######## riscv_rf_sched ########
==> riscv_rf_sched/class_map.png <==
The bar under the picture is 20 microns long.
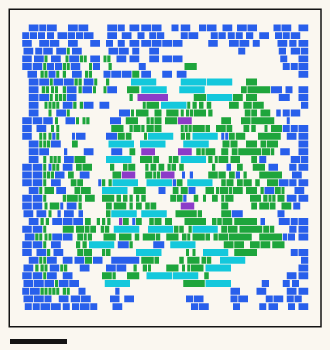

**config.mk**
```make
export PLATFORM = sky130hd
export DESIGN_NAME = riscv_rf_sched
export DESIGN_NICKNAME = d
export VERILOG_FILES = /design/src/rtl/riscv_rf_sched.sv
export SDC_FILE = /design/constraint.sdc
export NUM_CORES = 1
export LEC_CHECK = 0
export CORE_AREA = 4 4 105 107
export CTS_BUF_LIST = sky130_fd_sc_hd__clkbuf_8
export CTS_CLUSTER_DIAMETER = 80
export DETAILED_ROUTE_END_ITERATION = 10
export DIE_AREA = 0 0 109 111
export GPL_TIMING_DRIVEN = 0
export PLACE_DENSITY = 0.88
export SLEW_MARGIN = 20
export SYNTH_ARGS = -nofsm -noshare
export SYNTH_HDL_FRONTEND = slang
export SYNTH_SLANG_ARGS = --single-unit
```
**constraint.sdc**
```tcl
create_clock -name clk -period 5.44 [get_ports clk]
set_clock_uncertainty 0.05 [all_clocks]
set_input_delay 1.088 -clock clk [delete_from_list [all_inputs] [get_ports clk]]
set_output_delay 1.088 -clock clk [all_outputs]
set_load 0.02 [all_outputs]
```
**src/rtl/riscv_rf_sched.sv**
```systemverilog
// Register-file scheduler: scoreboard interlock, round-robin ALU/LSU writeback and operand issue.
// Optional same-cycle write forwarding is compiled in with RF_SCHED_BYPASS_EN.
module riscv_rf_sched #(
  parameter int unsigned XLEN = 32
) (
  input  logic            clk,
  input  logic            rstn,
  input  logic            dec_valid,
  input  logic [4:0]      dec_rs1,
  input  logic [4:0]      dec_rs2,
  input  logic [4:0]      dec_rd,
  input  logic            dec_wb,
  output logic            dec_ready,
  input  logic            alu_wvalid,
  input  logic [4:0]      alu_wrd,
  input  logic [XLEN-1:0] alu_wdata,
  output logic            alu_wready,
  input  logic            lsu_wvalid,
  input  logic [4:0]      lsu_wrd,
  input  logic [XLEN-1:0] lsu_wdata,
  output logic            lsu_wready,
  output logic            rf_cs,
  output logic            rf_wen,
  output logic [4:0]      rf_ra,
  output logic [4:0]      rf_rb,
  output logic [4:0]      rf_rd,
  output logic [XLEN-1:0] rf_data,
  input  logic [XLEN-1:0] rf_a,
  input  logic [XLEN-1:0] rf_b,
  output logic            op_valid,
  output logic [XLEN-1:0] op_a,
  output logic [XLEN-1:0] op_b
);

  localparam int unsigned NREG = 32;
  localparam int unsigned AW   = 5;

  logic [NREG-1:0] busy_q, busy_d;
  logic            ptr_q, ptr_d;       // 0: ALU has priority, 1: LSU
  logic            opv_q;
  logic            gnt_alu, gnt_lsu, gnt, gnt_nz;
  logic [AW-1:0]   g_rd;
  logic [XLEN-1:0] g_data;
  logic            fwd_rs1, fwd_rs2, fwd_rd;
  logic            rs1_busy, rs2_busy, rd_busy;
  logic            issue;

  // Round-robin writeback arbitration; nothing is granted while in reset
  always_comb begin
    gnt_alu = 1'b0;
    gnt_lsu = 1'b0;
    ptr_d   = ptr_q;
    if (rstn) begin
      if (alu_wvalid && lsu_wvalid) begin
        gnt_alu = !ptr_q;
        gnt_lsu = ptr_q;
        ptr_d   = !ptr_q;
      end else begin
        gnt_alu = alu_wvalid;
        gnt_lsu = lsu_wvalid;
      end
    end
  end

  assign gnt    = gnt_alu | gnt_lsu;
  assign g_rd   = gnt_lsu ? lsu_wrd : alu_wrd;
  assign g_data = gnt_lsu ? lsu_wdata : alu_wdata;
  assign gnt_nz = gnt && (g_rd != '0);

`ifdef RF_SCHED_BYPASS_EN
  assign fwd_rs1 = gnt_nz && (dec_rs1 == g_rd);
  assign fwd_rs2 = gnt_nz && (dec_rs2 == g_rd);
  assign fwd_rd  = gnt_nz && (dec_rd == g_rd);
`else
  assign fwd_rs1 = 1'b0;
  assign fwd_rs2 = 1'b0;
  assign fwd_rd  = 1'b0;
`endif

  assign rs1_busy  = busy_q[dec_rs1] & ~fwd_rs1;
  assign rs2_busy  = busy_q[dec_rs2] & ~fwd_rs2;
  assign rd_busy   = busy_q[dec_rd] & ~fwd_rd;
  assign dec_ready = !rs1_busy && !rs2_busy && !(dec_wb && rd_busy);
  assign issue     = rstn && dec_valid && dec_ready;

  assign alu_wready = gnt_alu;
  assign lsu_wready = gnt_lsu;
  assign rf_cs      = issue | gnt;
  assign rf_wen     = gnt_nz;
  assign rf_ra      = dec_rs1;
  assign rf_rb      = dec_rs2;
  assign rf_rd      = g_rd;
  assign rf_data    = g_data;
  assign op_valid   = opv_q;

  // Scoreboard update: writeback clears first so a same-cycle issue set wins
  always_comb begin
    busy_d = busy_q;
    if (gnt_nz) busy_d[g_rd] = 1'b0;
    if (issue && dec_wb && (dec_rd != '0)) busy_d[dec_rd] = 1'b1;
    busy_d[0] = 1'b0;
  end

  always_ff @(posedge clk or negedge rstn) begin
    if (!rstn) begin
      busy_q <= '0;
      ptr_q  <= 1'b0;
      opv_q  <= 1'b0;
    end else begin
      busy_q <= busy_d;
      ptr_q  <= ptr_d;
      opv_q  <= issue;
    end
  end

`ifdef RF_SCHED_BYPASS_EN
  logic            sel_a_q, sel_b_q;
  logic [XLEN-1:0] byp_q;

  // Capture the forwarded write data alongside the issuing operand selects
  always_ff @(posedge clk or negedge rstn) begin
    if (!rstn) begin
      sel_a_q <= 1'b0;
      sel_b_q <= 1'b0;
      byp_q   <= '0;
    end else begin
      sel_a_q <= issue & fwd_rs1;
      sel_b_q <= issue & fwd_rs2;
      if (issue && (fwd_rs1 || fwd_rs2)) byp_q <= g_data;
    end
  end

  assign op_a = sel_a_q ? byp_q : rf_a;
  assign op_b = sel_b_q ? byp_q : rf_b;
`else
  assign op_a = rf_a;
  assign op_b = rf_b;
`endif

endmodule

```
######## cskip_seq_adder_ctrl ########
<file path="src/rtl/cskip_pkg.sv">
// Shared types and sizing helpers for the sequential carry-skip adder family.
package cskip_pkg;

    typedef enum logic [1:0] {
        StIdle = 2'd0,
        StRun  = 2'd1,
        StDone = 2'd2
    } state_e;

    localparam int unsigned SKIP_GRP = 4;

    function automatic int unsigned calc_nslice(input int unsigned width, input int unsigned slice);
        return width / slice;
    endfunction

    // Slice index is never narrower than one bit, even for a single-slice configuration.
    function automatic int unsigned calc_idx_w(input int unsigned width, input int unsigned slice);
        int unsigned n;
        n = width / slice;
        return (n <= 1) ? 1 : $clog2(n);
    endfunction

endpackage

</file>
<file path="src/rtl/cskip_slice.sv">
// Combinational SLICE-bit carry-skip adder: 4-bit ripple groups, each bypassed by a skip mux
// when every bit in the group propagates.
module cskip_slice
    import cskip_pkg::*;
#(
    parameter int unsigned SLICE = 8
) (
    output logic [SLICE-1:0] sum,
    output logic             cout,
    input  logic [SLICE-1:0] a,
    input  logic [SLICE-1:0] b,
    input  logic             cin
);

    localparam int unsigned NGRP = SLICE / SKIP_GRP;

    logic [SLICE-1:0] p;
    logic [SLICE-1:0] g;
    logic [NGRP:0]    gc;

    assign p     = a ^ b;
    assign g     = a & b;
    assign gc[0] = cin;

    for (genvar grp = 0; grp < NGRP; grp++) begin : g_grp
        logic [SKIP_GRP:0] rc;
        assign rc[0] = gc[grp];
        for (genvar j = 0; j < SKIP_GRP; j++) begin : g_bit
            assign sum[grp*SKIP_GRP+j] = p[grp*SKIP_GRP+j] ^ rc[j];
            assign rc[j+1]             = g[grp*SKIP_GRP+j] | (p[grp*SKIP_GRP+j] & rc[j]);
        end
        assign gc[grp+1] = (&p[grp*SKIP_GRP +: SKIP_GRP]) ? gc[grp] : rc[SKIP_GRP];
    end

    assign cout = gc[NGRP];

endmodule

</file>
<file path="src/rtl/cskip_seq_adder_ctrl.sv">
// Multi-cycle WIDTH-bit adder that reuses one SLICE-bit carry-skip slice, LSB slice first,
// with a start/ready handshake and a one-cycle done pulse.
module cskip_seq_adder_ctrl
    import cskip_pkg::*;
#(
    parameter int unsigned WIDTH = 32,
    parameter int unsigned SLICE = 8
) (
    input  logic             clk,
    input  logic             rst_n,
    input  logic             start,
    input  logic [WIDTH-1:0] a,
    input  logic [WIDTH-1:0] b,
    input  logic             cin,
    output logic             ready,
    output logic             done,
    output logic [WIDTH-1:0] sum,
    output logic             cout
);

    localparam int unsigned NSLICE = calc_nslice(WIDTH, SLICE);
    localparam int unsigned IDX_W  = calc_idx_w(WIDTH, SLICE);
    localparam logic [IDX_W-1:0] IDX_LAST = IDX_W'(NSLICE - 1);

    state_e           state_q, state_d;
    logic [IDX_W-1:0] idx_q, idx_d;
    logic             carry_q, carry_d;
    logic [WIDTH-1:0] a_q, a_d;
    logic [WIDTH-1:0] b_q, b_d;
    logic [WIDTH-1:0] shadow_q, shadow_d;
    logic [WIDTH-1:0] sum_q, sum_d;
    logic             cout_q, cout_d;

    logic [SLICE-1:0] slice_a, slice_b, slice_sum;
    logic             slice_cout;
    logic [WIDTH-1:0] merged;

    assign slice_a = a_q[idx_q*SLICE +: SLICE];
    assign slice_b = b_q[idx_q*SLICE +: SLICE];

    cskip_slice #(
        .SLICE (SLICE)
    ) u_slice (
        .sum  (slice_sum),
        .cout (slice_cout),
        .a    (slice_a),
        .b    (slice_b),
        .cin  (carry_q)
    );

    always_comb begin
        state_d  = state_q;
        idx_d    = idx_q;
        carry_d  = carry_q;
        a_d      = a_q;
        b_d      = b_q;
        shadow_d = shadow_q;
        sum_d    = sum_q;
        cout_d   = cout_q;

        merged                          = shadow_q;
        merged[idx_q*SLICE +: SLICE]    = slice_sum;

        unique case (state_q)
            StIdle: begin
                if (start) begin
                    a_d     = a;
                    b_d     = b;
                    carry_d = cin;
                    idx_d   = '0;
                    state_d = StRun;
                end
            end
            StRun: begin
                shadow_d = merged;
                carry_d  = slice_cout;
                idx_d    = idx_q + IDX_W'(1);
                // Result is published only once, with the last slice merged in.
                if (idx_q == IDX_LAST) begin
                    sum_d   = merged;
                    cout_d  = slice_cout;
                    state_d = StDone;
                end
            end
            StDone: begin
                state_d = StIdle;
            end
            default: begin
                state_d = StIdle;
            end
        endcase
    end

    always_ff @(posedge clk) begin
        if (!rst_n) begin
            state_q  <= StIdle;
            idx_q    <= '0;
            carry_q  <= 1'b0;
            a_q      <= '0;
            b_q      <= '0;
            shadow_q <= '0;
            sum_q    <= '0;
            cout_q   <= 1'b0;
        end else begin
            state_q  <= state_d;
            idx_q    <= idx_d;
            carry_q  <= carry_d;
            a_q      <= a_d;
            b_q      <= b_d;
            shadow_q <= shadow_d;
            sum_q    <= sum_d;
            cout_q   <= cout_d;
        end
    end

    assign ready = (state_q == StIdle);
    assign done  = (state_q == StDone);
    assign sum   = sum_q;
    assign cout  = cout_q;

endmodule

</file>
<file path="config.mk">
export PLATFORM = sky130hd
export DESIGN_NAME = cskip_seq_adder_ctrl
export DESIGN_NICKNAME = d
export VERILOG_FILES = /design/src/rtl/cskip_pkg.sv /design/src/rtl/cskip_slice.sv /design/src/rtl/cskip_seq_adder_ctrl.sv
export SDC_FILE = /design/constraint.sdc
export NUM_CORES = 1
export LEC_CHECK = 0
export CAP_MARGIN = 20
export CORE_ASPECT_RATIO = 0.8
export CORE_MARGIN = 10
export CORE_UTILIZATION = 49
export CTS_BUF_LIST = sky130_fd_sc_hd__clkbuf_16
export DETAILED_ROUTE_END_ITERATION = 10
export PLACE_DENSITY = 0.83
export REMOVE_ABC_BUFFERS = 1
export SYNTH_ARGS = -nofsm -noshare
export SYNTH_HDL_FRONTEND = slang
export SYNTH_SLANG_ARGS = --single-unit
export TNS_END_PERCENT = 100
</file>
<file path="constraint.sdc">
create_clock -name clk -period 11.7 [get_ports clk]
set_input_delay 1.755 -clock clk [delete_from_list [all_inputs] [get_ports clk]]
set_output_delay 1.755 -clock clk [all_outputs]
set_load 0.005 [all_outputs]
</file>
######## fifo_drain_serializer ########
File: config.mk
export PLATFORM = sky130hd
export DESIGN_NAME = fifo_drain_serializer
export DESIGN_NICKNAME = d
export VERILOG_FILES = /design/src/rtl/fifo_drain_serializer.sv
export SDC_FILE = /design/constraint.sdc
export NUM_CORES = 1
export LEC_CHECK = 0
export CAP_MARGIN = 10
export CORE_ASPECT_RATIO = 1.75
export CORE_MARGIN = 3
export CORE_UTILIZATION = 35
export CTS_BUF_LIST = sky130_fd_sc_hd__clkbuf_8
export DETAILED_ROUTE_END_ITERATION = 16
export PLACE_DENSITY_LB_ADDON = 0.3
export SLEW_MARGIN = 0
export SYNTH_ARGS = -nofsm -noshare
export SYNTH_HDL_FRONTEND = slang
export SYNTH_SLANG_ARGS = --single-unit
File: constraint.sdc
create_clock -name clk -period 2.65 [get_ports clk]
set_input_delay 0.265 -clock clk [delete_from_list [all_inputs] [get_ports clk]]
set_output_delay 0.265 -clock clk [all_outputs]
set_load 0.1 [all_outputs]
File: src/rtl/fifo_drain_serializer.sv
// Pops up to NUM_WAY addr/data entries per fetch into a group buffer and replays them one per cycle
// on a valid/ready stream; the next group is fetched on the final accepted beat so groups run back to back.
module fifo_drain_serializer #(
   parameter int NUM_WAY = 3,
   parameter int ADDR_W  = 6,
   parameter int DATA_W  = 6,
   parameter int CNT_W   = 16
) (
   input  logic                      clk,
   input  logic                      rst,
   input  logic                      fifo_empty,
   input  logic [NUM_WAY-1:0]        fifo_near_empty_arr,
   input  logic [NUM_WAY-1:0]        fifo_grant,
   input  logic [NUM_WAY*ADDR_W-1:0] fifo_addr,
   input  logic [NUM_WAY*DATA_W-1:0] fifo_data,
   output logic [NUM_WAY-1:0]        ren,
   input  logic                      flush,
   output logic                      out_valid,
   input  logic                      out_ready,
   output logic [ADDR_W-1:0]         out_addr,
   output logic [DATA_W-1:0]         out_data,
   output logic [CNT_W-1:0]          beat_cnt,
   output logic                      grant_err
);

   localparam int CW = $clog2(NUM_WAY + 1);

   typedef enum logic {IDLE, DRAIN} state_t;

   state_t              state_q, state_d;
   logic [ADDR_W-1:0]   buf_addr_q [NUM_WAY];
   logic [ADDR_W-1:0]   buf_addr_d [NUM_WAY];
   logic [DATA_W-1:0]   buf_data_q [NUM_WAY];
   logic [DATA_W-1:0]   buf_data_d [NUM_WAY];
   logic [CW-1:0]       idx_q, idx_d;
   logic [CW-1:0]       count_q, count_d;
   logic [ADDR_W-1:0]   out_addr_q, out_addr_d;
   logic [DATA_W-1:0]   out_data_q, out_data_d;
   logic [CNT_W-1:0]    beat_cnt_q, beat_cnt_d;
   logic                grant_err_q, grant_err_d;

   logic                hs, last_beat, fetch_op, grant_legal;
   logic [CW-1:0]       grant_span;

   always_comb begin
      hs          = (state_q == DRAIN) && out_ready;
      last_beat   = ((idx_q + CW'(1)) == count_q);
      fetch_op    = (state_q == IDLE) || (hs && last_beat);
      ren         = (fetch_op && !fifo_empty && !flush && !rst) ? ~fifo_near_empty_arr : '0;

      // Illegal masks are still captured positionally, so the span runs to the highest granted lane.
      grant_span = '0;
      for (int i = 0; i < NUM_WAY; i++) begin
         if (fifo_grant[i]) grant_span = CW'(i + 1);
      end
      grant_legal = ((fifo_grant & ~ren) == '0) &&
                    ((fifo_grant & (fifo_grant + NUM_WAY'(1))) == '0);

      state_d     = state_q;
      idx_d       = idx_q;
      count_d     = count_q;
      out_addr_d  = out_addr_q;
      out_data_d  = out_data_q;
      buf_addr_d  = buf_addr_q;
      buf_data_d  = buf_data_q;
      beat_cnt_d  = beat_cnt_q + CNT_W'(hs);
      grant_err_d = grant_err_q | ~grant_legal;

      if (flush) begin
         state_d = IDLE;
         idx_d   = '0;
         count_d = '0;
      end else if (fetch_op) begin
         for (int i = 0; i < NUM_WAY; i++) begin
            if (fifo_grant[i]) begin
               buf_addr_d[i] = fifo_addr[i*ADDR_W +: ADDR_W];
               buf_data_d[i] = fifo_data[i*DATA_W +: DATA_W];
            end
         end
         idx_d   = '0;
         count_d = grant_span;
         if (grant_span != '0) begin
            state_d    = DRAIN;
            out_addr_d = buf_addr_d[0];
            out_data_d = buf_data_d[0];
         end else begin
            state_d = IDLE;
         end
      end else if (hs) begin
         idx_d = idx_q + CW'(1);
         for (int i = 0; i < NUM_WAY; i++) begin
            if (CW'(i) == idx_d) begin
               out_addr_d = buf_addr_q[i];
               out_data_d = buf_data_q[i];
            end
         end
      end
   end

   always_ff @(posedge clk or posedge rst) begin
      if (rst) begin
         state_q     <= IDLE;
         idx_q       <= '0;
         count_q     <= '0;
         out_addr_q  <= '0;
         out_data_q  <= '0;
         beat_cnt_q  <= '0;
         grant_err_q <= 1'b0;
         for (int i = 0; i < NUM_WAY; i++) begin
            buf_addr_q[i] <= '0;
            buf_data_q[i] <= '0;
         end
      end else begin
         state_q     <= state_d;
         idx_q       <= idx_d;
         count_q     <= count_d;
         out_addr_q  <= out_addr_d;
         out_data_q  <= out_data_d;
         beat_cnt_q  <= beat_cnt_d;
         grant_err_q <= grant_err_d;
         buf_addr_q  <= buf_addr_d;
         buf_data_q  <= buf_data_d;
      end
   end

   assign out_valid = (state_q == DRAIN);
   assign out_addr  = out_addr_q;
   assign out_data  = out_data_q;
   assign beat_cnt  = beat_cnt_q;
   assign grant_err = grant_err_q;

endmodule


==> gallery <==
Routing congestion map.
(a)
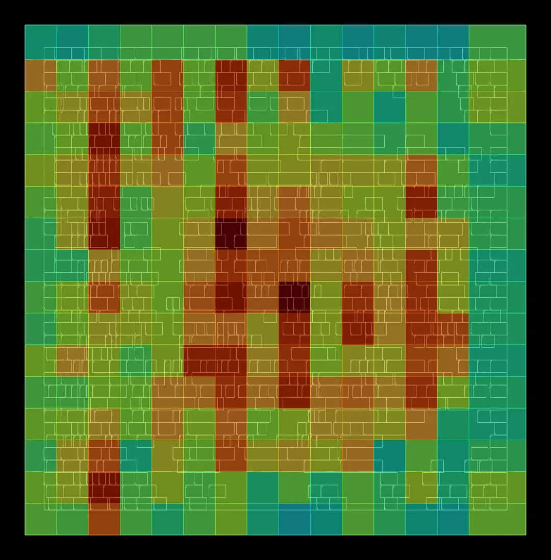
(b)
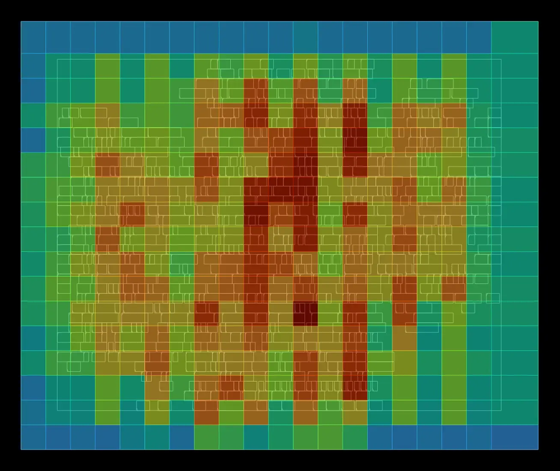
(c)
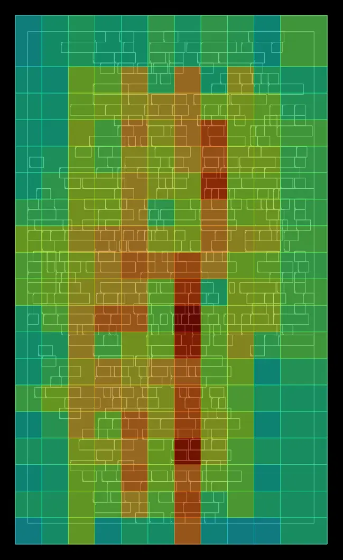
(c) comes from fifo_drain_serializer.
(a) comes from riscv_rf_sched.
(b) comes from cskip_seq_adder_ctrl.
The one with the highest track usage is (a).
The one with the lowest utilization is (c).

==> riscv_rf_sched/gates.png <==
The bar under the picture is 20 microns long.
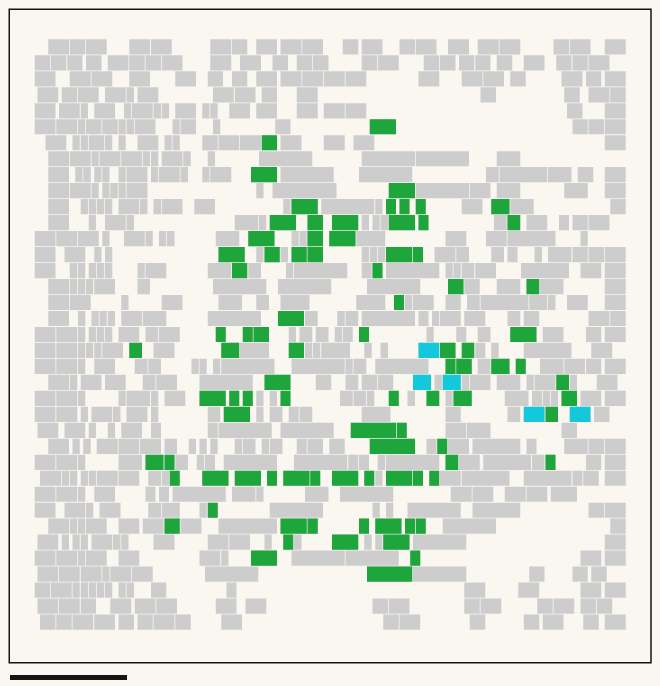
- aoi and oai cells: green (cells 89)
- non-inverting ao/oa cells: cyan (cells 5)
dominant logic cell type in the layout: clkdlybuf4s50_1
combinational share of cell area: 0.369
final instance count without filler cells: 844

## Picture notes: riscv_rf_sched/class_map.png
- clock drivers and dummy loads: purple (cells 8)
- remaining logic cells: green (cells 353)
- registers: cyan (cells 33)
- remaining buffers and delay cells: blue (cells 314)

==> notes.md, riscv_rf_sched <==
flow finished, numbers: run status complete, no violations, ys cells 493, worst reg2reg path endpoint busy_q[30], FF-to-FF setup slack 3.11 ns, pre-CTS setup slack -0.0928 ns, Max FO, Critical Path 10, P_int 725 uW, number of hold violations in the final report 0, final-stage net count 866, number of endpoints failing setup at the final stage 0, Final Cycle Share 0.963, Peak supply drop 0.116 mV, half-perimeter wire length after placement 13,200 microns, synth-to-layout area growth 60.0%, RD Place Congestion 0.982, number of antenna violations at the first check in global routing 0
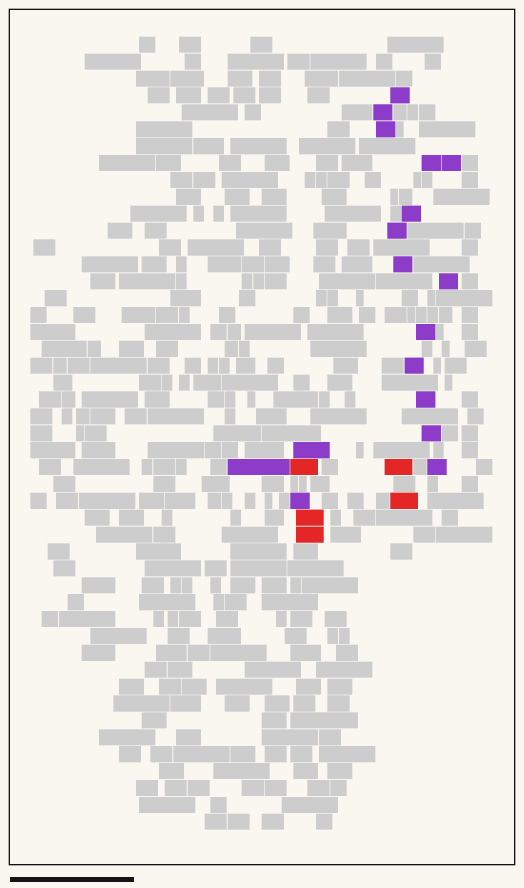
(fifo_drain_serializer/gates.png)
The bar under the picture is 20 microns long.
- xor and xnor cells: purple (cells 17)
- fa/ha/maj cells: red (cells 5; where middle)
combinational share of cell area: 0.354
final instance count without filler cells: 491
dominant logic cell type in the layout: dfrtp_1

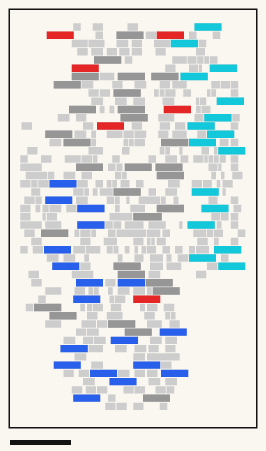
(fifo_drain_serializer/ff_map.png)
The bar under the picture is 20 microns long. Other sequential cells in the stronger grey, the rest of the logic in the fainter grey.
- out_addr: red (placed flops 6; where top middle)
- buf_data_q: blue (placed flops 18)
- beat_cnt: cyan (placed flops 16)
fraction of area in registers: 0.377
Power Sequential: 1.47 mW

==> notes.md, fifo_drain_serializer <==
flow finished, numbers: run status complete, no violations, hold crit path type input pin to async pin, count of library flops with an enable pin 0, multiplexer share of the synthesized area 0.274, area fraction in compound gates 0.0579, Max Cap Violations 0, met3 GRT Util 0.0334, distinct cell type count after synthesis 35, post-route ant nets 0, clock sinks 70, static leakage 2.06 nW, Non-clock buffering overhead 0.189, endpoint required time on the critical path 2.38 ns, routed wire length per instance 17.1 microns, Least-Margin Pin Slew 0.670 ns, post-layout power 3.98 mW, count of warning messages emitted by the tools 29, critical path buffer and inverter count 2, synth-to-layout area growth 34.4%
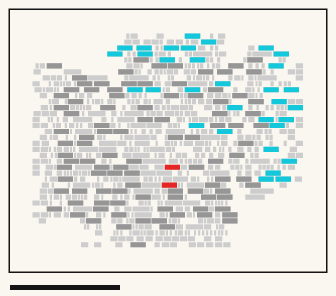
(cskip_seq_adder_ctrl/ff_map.png)
The bar under the picture is 50 microns long. Other sequential cells in the stronger grey, the rest of the logic in the fainter grey.
- sum: cyan (placed flops 32)
- idx_q: red (placed flops 2)

==> notes.md, cskip_seq_adder_ctrl <==
flow finished, numbers: run status complete, no violations, final-stage net count 835, Core Box Area 12,100 sq um, TritonCTS Buffers 17, number of instances on the worst hold path 2, multiplexer share of the synthesized area 0.0596, most frequent cells after synthesis nand2_1, dfxtp_1, a21oi_1, post-route worst hold slack 0.452 ns, proportion of synthesized flip-flops having asynchronous set or reset 0, worst-case headroom to the max-slew limit 0.282, shortest period the worst path allows 5.12 ns, count of non-CTS buffers in the layout 107, number of remaining DRC errors 0, FF-to-FF setup slack 6.58 ns, routed wire length per instance 16.9 microns, clock sinks 134, Chip Area 17,200 sq um, Power Sequential 483 uW, cell at the slowest stage of the critical path dfxtp_1, P_int 843 uW, dominant cells by area after synthesis dfxtp_1, nand2_1, mux4_2, switching power 288 uW, GR Layer Usage met1 0.233, final instance count without filler cells 910, share of cells above drive strength 1 0.0752, kind of capture point of the worst setup path flip-flop, Non-clock buffering overhead 0.138

######## fsm_vector_sequencer ########
==> fsm_vector_sequencer/congestion_map.png <==
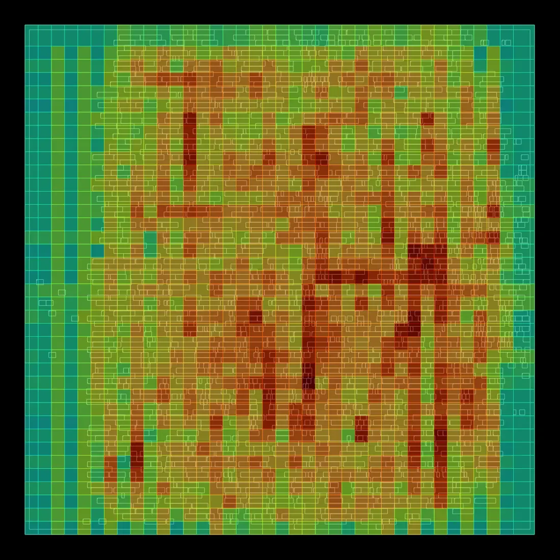

`src/rtl/fsm_vector_sequencer.sv`:
```
// Vector sequencer for small benchmark FSMs: holds the FSM in reset, replays stored stimulus,
// compares outputs against expected words and reports mismatches. Optional SEQ_CAPTURE_EN adds a y_in capture RAM.
module fsm_vector_sequencer #(
  parameter int DEPTH = 32,
  parameter int AW    = 5,
  parameter int XW    = 10,
  parameter int YW    = 13
) (
  input  logic          clk,
  input  logic          rst,
  input  logic          cfg_we,
  input  logic [AW-1:0] cfg_addr,
  input  logic [XW-1:0] cfg_stim,
  input  logic [YW-1:0] cfg_exp,
  input  logic [AW:0]   cfg_len,
  input  logic          start,
  input  logic          abort,
  output logic          dut_rst,
  output logic [XW-1:0] x_out,
  input  logic [YW-1:0] y_in,
  output logic          busy,
  output logic          done,
  output logic          pass,
  output logic [AW:0]   fail_cnt,
  output logic [AW-1:0] first_fail,
  input  logic [AW-1:0] rd_addr,
  output logic [YW-1:0] rd_data
);

  typedef enum logic [1:0] {S_IDLE, S_RST, S_RUN, S_DONE} state_t;

  localparam logic [AW:0] DEPTH_L = (AW+1)'(DEPTH);

  logic [XW-1:0] stim_mem [DEPTH];
  logic [YW-1:0] exp_mem  [DEPTH];

  state_t        state_q, state_d;
  logic [AW:0]   len_q, len_d;
  logic [AW-1:0] idx_q, idx_d;
  logic          dut_rst_q, dut_rst_d;
  logic [XW-1:0] x_out_q, x_out_d;
  logic          busy_q, busy_d;
  logic          done_q, done_d;
  logic          pass_q, pass_d;
  logic [AW:0]   fail_cnt_q, fail_cnt_d;
  logic [AW-1:0] first_fail_q, first_fail_d;

  logic mismatch;
  logic last_vec;
  logic cmp_en;

  assign mismatch = (y_in != exp_mem[idx_q]);
  assign last_vec = ({1'b0, idx_q} == (len_q - 1'b1));
  assign cmp_en   = (state_q == S_RUN) && !abort;

  always_comb begin
    state_d      = state_q;
    len_d        = len_q;
    idx_d        = idx_q;
    dut_rst_d    = dut_rst_q;
    x_out_d      = x_out_q;
    busy_d       = busy_q;
    done_d       = done_q;
    pass_d       = pass_q;
    fail_cnt_d   = fail_cnt_q;
    first_fail_d = first_fail_q;
    case (state_q)
      S_IDLE: begin
        dut_rst_d = 1'b1;
        if (start) begin
          len_d   = (cfg_len > DEPTH_L) ? DEPTH_L : cfg_len;
          state_d = S_RST;
        end
      end
      S_RST: begin
        if (abort) begin
          state_d   = S_IDLE;
          dut_rst_d = 1'b1;
          busy_d    = 1'b0;
          done_d    = 1'b0;
          pass_d    = 1'b0;
        end else begin
          busy_d       = 1'b1;
          fail_cnt_d   = '0;
          first_fail_d = '0;
          idx_d        = '0;
          done_d       = 1'b0;
          pass_d       = 1'b0;
          dut_rst_d    = 1'b0;
          x_out_d      = stim_mem[0];
          // An empty run skips RUN; DONE then raises done one edge later.
          state_d      = (len_q == '0) ? S_DONE : S_RUN;
        end
      end
      S_RUN: begin
        if (abort) begin
          state_d   = S_IDLE;
          dut_rst_d = 1'b1;
          busy_d    = 1'b0;
          done_d    = 1'b0;
          pass_d    = 1'b0;
        end else begin
          if (mismatch) begin
            fail_cnt_d = fail_cnt_q + 1'b1;
            if (fail_cnt_q == '0) first_fail_d = idx_q;
          end
          if (last_vec) begin
            state_d = S_DONE;
            busy_d  = 1'b0;
            done_d  = 1'b1;
            pass_d  = (fail_cnt_d == '0);
          end else begin
            idx_d   = idx_q + 1'b1;
            x_out_d = stim_mem[idx_q + 1'b1];
          end
        end
      end
      S_DONE: begin
        busy_d = 1'b0;
        done_d = 1'b1;
        pass_d = (fail_cnt_q == '0);
        if (start) begin
          len_d     = (cfg_len > DEPTH_L) ? DEPTH_L : cfg_len;
          dut_rst_d = 1'b1;
          state_d   = S_RST;
        end
      end
      default: state_d = S_IDLE;
    endcase
  end

  always_ff @(posedge clk or posedge rst) begin
    if (rst) begin
      state_q      <= S_IDLE;
      len_q        <= '0;
      idx_q        <= '0;
      dut_rst_q    <= 1'b1;
      x_out_q      <= '0;
      busy_q       <= 1'b0;
      done_q       <= 1'b0;
      pass_q       <= 1'b0;
      fail_cnt_q   <= '0;
      first_fail_q <= '0;
    end else begin
      state_q      <= state_d;
      len_q        <= len_d;
      idx_q        <= idx_d;
      dut_rst_q    <= dut_rst_d;
      x_out_q      <= x_out_d;
      busy_q       <= busy_d;
      done_q       <= done_d;
      pass_q       <= pass_d;
      fail_cnt_q   <= fail_cnt_d;
      first_fail_q <= first_fail_d;
    end
  end

  // Vector RAM is not reset; the host reloads it as needed.
  always_ff @(posedge clk) begin
    if (cfg_we && !busy_q) begin
      stim_mem[cfg_addr] <= cfg_stim;
      exp_mem[cfg_addr]  <= cfg_exp;
    end
  end

  assign dut_rst    = dut_rst_q;
  assign x_out      = x_out_q;
  assign busy       = busy_q;
  assign done       = done_q;
  assign pass       = pass_q;
  assign fail_cnt   = fail_cnt_q;
  assign first_fail = first_fail_q;

`ifdef SEQ_CAPTURE_EN
  logic [YW-1:0] cap_mem [DEPTH];
  logic [YW-1:0] rd_data_q, rd_data_d;

  always_ff @(posedge clk) begin
    if (cmp_en) cap_mem[idx_q] <= y_in;
  end

  always_comb begin
    rd_data_d = cap_mem[rd_addr];
  end

  always_ff @(posedge clk or posedge rst) begin
    if (rst) rd_data_q <= '0;
    else     rd_data_q <= rd_data_d;
  end

  assign rd_data = rd_data_q;
`else
  logic unused_rd;
  assign unused_rd = ^{rd_addr, cmp_en};
  assign rd_data   = '0;
`endif

endmodule

```
`config.mk`:
```
export PLATFORM = sky130hd
export DESIGN_NAME = fsm_vector_sequencer
export DESIGN_NICKNAME = d
export VERILOG_FILES = /design/src/rtl/fsm_vector_sequencer.sv
export SDC_FILE = /design/constraint.sdc
export NUM_CORES = 1
export LEC_CHECK = 0
export ABC_AREA = 0
export ABC_CLOCK_PERIOD_IN_PS = 5800
export CORE_MARGIN = 2
export CORE_UTILIZATION = 45
export CTS_CLUSTER_SIZE = 25
export DETAILED_ROUTE_END_ITERATION = 10
export GPL_TIMING_DRIVEN = 0
export PLACE_DENSITY = 0.59
export SYNTH_ARGS = -nofsm -noshare
export SYNTH_HDL_FRONTEND = slang
export SYNTH_SLANG_ARGS = --single-unit
```
`constraint.sdc`:
```
create_clock -name clk -period 5.8 [get_ports clk]
set_input_delay 1.16 -clock clk [delete_from_list [all_inputs] [get_ports clk]]
set_output_delay 1.16 -clock clk [all_outputs]
set_load 0.02 [all_outputs]
```
######## knight_rider_monitor_flat ########
--- config.mk ---
export PLATFORM = sky130hd
export DESIGN_NAME = knight_rider_monitor_flat
export DESIGN_NICKNAME = d
export VERILOG_FILES = /design/src/rtl/knight_rider_monitor_if.sv /design/src/rtl/knight_rider_monitor.sv /design/src/flat_wrapper.sv
export SDC_FILE = /design/constraint.sdc
export NUM_CORES = 1
export LEC_CHECK = 0
export CORE_MARGIN = 5
export CORE_UTILIZATION = 30
export CTS_CLUSTER_DIAMETER = 40
export DETAILED_ROUTE_END_ITERATION = 8
export SLEW_MARGIN = 20
export SYNTH_ARGS = -nofsm -noshare
export SYNTH_HDL_FRONTEND = slang
export SYNTH_SLANG_ARGS = --single-unit
export TNS_END_PERCENT = 10
--- constraint.sdc ---
create_clock -name clk -period 5.6 [get_ports clk]
set_input_delay 1.12 -clock clk [delete_from_list [all_inputs] [get_ports clk]]
set_output_delay 1.12 -clock clk [all_outputs]
set_load 0.02 [all_outputs]
--- src/rtl/knight_rider_monitor_if.sv ---
// Bus between a Knight Rider LED scanner (master) and its receive-side monitor (slave).
// Carries the qualified LED samples in one direction and the tracking status back.
interface knight_rider_monitor_if #(
  parameter int ERR_W   = 8,
  parameter int SWEEP_W = 16
);
  logic               sample_en;
  logic [7:0]         leds;
  logic               locked;
  logic [2:0]         pos;
  logic               dir;
  logic               error;
  logic               bounce;
  logic [ERR_W-1:0]   err_count;
  logic [SWEEP_W-1:0] sweep_count;

  modport master (
    output sample_en, leds,
    input  locked, pos, dir, error, bounce, err_count, sweep_count
  );

  modport slave (
    input  sample_en, leds,
    output locked, pos, dir, error, bounce, err_count, sweep_count
  );
endinterface

--- src/rtl/knight_rider_monitor.sv ---
// Receive-side checker for an 8-bit Knight Rider scanner: locks onto the 3-LED
// window, tracks its position and direction, flags sequence breaks and counts bounces.
module knight_rider_monitor #(
  parameter int ERR_W   = 8,
  parameter int SWEEP_W = 16
) (
  input  logic                  clk,
  input  logic                  rst,
  knight_rider_monitor_if.slave bus
);

  typedef enum logic [1:0] {UNLOCKED, ACQUIRE, LOCKED} state_t;

  localparam logic [ERR_W-1:0]   ERR_ONE   = 1;
  localparam logic [SWEEP_W-1:0] SWEEP_ONE = 1;

  state_t             state, state_next;
  logic [2:0]         pos, pos_next;
  logic               dir, dir_next;
  logic               error, error_next;
  logic               bounce, bounce_next;
  logic [ERR_W-1:0]   err_count, err_next;
  logic [SWEEP_W-1:0] sweep_count, sweep_next;

  logic               legal;
  logic [2:0]         p;
  logic [2:0]         exp_pos;
  logic               exp_dir;

  // A sample is legal only if it is exactly the 3-LED window at one of six offsets.
  always_comb begin
    legal = 1'b0;
    p     = 3'd0;
    for (int i = 0; i < 6; i++) begin
      if (bus.leds == (8'h07 << i)) begin
        legal = 1'b1;
        p     = 3'(i);
      end
    end
  end

  always_comb begin
    exp_pos = pos;
    exp_dir = dir;
    if (!dir) begin
      if (pos < 3'd5) begin
        exp_pos = pos + 3'd1;
        exp_dir = 1'b0;
      end else begin
        exp_pos = 3'd4;
        exp_dir = 1'b1;
      end
    end else begin
      if (pos > 3'd0) begin
        exp_pos = pos - 3'd1;
        exp_dir = 1'b1;
      end else begin
        exp_pos = 3'd1;
        exp_dir = 1'b0;
      end
    end
  end

  always_comb begin
    state_next  = state;
    pos_next    = pos;
    dir_next    = dir;
    error_next  = 1'b0;
    bounce_next = 1'b0;
    err_next    = err_count;
    sweep_next  = sweep_count;
    if (bus.sample_en) begin
      case (state)
        UNLOCKED: begin
          if (legal) begin
            pos_next   = p;
            state_next = ACQUIRE;
          end
        end
        // Two adjacent legal samples establish both position and direction.
        ACQUIRE: begin
          if (!legal) begin
            state_next = UNLOCKED;
          end else begin
            pos_next = p;
            if (p == pos + 3'd1) begin
              dir_next   = 1'b0;
              state_next = LOCKED;
            end else if (p == pos - 3'd1) begin
              dir_next   = 1'b1;
              state_next = LOCKED;
            end
          end
        end
        LOCKED: begin
          if (legal && (p == exp_pos)) begin
            pos_next = exp_pos;
            dir_next = exp_dir;
            if (exp_dir != dir) begin
              bounce_next = 1'b1;
              sweep_next  = sweep_count + SWEEP_ONE;
            end
          end else begin
            error_next = 1'b1;
            if (err_count != '1) err_next = err_count + ERR_ONE;
            if (legal) begin
              pos_next   = p;
              state_next = ACQUIRE;
            end else begin
              state_next = UNLOCKED;
            end
          end
        end
        default: state_next = UNLOCKED;
      endcase
    end
  end

  always_ff @(posedge clk) begin
    if (rst) begin
      state       <= UNLOCKED;
      pos         <= 3'd0;
      dir         <= 1'b0;
      error       <= 1'b0;
      bounce      <= 1'b0;
      err_count   <= '0;
      sweep_count <= '0;
    end else begin
      state       <= state_next;
      pos         <= pos_next;
      dir         <= dir_next;
      error       <= error_next;
      bounce      <= bounce_next;
      err_count   <= err_next;
      sweep_count <= sweep_next;
    end
  end

  assign bus.locked      = (state == LOCKED);
  assign bus.pos         = pos;
  assign bus.dir         = dir;
  assign bus.error       = error;
  assign bus.bounce      = bounce;
  assign bus.err_count   = err_count;
  assign bus.sweep_count = sweep_count;

endmodule

--- src/flat_wrapper.sv ---
// flat-port wrapper written by rule: the top's interface ports become plain ports
module knight_rider_monitor_flat 
#(
  parameter int ERR_W   = 8,
  parameter int SWEEP_W = 16
)
  (clk, rst, bus_sample_en, bus_leds, bus_locked, bus_pos, bus_dir, bus_error, bus_bounce, bus_err_count, bus_sweep_count);
  knight_rider_monitor_if #(.ERR_W(ERR_W), .SWEEP_W(SWEEP_W)) bus_i ();
  input  logic clk;
  input  logic rst;
  input wire logic [$bits(bus_i.sample_en)-1:0] bus_sample_en;
  input wire logic [$bits(bus_i.leds)-1:0] bus_leds;
  output wire logic [$bits(bus_i.locked)-1:0] bus_locked;
  output wire logic [$bits(bus_i.pos)-1:0] bus_pos;
  output wire logic [$bits(bus_i.dir)-1:0] bus_dir;
  output wire logic [$bits(bus_i.error)-1:0] bus_error;
  output wire logic [$bits(bus_i.bounce)-1:0] bus_bounce;
  output wire logic [$bits(bus_i.err_count)-1:0] bus_err_count;
  output wire logic [$bits(bus_i.sweep_count)-1:0] bus_sweep_count;
  assign bus_i.sample_en = bus_sample_en;
  assign bus_i.leds = bus_leds;
  assign bus_locked = bus_i.locked;
  assign bus_pos = bus_i.pos;
  assign bus_dir = bus_i.dir;
  assign bus_error = bus_i.error;
  assign bus_bounce = bus_i.bounce;
  assign bus_err_count = bus_i.err_count;
  assign bus_sweep_count = bus_i.sweep_count;
  knight_rider_monitor #(.ERR_W(ERR_W), .SWEEP_W(SWEEP_W)) u_core (.clk(clk), .rst(rst), .bus(bus_i));
endmodule

==> notes/layouts.md <==
Pictures saved along the way, in no particular order.

Cell sizes after repair.
Plate I
The bar under the picture is 20 microns long.
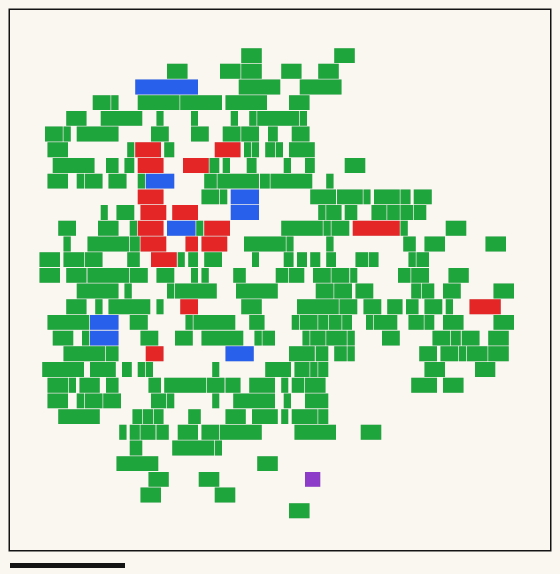
Plate II
The bar under the picture is 100 microns long.
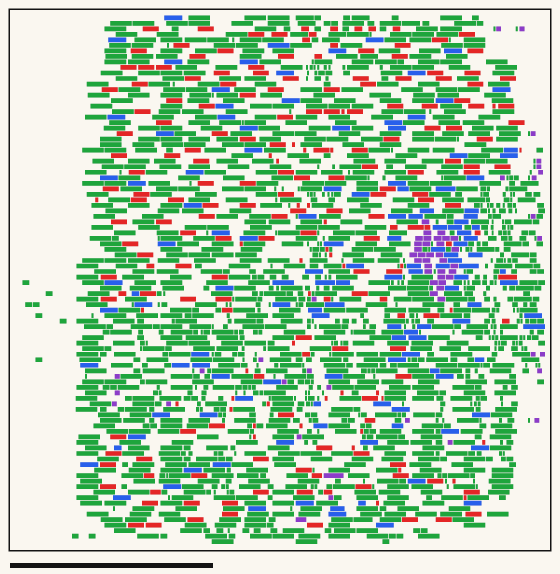
fsm_vector_sequencer -> Plate II
knight_rider_monitor_flat -> Plate I

==> knight_rider_monitor_flat/gates.png <==
The bar under the picture is 20 microns long.
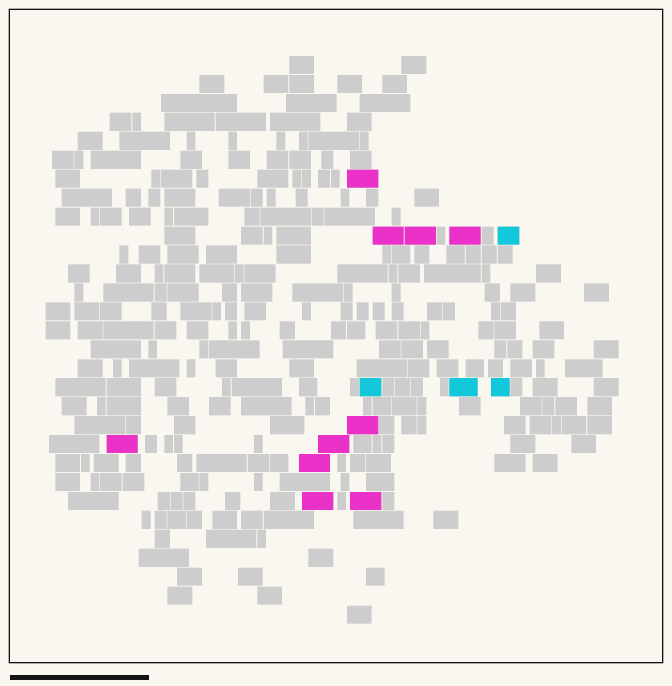
- non-inverting ao/oa cells: cyan (cells 4; where right middle)
- fa/ha/maj cells: magenta (cells 10)
final instance count without filler cells: 380
combinational share of cell area: 0.498

==> notes.md, knight_rider_monitor_flat <==
flow finished, numbers: run status complete, no violations, Chip Area 8760 sq um, path type of the worst setup path input pin to flip-flop, most frequent cell after synthesis dfxtp_1, peak clock frequency supported by timing 248 MHz, GRT Util Overall 0.111, Core Rows 30, net count of the mapped netlist 265, Taps Inserted 96, Reg clk slew, reported paths 0.06 ns, Final Max Slew Viols 0, P_int 398 uW, kind of capture point of the worst setup path flip-flop, switching part of the total power 0.201, Non-clock inverters 14, number of remaining DRC errors 0, Peak supply drop 0.167 mV, number of antenna violations at the first check in global routing 0, worst-case headroom to the max-slew limit 0.376, number of filler cells placed in the layout 714, Synth Flop Type dfxtp_1, Synthesis Warnings 0, maximum number of buffers from clock root to sink 2, routed wire length per instance 12.6 microns, multiplexer share of the synthesized area 0.0352, Max Cap Violations 0, horizontal die dimension 93.6 microns, number of flip-flops in the largest register 16, most frequent cells after synthesis dfxtp_1, nor2_1, xnor2_1, synth-to-layout area growth 29.1%, count of warning messages emitted by the tools 32, H-Tree Depth 2, launching element type of the critical path input pin, top cell family by delay on the critical path simple AND/OR/NAND/NOR gates, Sequential Area 641 sq um, number of endpoints failing setup at the final stage 0, ys cells 244, count of library flops with an enable pin 0, Final TNS setup 0 ns, met3 GRT Util 0.0249, setup clock skew after layout 0.00606 ns
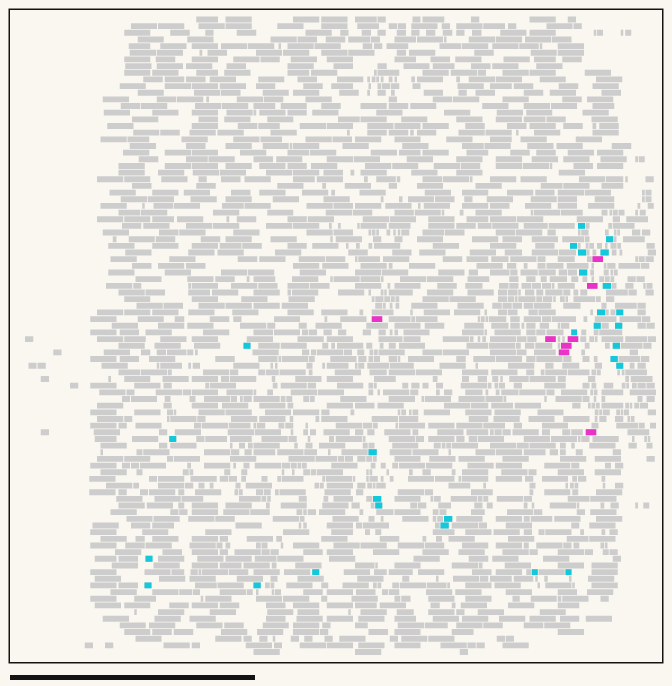
(fsm_vector_sequencer/gates.png)
The bar under the picture is 100 microns long.
- non-inverting ao/oa cells: cyan (cells 28)
- fa/ha/maj cells: magenta (cells 8; where right middle)

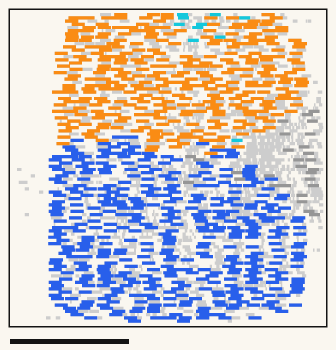
(fsm_vector_sequencer/ff_map.png)
The bar under the picture is 100 microns long. Other sequential cells in the stronger grey, the rest of the logic in the fainter grey.
- x_out: cyan (placed flops 10; where top middle)
- stim_mem: orange (placed flops 320)
- exp_mem: blue (placed flops 416)
- not coloured: 28
Sequential Area: 23,100 sq um
fraction of area in registers: 0.636
Power Sequential: 6.37 mW

About fsm_vector_sequencer/congestion_map.png:
GR Layer Usage met1: 0.368
met2 Usage GRT: 0.372
met3 GRT Util: 0.0401

==> notes.md, fsm_vector_sequencer <==
flow finished, numbers: Root Buffer clkbuf_16, cell area reported after detailed placement 33,800 sq um, pre-CTS setup slack 1.39 ns, Chip Area 70,900 sq um, count of pins on the block boundary 95, half-perimeter wire length after placement 55,200 microns, most frequent cell after synthesis edfxtp_1, synth-to-layout area growth 17.1%, run status complete, no violations, area share of the largest cell type after synthesis 0.714, Non-clock buffering overhead 0.0549, worst reg2reg path endpoint fail_cnt[4], path type of the worst setup path flip-flop to flip-flop, final instance count without filler cells 2,711, Top non-seq family multiplexers, peak clock frequency supported by timing 216 MHz, end-of-flow core utilization 0.531, proportion of synthesized flip-flops having asynchronous set or reset 0.0491, dominant logic cell type in the layout edfxtp_1, count of warning messages emitted by the tools 35, endpoint required time on the critical path 6.29 ns, Hold Buf Count CTS 0, Most flops, register exp_mem, post-route worst hold slack 0.502 ns, hold crit path type flip-flop to flip-flop, Synth Flop Type edfxtp_1, wire length of the first global-routing pass 121,000 microns, cell type with the largest total area edfxtp_1, total number of sequential cells 774, switching part of the total power 0.264, P_comb 2.64 mW, setup clock skew after layout 0.0197 ns, Top Metal Used met4, FF-to-FF setup slack 1.18 ns

######## qspi_target_fsm ########
==> qspi_target_fsm/congestion_map.png <==
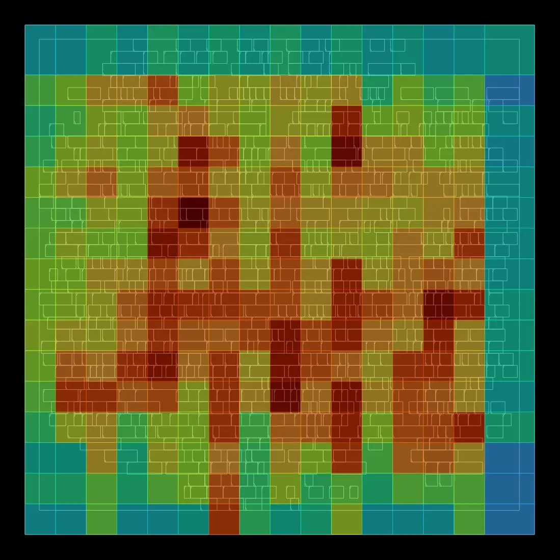

File: config.mk
export PLATFORM = sky130hd
export DESIGN_NAME = qspi_target_fsm
export DESIGN_NICKNAME = d
export VERILOG_FILES = /design/src/rtl/qspi_target_fsm.sv
export SDC_FILE = /design/constraint.sdc
export NUM_CORES = 1
export LEC_CHECK = 0
export CAP_MARGIN = 20
export CORE_MARGIN = 3
export CORE_UTILIZATION = 45
export CTS_BUF_LIST = sky130_fd_sc_hd__clkbuf_4
export DETAILED_ROUTE_END_ITERATION = 7
export GPL_ROUTABILITY_DRIVEN = 0
export PLACE_DENSITY = 0.73
export SLEW_MARGIN = 20
export SYNTH_ARGS = -nofsm -noshare
export SYNTH_HDL_FRONTEND = slang
export SYNTH_SLANG_ARGS = --single-unit
File: constraint.sdc
create_clock -name clk -period 1.9 [get_ports clk]
set_clock_uncertainty 0.1 [all_clocks]
set_input_delay 0.38 -clock clk [delete_from_list [all_inputs] [get_ports clk]]
set_output_delay 0.38 -clock clk [all_outputs]
set_load 0.02 [all_outputs]
File: src/rtl/qspi_target_fsm.sv
// qspi_target_fsm
//   QSPI target (flash responder). Oversamples the QSPI pins on clk, decodes
//   opcode / address / alt / dummy phases and, for Quad I/O Fast Read,
//   streams nibbles from a synchronous byte memory (data valid 1 clk after
//   mem_addr).
// Ports
//   clk, reset          system clock (>= 4x SCLK), synchronous active-high reset
//   qspi_sclk/cs_n/io_in asynchronous QSPI pins (mode 0)
//   qspi_io_out/io_oe   nibble driven on IO[3:0] and its output enable
//   mem_addr/mem_rdata  byte memory read port
//   current_phase, busy status, registered from state (1 clk lag)
//   cmd_valid           1-clk pulse when the address phase completes
//   cmd_opcode/addr/alt captured command fields
//
// state  | meaning
// IDLE   | waiting for a CS_N fall
// INSTR  | shifting 8 opcode bits on io[0]
// ADDR   | shifting 6 address nibbles
// ALT    | shifting 2 mode/alt nibbles
// DUMMY  | counting DUMMY_CYCLES rises, never driving
// DATA   | driving memory nibbles on SCLK falls
// IGNORE | unsupported opcode, waits for CS_N rise
module qspi_target_fsm #(
  parameter int          DUMMY_CYCLES = 4,
  parameter logic [7:0]  OPCODE_QREAD = 8'hEB
) (
  input  logic        clk,
  input  logic        reset,
  input  logic        qspi_sclk,
  input  logic        qspi_cs_n,
  input  logic [3:0]  qspi_io_in,
  output logic [3:0]  qspi_io_out,
  output logic        qspi_io_oe,
  output logic [23:0] mem_addr,
  input  logic [7:0]  mem_rdata,
  output logic [2:0]  current_phase,
  output logic        busy,
  output logic        cmd_valid,
  output logic [7:0]  cmd_opcode,
  output logic [23:0] cmd_addr,
  output logic [7:0]  cmd_alt
);

  localparam logic [2:0] PHASE_IDLE    = 3'd0;
  localparam logic [2:0] PHASE_INSTR   = 3'd1;
  localparam logic [2:0] PHASE_ADDRESS = 3'd2;
  localparam logic [2:0] PHASE_ALT     = 3'd3;
  localparam logic [2:0] PHASE_DUMMY   = 3'd4;
  localparam logic [2:0] PHASE_DATA    = 3'd5;

  localparam logic [3:0] DUMMY_LAST = 4'(DUMMY_CYCLES - 1);

  typedef enum logic [2:0] {
    S_IDLE, S_INSTR, S_ADDR, S_ALT, S_DUMMY, S_DATA, S_IGNORE
  } state_t;

  state_t      state;
  logic [3:0]  bit_cnt;
  logic [23:0] shreg;

  logic sclk_s1, sclk_s2, sclk_s3;
  logic cs_s1, cs_s2, cs_s3;
  logic [3:0] io_s1, io_s2;

  logic sclk_rise, sclk_fall, cs_fall, cs_rise;
  logic [23:0] shift_single, shift_quad;

  // SCLK edges only count while the synced chip select is low
  assign sclk_rise = sclk_s2 & ~sclk_s3 & ~cs_s2;
  assign sclk_fall = ~sclk_s2 & sclk_s3 & ~cs_s2;
  assign cs_fall   = ~cs_s2 & cs_s3;
  assign cs_rise   = cs_s2 & ~cs_s3;

  assign shift_single = {shreg[22:0], io_s2[0]};
  assign shift_quad   = {shreg[19:0], io_s2};

  function automatic logic [2:0] phase_of(input state_t s);
    case (s)
      S_INSTR: phase_of = PHASE_INSTR;
      S_ADDR:  phase_of = PHASE_ADDRESS;
      S_ALT:   phase_of = PHASE_ALT;
      S_DUMMY: phase_of = PHASE_DUMMY;
      S_DATA:  phase_of = PHASE_DATA;
      default: phase_of = PHASE_IDLE;
    endcase
  endfunction

  always_ff @(posedge clk) begin
    if (reset) begin
      sclk_s1       <= 1'b0;
      sclk_s2       <= 1'b0;
      sclk_s3       <= 1'b0;
      cs_s1         <= 1'b1;
      cs_s2         <= 1'b1;
      cs_s3         <= 1'b1;
      io_s1         <= 4'h0;
      io_s2         <= 4'h0;
      state         <= S_IDLE;
      bit_cnt       <= 4'd0;
      shreg         <= 24'h0;
      qspi_io_out   <= 4'h0;
      qspi_io_oe    <= 1'b0;
      mem_addr      <= 24'h0;
      current_phase <= PHASE_IDLE;
      busy          <= 1'b0;
      cmd_valid     <= 1'b0;
      cmd_opcode    <= 8'h0;
      cmd_addr      <= 24'h0;
      cmd_alt       <= 8'h0;
    end else begin
      sclk_s1 <= qspi_sclk;
      sclk_s2 <= sclk_s1;
      sclk_s3 <= sclk_s2;
      cs_s1   <= qspi_cs_n;
      cs_s2   <= cs_s1;
      cs_s3   <= cs_s2;
      io_s1   <= qspi_io_in;
      io_s2   <= io_s1;

      current_phase <= phase_of(state);
      busy          <= (state != S_IDLE);
      cmd_valid     <= 1'b0;

      if (cs_rise) begin
        state      <= S_IDLE;
        bit_cnt    <= 4'd0;
        qspi_io_oe <= 1'b0;
      end else begin
        case (state)
          S_IDLE: begin
            if (cs_fall) begin
              state   <= S_INSTR;
              bit_cnt <= 4'd0;
            end
          end
          S_INSTR: begin
            if (sclk_rise) begin
              shreg   <= shift_single;
              bit_cnt <= bit_cnt + 4'd1;
              if (bit_cnt == 4'd7) begin
                cmd_opcode <= shift_single[7:0];
                bit_cnt    <= 4'd0;
                state      <= (shift_single[7:0] == OPCODE_QREAD) ? S_ADDR : S_IGNORE;
              end
            end
          end
          S_ADDR: begin
            if (sclk_rise) begin
              shreg   <= shift_quad;
              bit_cnt <= bit_cnt + 4'd1;
              if (bit_cnt == 4'd5) begin
                cmd_addr  <= shift_quad;
                mem_addr  <= shift_quad;
                cmd_valid <= 1'b1;
                bit_cnt   <= 4'd0;
                state     <= S_ALT;
              end
            end
          end
          S_ALT: begin
            if (sclk_rise) begin
              shreg   <= shift_quad;
              bit_cnt <= bit_cnt + 4'd1;
              if (bit_cnt == 4'd1) begin
                cmd_alt <= shift_quad[7:0];
                bit_cnt <= 4'd0;
                state   <= S_DUMMY;
              end
            end
          end
          S_DUMMY: begin
            if (sclk_rise) begin
              bit_cnt <= bit_cnt + 4'd1;
              if (bit_cnt == DUMMY_LAST) begin
                bit_cnt <= 4'd0;
                state   <= S_DATA;
              end
            end
          end
          S_DATA: begin
            // bit_cnt[0] selects the nibble: 0 = high (first fall), 1 = low
            if (sclk_fall) begin
              qspi_io_oe <= 1'b1;
              bit_cnt    <= {3'b000, ~bit_cnt[0]};
              if (!bit_cnt[0]) begin
                qspi_io_out <= mem_rdata[7:4];
              end else begin
                qspi_io_out <= mem_rdata[3:0];
                mem_addr    <= mem_addr + 24'd1;
              end
            end
          end
          S_IGNORE: begin
            qspi_io_oe <= 1'b0;
          end
          default: begin
            state <= S_IDLE;
          end
        endcase
      end
    end
  end

endmodule

######## sbox_2om_scheduler_flat ########
### src/rtl/sbox_2om_scheduler_if.sv
`default_nettype none
// ============================================================================
// Module   : sbox_2om_scheduler_if
// Brief    : Requester / PRNG / S-box / response bundle for the S-box scheduler
// Revision : 1.0
// ============================================================================
interface sbox_2om_scheduler_if #(
    parameter int N_REQ  = 4,
    parameter int RAND_W = 24
);
    logic [N_REQ-1:0]    req_valid;
    logic [N_REQ*24-1:0] req_sh;
    logic [N_REQ-1:0]    req_ready;
    logic                rnd_valid;
    logic [RAND_W-1:0]   rnd_data;
    logic                rnd_ready;
    logic [23:0]         sb_sh;
    logic [RAND_W-1:0]   sb_r;
    logic [23:0]         sb_res;
    logic [N_REQ-1:0]    rsp_valid;
    logic [23:0]         rsp_sh;
    logic                drain_req;
    logic                drain_done;
    logic                busy;

    modport slave (
        input  req_valid, req_sh, rnd_valid, rnd_data, sb_res, drain_req,
        output req_ready, rnd_ready, sb_sh, sb_r, rsp_valid, rsp_sh, drain_done, busy
    );

    modport master (
        output req_valid, req_sh, rnd_valid, rnd_data, sb_res, drain_req,
        input  req_ready, rnd_ready, sb_sh, sb_r, rsp_valid, rsp_sh, drain_done, busy
    );
endinterface
`default_nettype wire

### src/rtl/sbox_2om_scheduler.sv
`default_nettype none
// ============================================================================
// Module   : sbox_2om_scheduler
// Brief    : Round-robin sharing of one pipelined 3-share masked AES S-box
// Revision : 1.0
// ============================================================================
module sbox_2om_scheduler #(
    parameter int N_REQ  = 4,
    parameter int LAT    = 6,
    parameter int RAND_W = 24
) (
    input  logic                clk,
    input  logic                rst_n,
    sbox_2om_scheduler_if.slave bus
);
    localparam int c_IDW = (N_REQ > 1) ? $clog2(N_REQ) : 1;
    localparam int c_SW  = 24;

    typedef enum logic [0:0] {
        ST_RUN   = 1'b0,
        ST_DRAIN = 1'b1
    } state_t;

    state_t           r_state;
    logic [c_IDW-1:0] r_ptr;
    logic [LAT-1:0]   r_pv;
    logic [c_IDW-1:0] r_pid [LAT];

    logic             w_found;
    logic [c_IDW-1:0] w_win;
    logic [c_IDW:0]   w_sum;
    logic             w_gnt;
    logic [c_IDW-1:0] w_ptr_nxt;
    logic [N_REQ-1:0] w_one;

    // Cyclic search starting at the round-robin pointer
    always_comb begin
        w_found = 1'b0;
        w_win   = r_ptr;
        w_sum   = '0;
        for (int k = 0; k < N_REQ; k++) begin
            w_sum = {1'b0, r_ptr} + (c_IDW+1)'(k);
            if (w_sum >= (c_IDW+1)'(N_REQ))
                w_sum = w_sum - (c_IDW+1)'(N_REQ);
            if (!w_found && bus.req_valid[w_sum[c_IDW-1:0]]) begin
                w_found = 1'b1;
                w_win   = w_sum[c_IDW-1:0];
            end
        end
    end

    // Reset gates the grant so no share value reaches the S-box while held in reset
    assign w_gnt     = rst_n && (r_state == ST_RUN) && !bus.drain_req && bus.rnd_valid && w_found;
    assign w_ptr_nxt = (w_win == c_IDW'(N_REQ-1)) ? '0 : w_win + 1'b1;
    assign w_one     = {{(N_REQ-1){1'b0}}, 1'b1};

    assign bus.req_ready  = w_gnt ? (w_one << w_win) : '0;
    assign bus.rnd_ready  = w_gnt;
    assign bus.sb_sh      = w_gnt ? bus.req_sh[c_SW*w_win +: c_SW] : '0;
    assign bus.sb_r       = w_gnt ? bus.rnd_data : '0;
    assign bus.rsp_valid  = r_pv[LAT-1] ? (w_one << r_pid[LAT-1]) : '0;
    assign bus.rsp_sh     = r_pv[LAT-1] ? bus.sb_res : '0;
    assign bus.busy       = |r_pv;
    assign bus.drain_done = (r_state == ST_DRAIN) && !(|r_pv);

    always_ff @(posedge clk or negedge rst_n) begin
        if (!rst_n) begin
            r_state <= ST_RUN;
            r_ptr   <= '0;
            r_pv    <= '0;
            for (int k = 0; k < LAT; k++)
                r_pid[k] <= '0;
        end else begin
            if (r_state == ST_RUN) begin
                if (bus.drain_req)
                    r_state <= ST_DRAIN;
            end else if (!bus.drain_req) begin
                r_state <= ST_RUN;
            end

            if (w_gnt)
                r_ptr <= w_ptr_nxt;

            // Owner tracking mirrors the S-box latency stage for stage
            r_pv[0]  <= w_gnt;
            r_pid[0] <= w_win;
            for (int k = 1; k < LAT; k++) begin
                r_pv[k]  <= r_pv[k-1];
                r_pid[k] <= r_pid[k-1];
            end
        end
    end
endmodule
`default_nettype wire
### src/flat_wrapper.sv
// flat-port wrapper written by rule: the top's interface ports become plain ports
module sbox_2om_scheduler_flat 
#(
    parameter int N_REQ  = 4,
    parameter int LAT    = 6,
    parameter int RAND_W = 24
)
  (clk, rst_n, bus_req_valid, bus_req_sh, bus_rnd_valid, bus_rnd_data, bus_sb_res, bus_drain_req, bus_req_ready, bus_rnd_ready, bus_sb_sh, bus_sb_r, bus_rsp_valid, bus_rsp_sh, bus_drain_done, bus_busy);
  sbox_2om_scheduler_if #(.N_REQ(N_REQ), .RAND_W(RAND_W)) bus_i ();
  input  logic clk;
  input  logic rst_n;
  input wire logic [$bits(bus_i.req_valid)-1:0] bus_req_valid;
  input wire logic [$bits(bus_i.req_sh)-1:0] bus_req_sh;
  input wire logic [$bits(bus_i.rnd_valid)-1:0] bus_rnd_valid;
  input wire logic [$bits(bus_i.rnd_data)-1:0] bus_rnd_data;
  input wire logic [$bits(bus_i.sb_res)-1:0] bus_sb_res;
  input wire logic [$bits(bus_i.drain_req)-1:0] bus_drain_req;
  output wire logic [$bits(bus_i.req_ready)-1:0] bus_req_ready;
  output wire logic [$bits(bus_i.rnd_ready)-1:0] bus_rnd_ready;
  output wire logic [$bits(bus_i.sb_sh)-1:0] bus_sb_sh;
  output wire logic [$bits(bus_i.sb_r)-1:0] bus_sb_r;
  output wire logic [$bits(bus_i.rsp_valid)-1:0] bus_rsp_valid;
  output wire logic [$bits(bus_i.rsp_sh)-1:0] bus_rsp_sh;
  output wire logic [$bits(bus_i.drain_done)-1:0] bus_drain_done;
  output wire logic [$bits(bus_i.busy)-1:0] bus_busy;
  assign bus_i.req_valid = bus_req_valid;
  assign bus_i.req_sh = bus_req_sh;
  assign bus_i.rnd_valid = bus_rnd_valid;
  assign bus_i.rnd_data = bus_rnd_data;
  assign bus_i.sb_res = bus_sb_res;
  assign bus_i.drain_req = bus_drain_req;
  assign bus_req_ready = bus_i.req_ready;
  assign bus_rnd_ready = bus_i.rnd_ready;
  assign bus_sb_sh = bus_i.sb_sh;
  assign bus_sb_r = bus_i.sb_r;
  assign bus_rsp_valid = bus_i.rsp_valid;
  assign bus_rsp_sh = bus_i.rsp_sh;
  assign bus_drain_done = bus_i.drain_done;
  assign bus_busy = bus_i.busy;
  sbox_2om_scheduler #(.N_REQ(N_REQ), .LAT(LAT), .RAND_W(RAND_W)) u_core (.clk(clk), .rst_n(rst_n), .bus(bus_i));
endmodule
### config.mk
export PLATFORM = sky130hd
export DESIGN_NAME = sbox_2om_scheduler_flat
export DESIGN_NICKNAME = d
export VERILOG_FILES = /design/src/rtl/sbox_2om_scheduler_if.sv /design/src/rtl/sbox_2om_scheduler.sv /design/src/flat_wrapper.sv
export SDC_FILE = /design/constraint.sdc
export NUM_CORES = 1
export LEC_CHECK = 0
export ABC_AREA = 1
export CAP_MARGIN = 20
export CORE_MARGIN = 1
export CORE_UTILIZATION = 30
export CTS_CLUSTER_DIAMETER = 80
export CTS_CLUSTER_SIZE = 10
export DETAILED_ROUTE_END_ITERATION = 12
export PLACE_DENSITY = 0.87
export REMOVE_ABC_BUFFERS = 1
export SYNTH_ARGS = -nofsm -noshare
export SYNTH_HDL_FRONTEND = slang
export SYNTH_SLANG_ARGS = --single-unit
### constraint.sdc
create_clock -name clk -period 4.2 [get_ports clk]
set_input_delay 0.63 -clock clk [delete_from_list [all_inputs] [get_ports clk]]
set_output_delay 0.63 -clock clk [all_outputs]
set_load 0.05 [all_outputs]
######## ir_beacon_detect ########
## config.mk

```make
export PLATFORM = sky130hd
export DESIGN_NAME = ir_beacon_detect
export DESIGN_NICKNAME = d
export VERILOG_FILES = /design/src/rtl/ir_beacon_detect_pkg.sv /design/src/rtl/ir_chan_detect.sv /design/src/rtl/ir_beacon_detect.sv
export SDC_FILE = /design/constraint.sdc
export NUM_CORES = 1
export LEC_CHECK = 0
export CORE_MARGIN = 4
export CORE_UTILIZATION = 32
export CTS_CLUSTER_DIAMETER = 200
export CTS_CLUSTER_SIZE = 24
export DETAILED_ROUTE_END_ITERATION = 16
export PLACE_DENSITY_LB_ADDON = 0.3
export SLEW_MARGIN = 20
export SYNTH_ARGS = -nofsm -noshare
export SYNTH_HDL_FRONTEND = slang
export SYNTH_SLANG_ARGS = --single-unit
```

## constraint.sdc

```tcl
create_clock -name clk -period 3.8 [get_ports clk]
set_clock_uncertainty 0.05 [all_clocks]
set_input_delay 0.76 -clock clk [delete_from_list [all_inputs] [get_ports clk]]
set_output_delay 0.76 -clock clk [all_outputs]
set_load 0.005 [all_outputs]
```

## src/rtl/ir_beacon_detect_pkg.sv

```systemverilog
// rtl/ir_beacon_detect_pkg.sv - channel state encoding and default window/band constants for ir_beacon_detect
package ir_beacon_detect_pkg;

    typedef enum logic [1:0] {
        IDLE = 2'd0,
        ACQ  = 2'd1,
        LOCK = 2'd2,
        HOLD = 2'd3
    } chanState_t;

    localparam int DEF_GATE_CYCLES = 10000000;
    localparam int DEF_F_MIN_CNT   = 90;
    localparam int DEF_F_MAX_CNT   = 110;
    localparam int DEF_CONFIRM     = 2;
    localparam int DEF_RELEASE     = 3;
    localparam int DEF_CNT_W       = 16;

endpackage

```

## src/rtl/ir_chan_detect.sv

```systemverilog
// rtl/ir_chan_detect.sv - one IR channel: sync, optional majority filter (IR_GLITCH_FILTER_EN), edge count, found FSM
module ir_chan_detect
    import ir_beacon_detect_pkg::*;
#(
    parameter int F_MIN_CNT = DEF_F_MIN_CNT,
    parameter int F_MAX_CNT = DEF_F_MAX_CNT,
    parameter int CONFIRM   = DEF_CONFIRM,
    parameter int RELEASE   = DEF_RELEASE,
    parameter int CNT_W     = DEF_CNT_W
) (
    input  logic clk,
    input  logic reset,
    input  logic irRaw,
    input  logic gateTick,
    output logic found
);

    localparam int HIT_W  = $clog2(CONFIRM + 1);
    localparam int MISS_W = $clog2(RELEASE + 1);
    localparam logic [CNT_W-1:0] CNT_MAX = '1;

    logic sync1;
    logic sync2;
    logic lvl;
    logic prevLvl;
    logic risingEdge;

    always_ff @(posedge clk or negedge reset) begin
        if (!reset) begin
            sync1 <= 1'b0;
            sync2 <= 1'b0;
        end else begin
            sync1 <= irRaw;
            sync2 <= sync1;
        end
    end

`ifdef IR_GLITCH_FILTER_EN
    logic dly1;
    logic dly2;

    always_ff @(posedge clk or negedge reset) begin
        if (!reset) begin
            dly1 <= 1'b0;
            dly2 <= 1'b0;
        end else begin
            dly1 <= sync2;
            dly2 <= dly1;
        end
    end

    // 2-of-3 vote: a level must persist two samples before it is believed
    assign lvl = (sync2 & dly1) | (sync2 & dly2) | (dly1 & dly2);
`else
    assign lvl = sync2;
`endif

    always_ff @(posedge clk or negedge reset) begin
        if (!reset) begin
            prevLvl <= 1'b0;
        end else begin
            prevLvl <= lvl;
        end
    end

    assign risingEdge = lvl & ~prevLvl;

    logic [CNT_W-1:0] edgeCnt;
    logic [CNT_W-1:0] winCnt;
    logic             inBand;

    // winCnt includes an edge landing on the tick cycle itself
    always_comb begin
        winCnt = edgeCnt;
        if (risingEdge && (edgeCnt != CNT_MAX)) begin
            winCnt = edgeCnt + 1'b1;
        end
    end

    assign inBand = (winCnt >= CNT_W'(F_MIN_CNT)) && (winCnt <= CNT_W'(F_MAX_CNT));

    always_ff @(posedge clk or negedge reset) begin
        if (!reset) begin
            edgeCnt <= '0;
        end else if (gateTick) begin
            edgeCnt <= '0;
        end else begin
            edgeCnt <= winCnt;
        end
    end

    chanState_t        state;
    logic [HIT_W-1:0]  hits;
    logic [MISS_W-1:0] misses;

    always_ff @(posedge clk or negedge reset) begin
        if (!reset) begin
            state  <= IDLE;
            hits   <= '0;
            misses <= '0;
            found  <= 1'b0;
        end else if (gateTick) begin
            case (state)
                IDLE: begin
                    if (inBand) begin
                        if (CONFIRM == 1) begin
                            state <= LOCK;
                            found <= 1'b1;
                        end else begin
                            state <= ACQ;
                            hits  <= HIT_W'(1);
                        end
                    end
                end
                ACQ: begin
                    if (!inBand) begin
                        state <= IDLE;
                        hits  <= '0;
                    end else if (hits + 1'b1 == HIT_W'(CONFIRM)) begin
                        state <= LOCK;
                        hits  <= '0;
                        found <= 1'b1;
                    end else begin
                        hits <= hits + 1'b1;
                    end
                end
                LOCK: begin
                    if (!inBand) begin
                        if (RELEASE == 1) begin
                            state <= IDLE;
                            found <= 1'b0;
                        end else begin
                            state  <= HOLD;
                            misses <= MISS_W'(1);
                        end
                    end
                end
                HOLD: begin
                    if (inBand) begin
                        state  <= LOCK;
                        misses <= '0;
                    end else if (misses + 1'b1 == MISS_W'(RELEASE)) begin
                        state  <= IDLE;
                        misses <= '0;
                        found  <= 1'b0;
                    end else begin
                        misses <= misses + 1'b1;
                    end
                end
                default: begin
                    state  <= IDLE;
                    hits   <= '0;
                    misses <= '0;
                    found  <= 1'b0;
                end
            endcase
        end
    end

endmodule

```

## src/rtl/ir_beacon_detect.sv

```systemverilog
// rtl/ir_beacon_detect.sv - two-channel IR beacon detector with shared gate window; IR_GLITCH_FILTER_EN adds input majority filter
module ir_beacon_detect
    import ir_beacon_detect_pkg::*;
#(
    parameter int GATE_CYCLES = DEF_GATE_CYCLES,
    parameter int F_MIN_CNT   = DEF_F_MIN_CNT,
    parameter int F_MAX_CNT   = DEF_F_MAX_CNT,
    parameter int CONFIRM     = DEF_CONFIRM,
    parameter int RELEASE     = DEF_RELEASE,
    parameter int CNT_W       = DEF_CNT_W
) (
    input  logic       clk,
    input  logic       reset,
    input  logic [1:0] ir_raw,
    output logic [1:0] ir_found,
    output logic       gate_tick
);

    localparam int GATE_W = $clog2(GATE_CYCLES);
    localparam logic [GATE_W-1:0] GATE_LAST = GATE_W'(GATE_CYCLES - 1);
    localparam logic [GATE_W-1:0] GATE_PRE  = GATE_W'(GATE_CYCLES - 2);

    logic [GATE_W-1:0] gateCnt;

    // tick is registered one count early so it is high exactly while gateCnt == GATE_LAST
    always_ff @(posedge clk or negedge reset) begin
        if (!reset) begin
            gateCnt   <= '0;
            gate_tick <= 1'b0;
        end else begin
            gateCnt   <= (gateCnt == GATE_LAST) ? '0 : gateCnt + 1'b1;
            gate_tick <= (gateCnt == GATE_PRE);
        end
    end

    for (genvar ch = 0; ch < 2; ch++) begin : gChan
        ir_chan_detect #(
            .F_MIN_CNT (F_MIN_CNT),
            .F_MAX_CNT (F_MAX_CNT),
            .CONFIRM   (CONFIRM),
            .RELEASE   (RELEASE),
            .CNT_W     (CNT_W)
        ) uChan (
            .clk      (clk),
            .reset    (reset),
            .irRaw    (ir_raw[ch]),
            .gateTick (gate_tick),
            .found    (ir_found[ch])
        );
    end

endmodule

```

==> ir_beacon_detect/gates.png <==
The bar under the picture is 20 microns long.
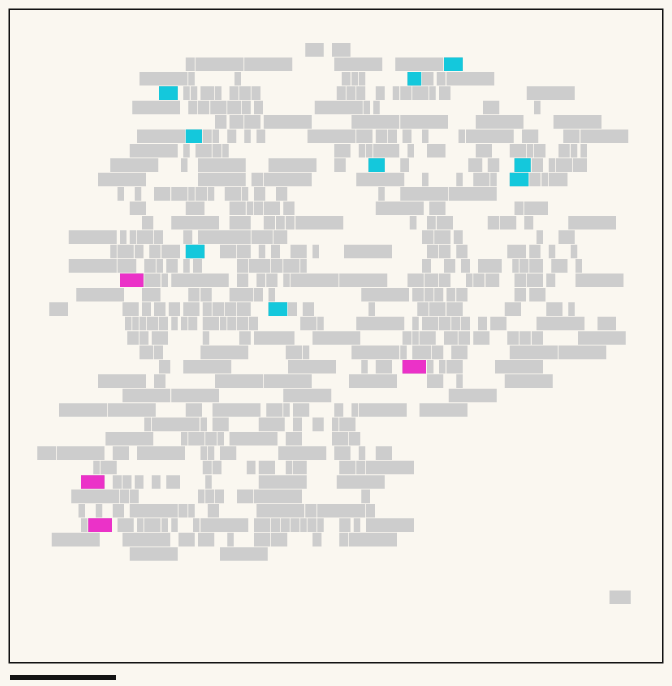
- non-inverting ao/oa cells: cyan (cells 9)
- fa/ha/maj cells: magenta (cells 4)

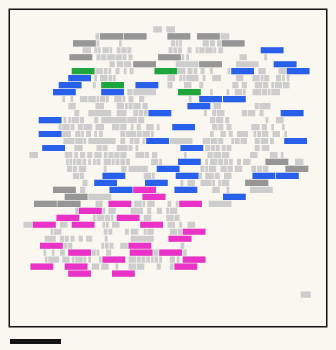
(ir_beacon_detect/ff_map.png)
The bar under the picture is 20 microns long. Other sequential cells in the stronger grey, the rest of the logic in the fainter grey.
- gChan.uChan.edgeCnt: blue (placed flops 32)
- gateCnt: magenta (placed flops 24)
- gChan.uChan.hits: green (placed flops 4; where top middle)
Power Sequential: 990 uW
end-of-flow core utilization: 0.373
fraction of area in registers: 0.405

==> notes.md, ir_beacon_detect <==
flow finished, numbers: Taps Inserted 172, Reg clk slew, reported paths 0.06 ns, run status complete, no violations, pre-CTS setup slack 0.383 ns, mean cell area of the mapped netlist 9.38 sq um, half-perimeter wire length after placement 5440 microns, multiplexer share of the synthesized area 0.0171, met2 Usage GRT 0.188, number of filler cells placed in the layout 1,292, final-stage net count 459, TritonRoute pass-1 iters 4, number of antenna violations at the first check in global routing 0, Top non-seq family simple AND/OR/NAND/NOR gates, worst reg2reg path endpoint gChan[0].uChan.found, number of instances on the worst hold path 0, total cell area reported by yosys after synthesis 4240 sq um, Chip Area 15,200 sq um, Root Buffer clkbuf_16, count of non-CTS buffers in the layout 10, Seq share, synth 0.454, multi-input combinational cell count 348, Sequential Area 1930 sq um, post-route ant nets 0, Hold Buf Count CTS 0, peak clock frequency supported by timing 293 MHz, floorplan-stage core utilization 0.332, Peak supply drop 0.257 mV, Vias 3,310, dominant cells by area after synthesis dfrtp_1, xnor2_1, xor2_1, Final TNS setup 0 ns, registers with the most flip-flops gChan.uChan.edgeCnt x32, gateCnt x24, total number of sequential cells 77
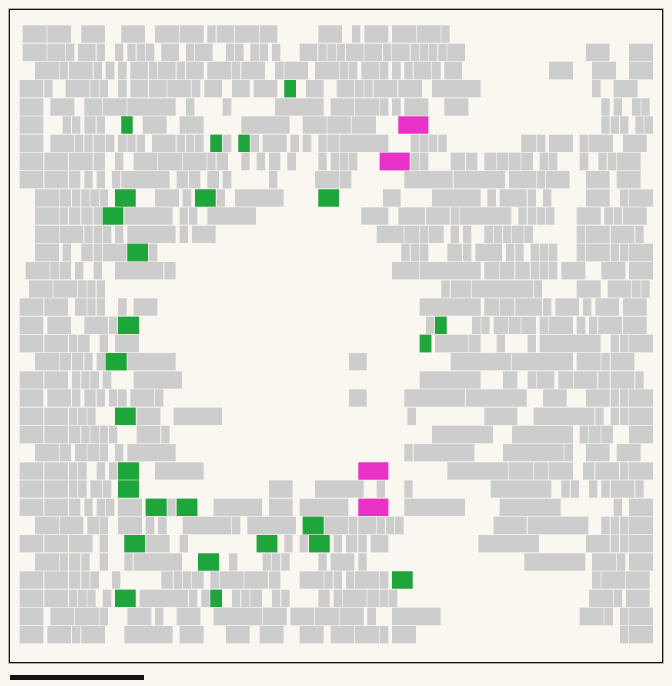
(sbox_2om_scheduler_flat/gates.png)
The bar under the picture is 20 microns long.
- aoi and oai cells: green (cells 26)
- fa/ha/maj cells: magenta (cells 4)

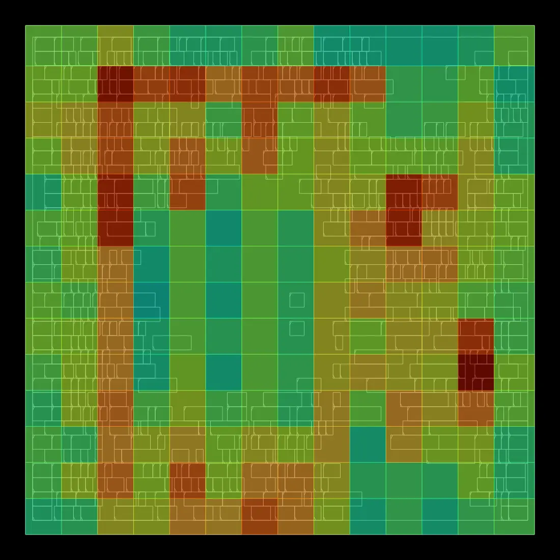
(sbox_2om_scheduler_flat/congestion_map.png)
GR Layer Usage met1: 0.197
most heavily used metal layer in global routing: met2
end-of-flow core utilization: 0.603
met3 GRT Util: 0.0353
routed wire length per instance: 11.9 microns

==> notes.md, sbox_2om_scheduler_flat <==
flow finished, numbers: run status complete, no violations, grt ovf 0, pin count of the biggest net entering global routing 53, post-layout instance area 5280 sq um, Core Rows 34, endpoint required time on the critical path 3.57 ns, TritonCTS Buffers 3, height of the die 97.4 microns, Final Cycle Share 0.866, detailed-routing wirelength on met1 3500 microns, share of the synthesized netlist area taken by xor and xnor gates 0, Power Sequential 334 uW, switching power 1.70 mW, combinational share of cell area 0.330, number of flip-flops in the largest register 12, path type of the worst setup path input pin to primary output, Least-Margin Pin Slew 0.732 ns, Max FO, Critical Path 48, post-route ant nets 0, fraction of area in registers 0.0995
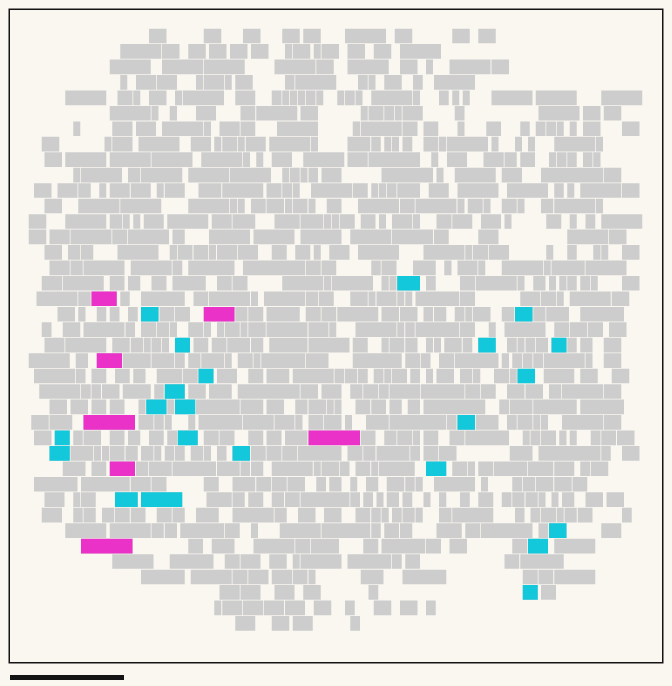
(qspi_target_fsm/gates.png)
The bar under the picture is 20 microns long.
- fa/ha/maj cells: magenta (cells 7)
- non-inverting ao/oa cells: cyan (cells 22)
final instance count without filler cells: 943
dominant logic cell type in the layout: dfxtp_1

About qspi_target_fsm/congestion_map.png:
GR Layer Usage met1: 0.298
met2 Usage GRT: 0.416

==> notes.md, qspi_target_fsm <==
flow finished, numbers: kind of capture point of the worst setup path flip-flop, smallest setup slack after layout -0.144 ns, run status complete, but fails checks, cells along the critical path or3b_4, buf_6, buf_6, buf_6, nor4_4, buf_12, mux2i_4, nor2_1, Non-clock inverters 6, vias in the first global route 5,234, multiplexer share of the synthesized area 0.0771, distinct cell type count after synthesis 65, Netlist Area Pre-Place 5320 sq um, Chip Area 13,200 sq um, failing checks negative setup slack, total cell area reported by yosys after synthesis 5320 sq um, count of port buffers added during placement 89, largest class combinational gates, number of endpoints failing setup at the final stage 42, area fraction in compound gates 0.189, grt ovf 0, Top non-seq family simple AND/OR/NAND/NOR gates, relative contribution of sequential cells to total power 0.471, height of the die 115 microns, ys cells 632, count of library flops with an enable pin 0, switching part of the total power 0.263

######## fifo_stim_gen ########
==> fifo_stim_gen/class_map.png <==
The bar under the picture is 20 microns long.
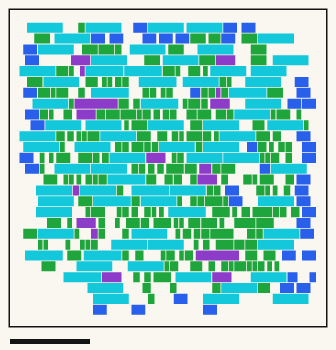

<file path="src/rtl/fifo_stim_gen.sv">
// Stimulus generator for a FIFO under test: reset phase, then NUM_TXN registered
// write/read/reset transactions driven from a Galois LFSR or a fixed pattern.
//
// state   | meaning
// --------+-------------------------------------------------------------
// S_IDLE  | waiting for start; FIFO held in reset, nothing driven
// S_RESET | FIFO held in reset for RST_CYCLES cycles, busy high
// S_RUN   | one transaction per cycle, sample high
// S_DONE  | run finished, done high, txn_count held; start restarts
module fifo_stim_gen #(
   parameter int          DATA_WIDTH  = 16,
   parameter int          NUM_TXN     = 10000,
   parameter int          RST_CYCLES  = 3,
   parameter int          WR_ON_PCT   = 70,
   parameter int          RD_ON_PCT   = 30,
   parameter int          DUT_RST_PCT = 1,
   parameter logic [31:0] SEED        = 32'hACE1_2468
) (
   input  logic                           clk,
   input  logic                           rst_n,
   input  logic                           start,
   input  logic [1:0]                     mode,
   output logic                           dut_rst_n,
   output logic                           wr_en,
   output logic                           rd_en,
   output logic [DATA_WIDTH-1:0]          data_in,
   output logic                           sample,
   output logic                           busy,
   output logic                           done,
   output logic [$clog2(NUM_TXN+1)-1:0]   txn_count
);

   localparam int CNT_W = $clog2(NUM_TXN + 1);
   localparam int RC_W  = (RST_CYCLES > 1) ? $clog2(RST_CYCLES) : 1;

   localparam logic [1:0] S_IDLE  = 2'd0;
   localparam logic [1:0] S_RESET = 2'd1;
   localparam logic [1:0] S_RUN   = 2'd2;
   localparam logic [1:0] S_DONE  = 2'd3;

   localparam logic [31:0]      SEED_EFF  = (SEED == 32'h0) ? 32'h1 : SEED;
   localparam logic [31:0]      LFSR_MASK = 32'h8020_0003;
   localparam logic [7:0]       WR_THR    = 8'(WR_ON_PCT * 128 / 100);
   localparam logic [7:0]       RD_THR    = 8'(RD_ON_PCT * 128 / 100);
   localparam logic [7:0]       RST_THR   = 8'(DUT_RST_PCT * 128 / 100);
   localparam logic [CNT_W-1:0] TXN_LAST  = CNT_W'(NUM_TXN);
   localparam logic [RC_W-1:0]  RC_INIT   = RC_W'(RST_CYCLES - 1);

   logic [1:0]      state;
   logic [1:0]      mode_q;
   logic [RC_W-1:0] rst_cnt;
   logic [31:0]     lfsr_q;
   logic [31:0]     lfsr_nxt;
   logic            launch;
   logic            emit;
   logic            txn_wr;
   logic            txn_rd;
   logic            txn_drn;

   always_comb begin
      lfsr_nxt = {1'b0, lfsr_q[31:1]} ^ (lfsr_q[0] ? LFSR_MASK : 32'h0);
      launch   = start && ((state == S_IDLE) || (state == S_DONE));
      emit     = ((state == S_RESET) && (rst_cnt == '0)) ||
                 ((state == S_RUN) && (txn_count != TXN_LAST));
      txn_wr   = 1'b0;
      txn_rd   = 1'b0;
      txn_drn  = 1'b1;
      case (mode_q)
         2'd0: begin
            txn_wr  = {1'b0, lfsr_q[6:0]} < WR_THR;
            txn_rd  = {1'b0, lfsr_q[13:7]} < RD_THR;
            txn_drn = !({1'b0, lfsr_q[20:14]} < RST_THR);
         end
         2'd1: txn_wr = 1'b1;
         2'd2: txn_rd = 1'b1;
         default: begin
            // txn_count still holds the 0-based index of the transaction being emitted
            txn_wr = !txn_count[0];
            txn_rd = txn_count[0];
         end
      endcase
   end

   always_ff @(posedge clk or negedge rst_n) begin
      if (!rst_n) begin
         state     <= S_IDLE;
         mode_q    <= 2'd0;
         rst_cnt   <= '0;
         dut_rst_n <= 1'b0;
         wr_en     <= 1'b0;
         rd_en     <= 1'b0;
         sample    <= 1'b0;
         busy      <= 1'b0;
         done      <= 1'b0;
      end else if (launch) begin
         state     <= S_RESET;
         mode_q    <= mode;
         rst_cnt   <= RC_INIT;
         dut_rst_n <= 1'b0;
         wr_en     <= 1'b0;
         rd_en     <= 1'b0;
         sample    <= 1'b0;
         busy      <= 1'b1;
         done      <= 1'b0;
      end else if (emit) begin
         state     <= S_RUN;
         dut_rst_n <= txn_drn;
         wr_en     <= txn_wr;
         rd_en     <= txn_rd;
         sample    <= 1'b1;
         busy      <= 1'b1;
      end else if (state == S_RESET) begin
         rst_cnt   <= rst_cnt - RC_W'(1);
      end else if (state == S_RUN) begin
         state     <= S_DONE;
         dut_rst_n <= 1'b1;
         wr_en     <= 1'b0;
         rd_en     <= 1'b0;
         sample    <= 1'b0;
         busy      <= 1'b0;
         done      <= 1'b1;
      end
   end

   always_ff @(posedge clk or negedge rst_n) begin
      if (!rst_n) begin
         lfsr_q    <= SEED_EFF;
         txn_count <= '0;
         data_in   <= '0;
      end else if (launch) begin
         lfsr_q    <= SEED_EFF;
         txn_count <= '0;
      end else if (emit) begin
         lfsr_q    <= lfsr_nxt;
         txn_count <= txn_count + CNT_W'(1);
         data_in   <= lfsr_q[DATA_WIDTH-1:0];
      end
   end

endmodule

</file>
<file path="config.mk">
export PLATFORM = sky130hd
export DESIGN_NAME = fifo_stim_gen
export DESIGN_NICKNAME = d
export VERILOG_FILES = /design/src/rtl/fifo_stim_gen.sv
export SDC_FILE = /design/constraint.sdc
export NUM_CORES = 1
export LEC_CHECK = 0
export CORE_MARGIN = 2
export CORE_UTILIZATION = 60
export DETAILED_ROUTE_END_ITERATION = 12
export GPL_ROUTABILITY_DRIVEN = 0
export PLACE_DENSITY = 0.93
export SYNTH_ARGS = -nofsm -noshare
export SYNTH_HDL_FRONTEND = slang
export SYNTH_SLANG_ARGS = --single-unit
export TNS_END_PERCENT = 30
</file>
<file path="constraint.sdc">
create_clock -name clk -period 5.5 [get_ports clk]
set_input_delay 0.55 -clock clk [delete_from_list [all_inputs] [get_ports clk]]
set_output_delay 0.55 -clock clk [all_outputs]
set_load 0.1 [all_outputs]
</file>
######## branch_predictor_table ########
### src/rtl/branch_predictor_table.sv
// Direction-only branch predictor: gshare (or bimodal when HIST_BITS=0) table of saturating counters.
// Define BPU_STATS_EN to add saturating update/mispredict statistics outputs.
module branch_predictor_table #(
  parameter int WIDTH      = 32,
  parameter int INDEX_BITS = 6,
  parameter int CTR_BITS   = 2,
  parameter int HIST_BITS  = 6
) (
  input  logic                  clk,
  input  logic                  rst,
  input  logic                  en,
  input  logic [WIDTH-1:0]      lookup_pc,
  output logic [INDEX_BITS-1:0] lookup_index,
  output logic                  prediction,
  input  logic                  upd_valid,
  input  logic [INDEX_BITS-1:0] upd_index,
  input  logic                  upd_taken,
  input  logic                  upd_mispredict
`ifdef BPU_STATS_EN
  ,
  output logic [31:0]           stat_updates,
  output logic [31:0]           stat_mispredicts
`endif
);

  localparam int ENTRIES = 1 << INDEX_BITS;
  localparam logic [CTR_BITS-1:0] CTR_MAX  = '1;
  localparam logic [CTR_BITS-1:0] CTR_INIT = CTR_MAX >> 1;

  logic [CTR_BITS-1:0]   ctr_table [ENTRIES];
  logic [CTR_BITS-1:0]   upd_ctr;
  logic [CTR_BITS-1:0]   upd_ctr_next;
  logic [CTR_BITS-1:0]   lookup_ctr;
  logic [INDEX_BITS-1:0] hist_ext;
  logic                  upd_fire;
  logic                  bypass_hit;
  logic                  unused_bits;

  assign upd_fire = en & upd_valid;
  assign upd_ctr  = ctr_table[upd_index];

  always_comb begin
    upd_ctr_next = upd_ctr;
    if (upd_taken) begin
      if (upd_ctr != CTR_MAX) upd_ctr_next = upd_ctr + 1'b1;
    end else begin
      if (upd_ctr != '0) upd_ctr_next = upd_ctr - 1'b1;
    end
  end

  generate
    if (HIST_BITS == 0) begin : g_bimodal
      assign hist_ext = '0;
    end else begin : g_gshare
      logic [HIST_BITS-1:0] ghr;
      logic [HIST_BITS-1:0] ghr_next;

      if (HIST_BITS == 1) begin : g_hist1
        assign ghr_next = upd_taken;
      end else begin : g_histn
        assign ghr_next = {ghr[HIST_BITS-2:0], upd_taken};
      end

      // History is trained at resolution only, never speculatively at fetch.
      always_ff @(posedge clk or negedge rst) begin
        if (!rst) begin
          ghr <= '0;
        end else if (upd_fire) begin
          ghr <= ghr_next;
        end
      end

      assign hist_ext = INDEX_BITS'(ghr);
    end
  endgenerate

  always_ff @(posedge clk or negedge rst) begin
    if (!rst) begin
      for (int i = 0; i < ENTRIES; i++) ctr_table[i] <= CTR_INIT;
    end else if (upd_fire) begin
      ctr_table[upd_index] <= upd_ctr_next;
    end
  end

  assign lookup_index = lookup_pc[INDEX_BITS+1:2] ^ hist_ext;

  // Write-through bypass covers the counter only; the index sees new history next cycle.
  assign bypass_hit = upd_fire & rst & (upd_index == lookup_index);
  assign lookup_ctr = bypass_hit ? upd_ctr_next : ctr_table[lookup_index];
  assign prediction = lookup_ctr[CTR_BITS-1];

`ifdef BPU_STATS_EN
  always_ff @(posedge clk or negedge rst) begin
    if (!rst) begin
      stat_updates     <= '0;
      stat_mispredicts <= '0;
    end else if (upd_fire) begin
      if (stat_updates != '1) stat_updates <= stat_updates + 32'd1;
      if (upd_mispredict && (stat_mispredicts != '1)) stat_mispredicts <= stat_mispredicts + 32'd1;
    end
  end

  assign unused_bits = ^{lookup_pc[WIDTH-1:INDEX_BITS+2], lookup_pc[1:0]};
`else
  assign unused_bits = ^{lookup_pc[WIDTH-1:INDEX_BITS+2], lookup_pc[1:0], upd_mispredict};
`endif

endmodule

### config.mk
export PLATFORM = sky130hd
export DESIGN_NAME = branch_predictor_table
export DESIGN_NICKNAME = d
export VERILOG_FILES = /design/src/rtl/branch_predictor_table.sv
export SDC_FILE = /design/constraint.sdc
export NUM_CORES = 1
export LEC_CHECK = 0
export CORE_MARGIN = 3
export CORE_UTILIZATION = 32
export DETAILED_ROUTE_END_ITERATION = 8
export PLACE_DENSITY_LB_ADDON = 0.15
export SYNTH_ARGS = -nofsm -noshare
export SYNTH_HDL_FRONTEND = slang
export SYNTH_SLANG_ARGS = --single-unit
export TNS_END_PERCENT = 10
### constraint.sdc
create_clock -name clk -period 3.1 [get_ports clk]
set_input_delay 0.465 -clock clk [delete_from_list [all_inputs] [get_ports clk]]
set_output_delay 0.465 -clock clk [all_outputs]
set_load 0.005 [all_outputs]
######## brush_stamp_writer ########
`config.mk`:
```
export PLATFORM = sky130hd
export DESIGN_NAME = brush_stamp_writer
export DESIGN_NICKNAME = d
export VERILOG_FILES = /design/src/rtl/brush_stamp_writer.sv
export SDC_FILE = /design/constraint.sdc
export NUM_CORES = 1
export LEC_CHECK = 0
export CELL_PAD_IN_SITES_DETAIL_PLACEMENT = 2
export CELL_PAD_IN_SITES_GLOBAL_PLACEMENT = 2
export CORE_MARGIN = 2
export CORE_UTILIZATION = 35
export CTS_BUF_LIST = sky130_fd_sc_hd__clkbuf_8
export DETAILED_ROUTE_END_ITERATION = 12
export PLACE_DENSITY = 0.9
export SLEW_MARGIN = 20
export SYNTH_ARGS = -nofsm -noshare
export SYNTH_HDL_FRONTEND = slang
export SYNTH_SLANG_ARGS = --single-unit
```
`constraint.sdc`:
```
create_clock -name clk_i -period 14.2 [get_ports clk_i]
set_clock_uncertainty 0.1 [all_clocks]
set_input_delay 2.84 -clock clk_i [delete_from_list [all_inputs] [get_ports clk_i]]
set_output_delay 2.84 -clock clk_i [all_outputs]
set_load 0.02 [all_outputs]
```
`src/rtl/brush_stamp_writer.sv`:
```
// Stamps a square brush of material into VRAM around the mouse, one granted write per cycle.
// Define BRUSH_CIRCLE_EN to restrict the footprint to the disc dx^2+dy^2 <= r^2.
module brush_stamp_writer #(
  parameter int COLUMNS    = 640,
  parameter int ROWS       = 400,
  parameter int ADDR_WIDTH = $clog2(COLUMNS*ROWS),
  parameter int DATA_WIDTH = 2,
  parameter int MAX_RADIUS = 7
) (
  input  logic                           clk_i,
  input  logic                           reset_i,
  input  logic                           draw_en_i,
  input  logic [$clog2(COLUMNS)-1:0]     mouse_x_position_i,
  input  logic [$clog2(ROWS)-1:0]        mouse_y_position_i,
  input  logic [DATA_WIDTH-1:0]          pixel_type_i,
  input  logic [$clog2(MAX_RADIUS+1)-1:0] radius_i,
  input  logic                           wr_grant_i,
  output logic [ADDR_WIDTH-1:0]          wr_address_o,
  output logic [DATA_WIDTH-1:0]          wr_data_o,
  output logic                           wr_en_o,
  output logic                           busy_o,
  output logic                           done_o
);

  localparam int XW = $clog2(COLUMNS);
  localparam int YW = $clog2(ROWS);
  localparam int RW = $clog2(MAX_RADIUS+1);
  localparam logic signed [RW:0] ONE = 1;

  typedef enum logic [1:0] {IDLE, STAMP, DONE} state_t;
  state_t state;

  logic [XW-1:0]         x_q;
  logic [YW-1:0]         y_q;
  logic [DATA_WIDTH-1:0] type_q;
  logic [RW-1:0]         r_q;
  logic signed [RW:0]    dx_q, dy_q;
  logic                  in_bounds_q, mask_q;

  logic [XW-1:0]         src_x;
  logic [YW-1:0]         src_y;
  logic [RW-1:0]         src_r, r_clamp;
  logic signed [RW:0]    r_pos, nxt_dx, nxt_dy;
  logic                  last_cell;
  logic signed [XW:0]    tx;
  logic signed [YW:0]    ty;
  logic                  nxt_in_bounds, nxt_mask;
  logic [ADDR_WIDTH-1:0] nxt_addr;

  assign r_clamp = (radius_i > RW'(MAX_RADIUS)) ? RW'(MAX_RADIUS) : radius_i;

  // Everything registered describes the cell presented next cycle, so compute it one step ahead.
  always_comb begin
    src_x = x_q;
    src_y = y_q;
    src_r = r_q;
    if (state == IDLE) begin
      src_x = mouse_x_position_i;
      src_y = mouse_y_position_i;
      src_r = r_clamp;
    end
    r_pos     = $signed({1'b0, src_r});
    last_cell = (dx_q == r_pos) && (dy_q == r_pos);
    nxt_dx    = -r_pos;
    nxt_dy    = -r_pos;
    if (state == STAMP) begin
      if (dx_q != r_pos) begin
        nxt_dx = dx_q + ONE;
        nxt_dy = dy_q;
      end else begin
        nxt_dx = -r_pos;
        nxt_dy = dy_q + ONE;
      end
    end
    tx = $signed({1'b0, src_x}) + $signed({{(XW-RW){nxt_dx[RW]}}, nxt_dx});
    ty = $signed({1'b0, src_y}) + $signed({{(YW-RW){nxt_dy[RW]}}, nxt_dy});
    nxt_in_bounds = !tx[XW] && ({1'b0, tx[XW-1:0]} < (XW+1)'(COLUMNS)) &&
                    !ty[YW] && ({1'b0, ty[YW-1:0]} < (YW+1)'(ROWS));
    nxt_addr = ADDR_WIDTH'(ty[YW-1:0]) * ADDR_WIDTH'(COLUMNS) + ADDR_WIDTH'(tx[XW-1:0]);
  end

`ifdef BRUSH_CIRCLE_EN
  localparam int SW = 2*RW+1;
  logic [RW-1:0] adx, ady;
  logic [SW-1:0] dist_sq, r_sq;

  always_comb begin
    adx      = nxt_dx[RW] ? RW'(-nxt_dx) : nxt_dx[RW-1:0];
    ady      = nxt_dy[RW] ? RW'(-nxt_dy) : nxt_dy[RW-1:0];
    dist_sq  = SW'(adx) * SW'(adx) + SW'(ady) * SW'(ady);
    r_sq     = SW'(src_r) * SW'(src_r);
    nxt_mask = (dist_sq <= r_sq);
  end
`else
  assign nxt_mask = 1'b1;
`endif

  always_ff @(posedge clk_i) begin
    if (reset_i) begin
      state        <= IDLE;
      x_q          <= '0;
      y_q          <= '0;
      type_q       <= '0;
      r_q          <= '0;
      dx_q         <= '0;
      dy_q         <= '0;
      in_bounds_q  <= 1'b0;
      mask_q       <= 1'b0;
      wr_address_o <= '0;
      wr_data_o    <= '0;
      busy_o       <= 1'b0;
      done_o       <= 1'b0;
    end else begin
      case (state)
        IDLE: begin
          done_o <= 1'b0;
          if (draw_en_i) begin
            x_q          <= mouse_x_position_i;
            y_q          <= mouse_y_position_i;
            type_q       <= pixel_type_i;
            r_q          <= r_clamp;
            dx_q         <= nxt_dx;
            dy_q         <= nxt_dy;
            in_bounds_q  <= nxt_in_bounds;
            mask_q       <= nxt_mask;
            wr_address_o <= nxt_addr;
            wr_data_o    <= pixel_type_i;
            busy_o       <= 1'b1;
            state        <= STAMP;
          end
        end
        STAMP: begin
          if (wr_grant_i) begin
            if (last_cell) begin
              busy_o <= 1'b0;
              done_o <= 1'b1;
              state  <= DONE;
            end else begin
              dx_q         <= nxt_dx;
              dy_q         <= nxt_dy;
              in_bounds_q  <= nxt_in_bounds;
              mask_q       <= nxt_mask;
              wr_address_o <= nxt_addr;
              wr_data_o    <= type_q;
            end
          end
        end
        DONE: begin
          done_o <= 1'b0;
          state  <= IDLE;
        end
        default: state <= IDLE;
      endcase
    end
  end

  assign wr_en_o = (state == STAMP) && wr_grant_i && in_bounds_q && mask_q;

endmodule

```
######## cla_requester32 ########
File: src/rtl/cla_requester32.sv
// Purpose : runs a 32-bit add/sub as two chained 16-bit passes on an en/ready CLA adder.
// Latency : start -> done = 2 cycles per adder response + 2 release cycles + 1.
// Backpress: start accepted only in IDLE; each add_en pass aborts after TIMEOUT_CYCLES without add_ready.
// Ports   : clk/reset_n; start/sub/a/b request; busy/done/result/carry/overflow/error status;
//           add_en/add_c_in/add_a/add_b drive the adder, add_out/add_c_out/add_ready return from it.
module cla_requester32 #(
  parameter int TIMEOUT_CYCLES = 15,
  parameter int CNT_W          = 4
) (
  input  logic        clk,
  input  logic        reset_n,
  input  logic        start,
  input  logic        sub,
  input  logic [31:0] a,
  input  logic [31:0] b,
  output logic        busy,
  output logic        done,
  output logic [31:0] result,
  output logic        carry,
  output logic        overflow,
  output logic        error,
  output logic        add_en,
  output logic        add_c_in,
  output logic [15:0] add_a,
  output logic [15:0] add_b,
  input  logic [15:0] add_out,
  input  logic        add_c_out,
  input  logic        add_ready
);

  typedef enum logic [2:0] {
    S_IDLE, S_LO_REQ, S_LO_REL, S_HI_REQ, S_HI_REL, S_DONE, S_ABORT
  } state_t;

  state_t             state_q, state_d;
  logic [31:0]        a_q, a_d, b_q, b_d;
  logic               sub_q, sub_d, c_lo_q, c_lo_d;
  logic [CNT_W-1:0]   cnt_q, cnt_d;
  logic               busy_q, busy_d, done_q, done_d;
  logic [31:0]        result_q, result_d;
  logic               carry_q, carry_d, overflow_q, overflow_d, error_q, error_d;
  logic               add_en_q, add_en_d, add_c_in_q, add_c_in_d;
  logic [15:0]        add_a_q, add_a_d, add_b_q, add_b_d;
  logic               timeout_hit;

  // Last add_en-high cycle of the pass: counter holds cycles already spent in REQ.
  assign timeout_hit = (cnt_q == CNT_W'(TIMEOUT_CYCLES - 1));

  always_comb begin
    state_d    = state_q;
    a_d        = a_q;
    b_d        = b_q;
    sub_d      = sub_q;
    c_lo_d     = c_lo_q;
    cnt_d      = cnt_q;
    busy_d     = busy_q;
    done_d     = 1'b0;
    result_d   = result_q;
    carry_d    = carry_q;
    overflow_d = overflow_q;
    error_d    = error_q;
    add_en_d   = add_en_q;
    add_c_in_d = add_c_in_q;
    add_a_d    = add_a_q;
    add_b_d    = add_b_q;

    case (state_q)
      S_IDLE: begin
        busy_d   = 1'b0;
        add_en_d = 1'b0;
        // Holding off while add_ready is still high keeps add_en from rising
        // into a stale response left over from an aborted pass.
        if (start && !add_ready) begin
          a_d        = a;
          b_d        = b;
          sub_d      = sub;
          error_d    = 1'b0;
          carry_d    = 1'b0;
          overflow_d = 1'b0;
          busy_d     = 1'b1;
          cnt_d      = '0;
          add_en_d   = 1'b1;
          add_a_d    = a[15:0];
          // b_eff ^ {16{c}} with c = sub cancels back to the raw low half of b.
          add_b_d    = b[15:0];
          add_c_in_d = sub;
          state_d    = S_LO_REQ;
        end
      end

      S_LO_REQ: begin
        if (add_ready) begin
          result_d = {result_q[31:16], add_out};
          c_lo_d   = add_c_out;
          add_en_d = 1'b0;
          cnt_d    = '0;
          state_d  = S_LO_REL;
        end else if (timeout_hit) begin
          state_d = S_ABORT;
        end else begin
          cnt_d = cnt_q + 1'b1;
        end
      end

      S_LO_REL: begin
        cnt_d = '0;
        if (!add_ready) begin
          add_en_d   = 1'b1;
          add_a_d    = a_q[31:16];
          add_b_d    = b_q[31:16] ^ {16{sub_q ^ c_lo_q}};
          add_c_in_d = c_lo_q;
          state_d    = S_HI_REQ;
        end
      end

      S_HI_REQ: begin
        if (add_ready) begin
          result_d   = {add_out, result_q[15:0]};
          carry_d    = add_c_out;
          overflow_d = (a_q[31] == (b_q[31] ^ sub_q)) && (add_out[15] != a_q[31]);
          add_en_d   = 1'b0;
          cnt_d      = '0;
          state_d    = S_HI_REL;
        end else if (timeout_hit) begin
          state_d = S_ABORT;
        end else begin
          cnt_d = cnt_q + 1'b1;
        end
      end

      S_HI_REL: begin
        if (!add_ready) begin
          done_d  = 1'b1;
          busy_d  = 1'b0;
          state_d = S_DONE;
        end
      end

      S_DONE:  state_d = S_IDLE;
      S_ABORT: state_d = S_IDLE;
      default: state_d = S_IDLE;
    endcase

    // Abort outputs are set on the transition so they appear in the ABORT cycle.
    if (state_d == S_ABORT && state_q != S_ABORT) begin
      add_en_d   = 1'b0;
      cnt_d      = '0;
      result_d   = '0;
      carry_d    = 1'b0;
      overflow_d = 1'b0;
      error_d    = 1'b1;
      done_d     = 1'b1;
      busy_d     = 1'b0;
    end
  end

  always_ff @(posedge clk or negedge reset_n) begin
    if (!reset_n) begin
      state_q    <= S_IDLE;
      a_q        <= '0;
      b_q        <= '0;
      sub_q      <= 1'b0;
      c_lo_q     <= 1'b0;
      cnt_q      <= '0;
      busy_q     <= 1'b0;
      done_q     <= 1'b0;
      result_q   <= '0;
      carry_q    <= 1'b0;
      overflow_q <= 1'b0;
      error_q    <= 1'b0;
      add_en_q   <= 1'b0;
      add_c_in_q <= 1'b0;
      add_a_q    <= '0;
      add_b_q    <= '0;
    end else begin
      state_q    <= state_d;
      a_q        <= a_d;
      b_q        <= b_d;
      sub_q      <= sub_d;
      c_lo_q     <= c_lo_d;
      cnt_q      <= cnt_d;
      busy_q     <= busy_d;
      done_q     <= done_d;
      result_q   <= result_d;
      carry_q    <= carry_d;
      overflow_q <= overflow_d;
      error_q    <= error_d;
      add_en_q   <= add_en_d;
      add_c_in_q <= add_c_in_d;
      add_a_q    <= add_a_d;
      add_b_q    <= add_b_d;
    end
  end

  assign busy     = busy_q;
  assign done     = done_q;
  assign result   = result_q;
  assign carry    = carry_q;
  assign overflow = overflow_q;
  assign error    = error_q;
  assign add_en   = add_en_q;
  assign add_c_in = add_c_in_q;
  assign add_a    = add_a_q;
  assign add_b    = add_b_q;

endmodule

File: config.mk
export PLATFORM = sky130hd
export DESIGN_NAME = cla_requester32
export DESIGN_NICKNAME = d
export VERILOG_FILES = /design/src/rtl/cla_requester32.sv
export SDC_FILE = /design/constraint.sdc
export NUM_CORES = 1
export LEC_CHECK = 0
export CORE_MARGIN = 10
export CORE_UTILIZATION = 50
export DETAILED_ROUTE_END_ITERATION = 12
export PLACE_DENSITY_LB_ADDON = 0.3
export SLEW_MARGIN = 10
export SYNTH_ARGS = -nofsm -noshare
export SYNTH_HDL_FRONTEND = slang
export SYNTH_SLANG_ARGS = --single-unit
File: constraint.sdc
create_clock -name clk -period 5.09 [get_ports clk]
set_input_delay 1.527 -clock clk [delete_from_list [all_inputs] [get_ports clk]]
set_output_delay 1.527 -clock clk [all_outputs]
set_load 0.005 [all_outputs]
==> fifo_stim_gen/gates.png <==
The bar under the picture is 20 microns long.
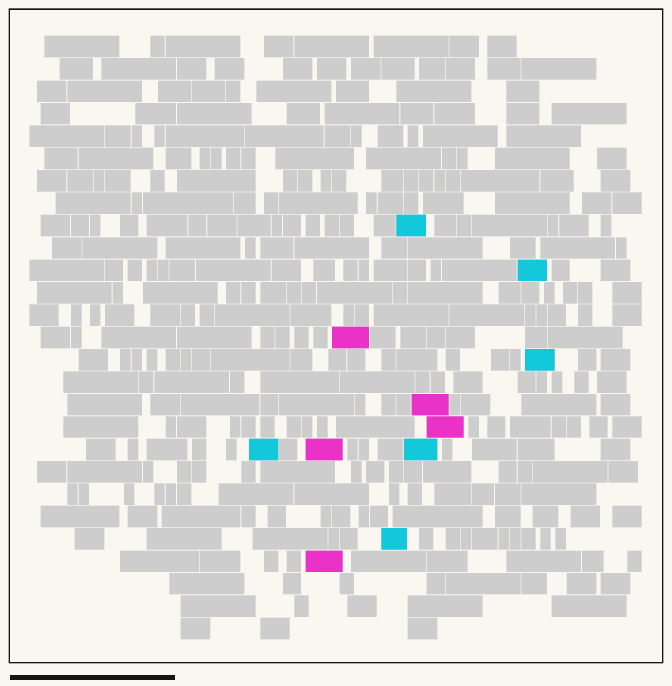
- fa/ha/maj cells: magenta (cells 5)
- non-inverting ao/oa cells: cyan (cells 6)
final instance count without filler cells: 431
dominant logic cell type in the layout: dfrtp_1
combinational share of cell area: 0.346

## Picture notes: fifo_stim_gen/class_map.png
- remaining buffers and delay cells: blue (cells 44)
- registers: cyan (cells 74)
- clock drivers and dummy loads: purple (cells 16)
- remaining logic cells: green (cells 225)

==> notes.md, fifo_stim_gen <==
flow finished, numbers: run status complete, no violations, largest class flip-flops and latches, reg2reg start txn_count[0], synthesized instance count 318, worst reg2reg path endpoint lfsr_q[31], height of the die 79.2 microns, count of pins on the block boundary 41, Non-clock inverters 12, Routed met3 length 392 microns, TritonRoute pass-1 iters 7, area fraction in compound gates 0.127, antenna cells 0, most frequent cells after synthesis dfrtp_1, nand2_1, o21ai_0, proportion of synthesized flip-flops having asynchronous set or reset 1.00, arithmetic-cell share of the synthesized area counting full adders, half adders and majority gates 0.0184, Hold Buf Count CTS 0, smallest setup slack after layout 2.95 ns, Largest stage delay, worst path 1.19 ns, dominant cells by area after synthesis dfrtp_1, dfstp_2, mux2_2, maximum number of buffers from clock root to sink 2, number of hold violations in the final report 0, worst-case headroom to the max-slew limit 0.315, most frequent logic cells in the routed design dfrtp_1, clkdlybuf4s50_1, nand2_1, Crit. path cell count 1, Least-Margin Pin Slew 1.03 ns
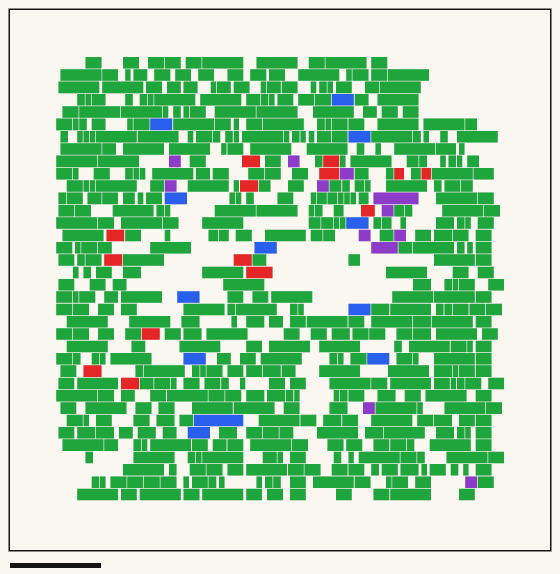
(cla_requester32/sizing.png)
The bar under the picture is 20 microns long.
- x1 and smaller: green (cells 532; share 93%)
- x3 and x4: purple (cells 12; share 2.1%)
- x6 and larger: blue (cells 12; share 2.1%)
- x2: red (cells 14; share 2.5%)
count of non-CTS buffers in the layout: 162
synth-to-layout area growth: 37.1%

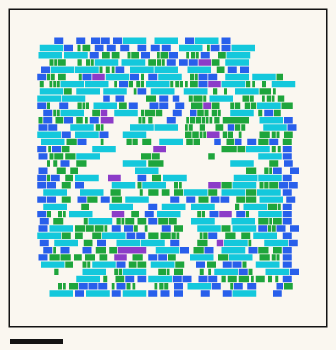
(cla_requester32/class_map.png)
The bar under the picture is 20 microns long.
- clock drivers and dummy loads: purple (cells 15)
- remaining logic cells: green (cells 281)
- remaining buffers and delay cells: blue (cells 162)
- registers: cyan (cells 112)
Core Rows: 36
fraction of area in registers: 0.417
Core Box Area: 9680 sq um
end-of-flow core utilization: 0.695

==> notes.md, cla_requester32 <==
flow finished, numbers: run status complete, no violations, maximum number of buffers from clock root to sink 2, share of cells above drive strength 1 0.0667, net count of the mapped netlist 509, placed cells 688, Max FO, Critical Path 66, number of remaining DRC errors 0, top cell family by delay on the critical path buffers and inverters, post-layout instance area 6730 sq um, Routed met3 length 736 microns, startpoint of the worst hold path a_q[25], kind of capture point of the worst setup path flip-flop, mean cell area of the mapped netlist 11.7 sq um, Vias 3,666, Reg clk slew, reported paths 0.10 ns, number of instances on the worst hold path 1, routed wire length per instance 18.5 microns, floorplan-stage core utilization 0.507, multi-input combinational cell count 278, antenna cells 0, ys cells 421, share of the synthesized netlist area taken by xor and xnor gates 0.0321, register bit total from synthesis 112, cell type with the largest total area dfrtp_1, critical path startpoint add_ready, shortest period the worst path allows 3.42 ns
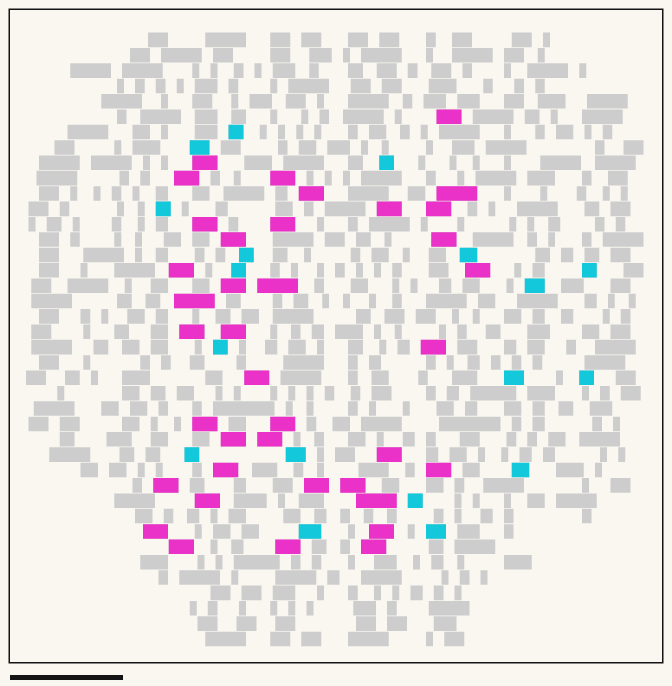
(brush_stamp_writer/gates.png)
The bar under the picture is 20 microns long.
- fa/ha/maj cells: magenta (cells 38)
- non-inverting ao/oa cells: cyan (cells 18)

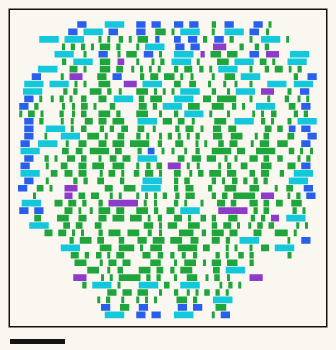
(brush_stamp_writer/class_map.png)
The bar under the picture is 20 microns long.
- clock drivers and dummy loads: purple (cells 16)
- remaining logic cells: green (cells 460)
- remaining buffers and delay cells: blue (cells 53)
- registers: cyan (cells 58)

==> notes.md, brush_stamp_writer <==
flow finished, numbers: number of buffers inserted to repair setup after CTS 0, Root Buffer clkbuf_8, end-of-flow core utilization 0.431, later-pin clock latency in the skew report 0.39 ns, pin count of the biggest net entering global routing 61, count of cells along the worst register-to-register path 24, largest class combinational gates, run status complete, no violations, Top non-seq family simple AND/OR/NAND/NOR gates, Core Box Area 12,100 sq um, Final TNS setup 0 ns, number of flip-flops in the largest register 18, Vias 4,207, hold endpoint wr_address_o[10], critical path buffer and inverter count 2, post-route worst hold slack 0.364 ns
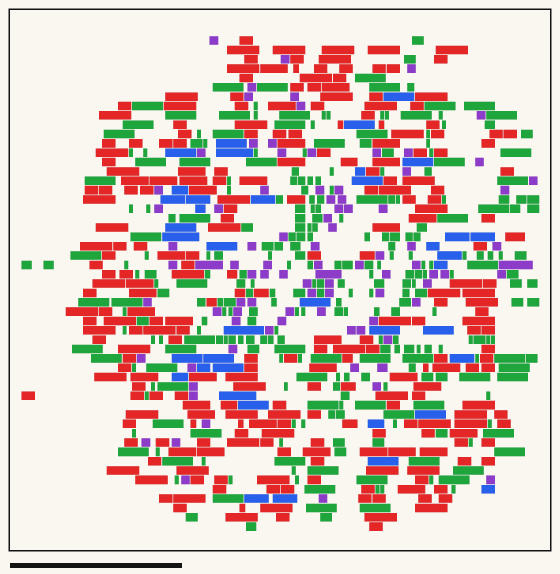
(branch_predictor_table/sizing.png)
The bar under the picture is 50 microns long.
- x6 and larger: blue (cells 39; share 5.8%)
- x2: red (cells 258; share 38%)
- x3 and x4: purple (cells 90; share 13%)
- x1 and smaller: green (cells 291; share 43%)

==> notes.md, branch_predictor_table <==
flow finished, numbers: run status complete, but fails checks, failing checks negative setup slack, mean cell area of the mapped netlist 13.0 sq um, count of warning messages emitted by the tools 55, Largest stage delay, worst path 0.51 ns, share of cells above drive strength 1 0.571, smallest setup slack after layout -0.0896 ns, Crit. path cell count 10, Post-Route WL 21,800 microns, ys cells 564, Most flops, register ctr_table, shortest period the worst path allows 3.19 ns, number of flip-flops in the largest register 128, proportion of synthesized flip-flops having asynchronous set or reset 1.00, RD Place Congestion 0.808, number of endpoints failing setup at the final stage 1, number of antenna violations at the first check in global routing 0, and+or+nand+nor area frac 0.0917, count of non-CTS buffers in the layout 120, multiplexer share of the synthesized area 0.351, area share of the largest cell type after synthesis 0.240, Top Metal Used met4, Final Max Slew Viols 0, later-pin clock latency in the skew report 0.42 ns, Final clock-cell share 0.0668, worst-case headroom to the max-slew limit 0.398, Seq share, synth 0.470, total cell area reported by yosys after synthesis 7310 sq um, total number of sequential cells 134


## Gallery

Cells coloured by class.
image #1
The bar under the picture is 20 microns long.
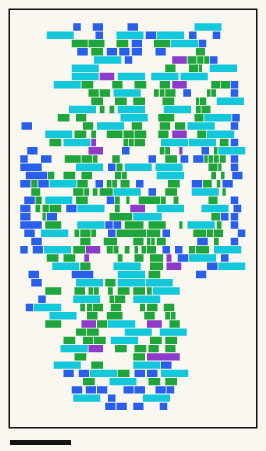
image #2
The bar under the picture is 20 microns long.
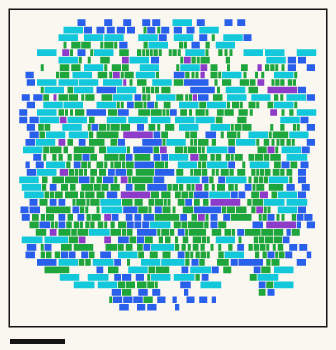
image #3
The bar under the picture is 50 microns long.
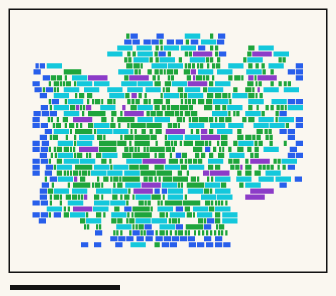
image #4
The bar under the picture is 20 microns long.
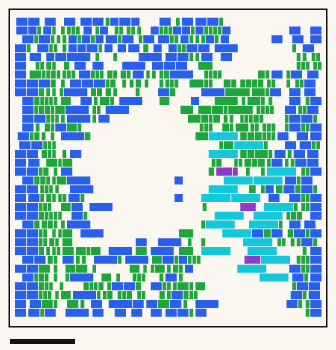
image #5
The bar under the picture is 50 microns long.
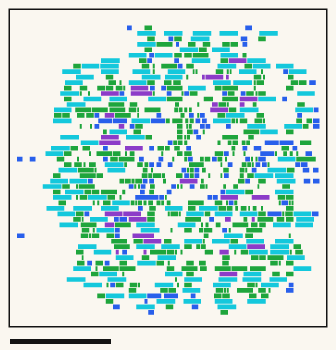
image #6
The bar under the picture is 100 microns long.
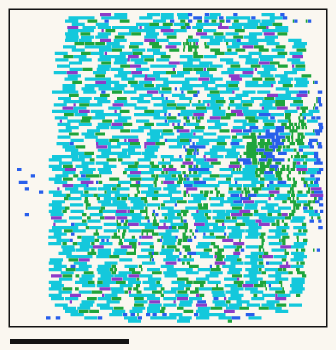
- fifo_drain_serializer = image #1
- qspi_target_fsm = image #2
- sbox_2om_scheduler_flat = image #4
- cskip_seq_adder_ctrl = image #3
- branch_predictor_table = image #5
- fsm_vector_sequencer = image #6
Of these, fewest sequential cells: image #4
Of these, most sequential cells: image #6

Key to image #2:
- remaining logic cells: green (cells 466)
- clock drivers and dummy loads: purple (cells 32)
- registers: cyan (cells 115)
- remaining buffers and delay cells: blue (cells 187)


==> screenshots <==
Cell sizes after repair.
shot_01.png
The bar under the picture is 20 microns long.
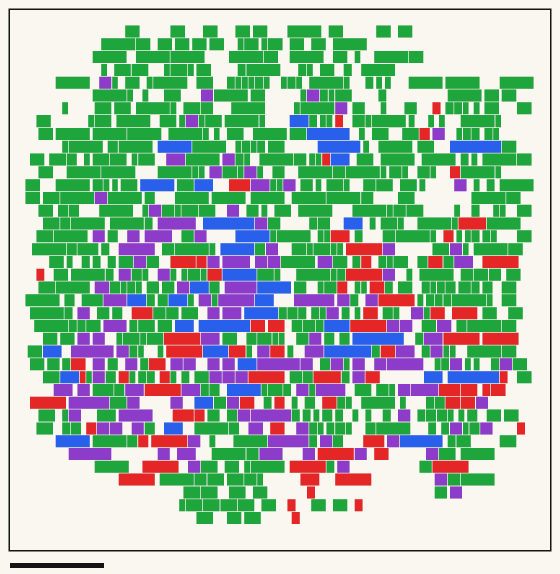
shot_02.png
The bar under the picture is 50 microns long.
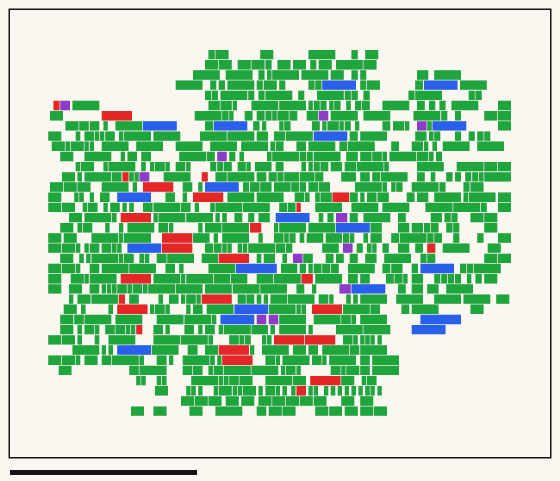
shot_03.png
The bar under the picture is 20 microns long.
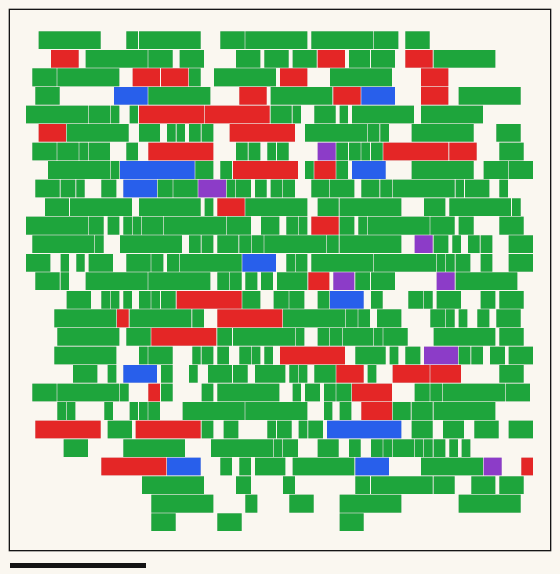
shot_04.png
The bar under the picture is 20 microns long.
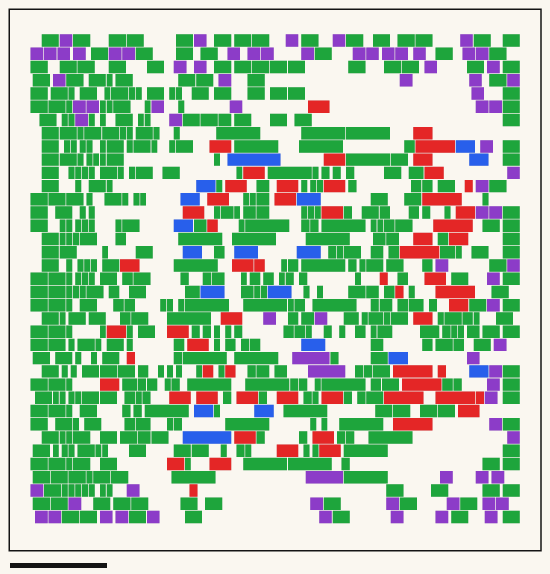
shot_05.png
The bar under the picture is 20 microns long.
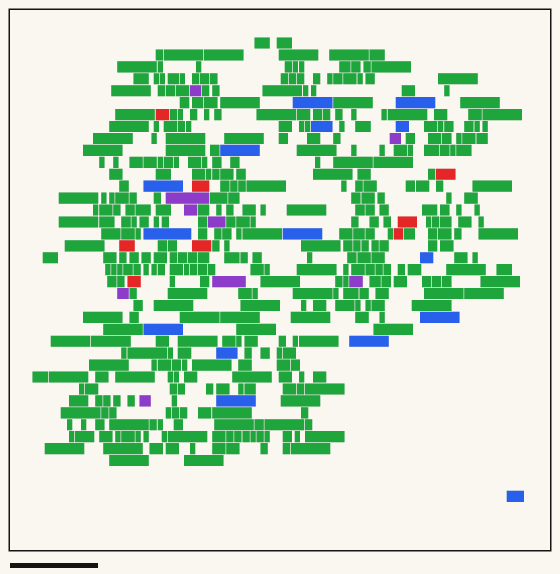
shot_06.png
The bar under the picture is 20 microns long.
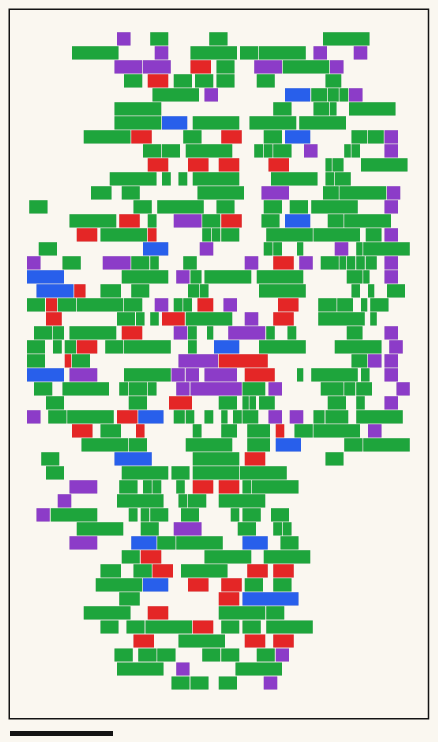
shot_06.png -> fifo_drain_serializer
shot_02.png -> cskip_seq_adder_ctrl
shot_04.png -> riscv_rf_sched
shot_03.png -> fifo_stim_gen
shot_01.png -> qspi_target_fsm
shot_05.png -> ir_beacon_detect

Power and IR drop assume default switching activity.
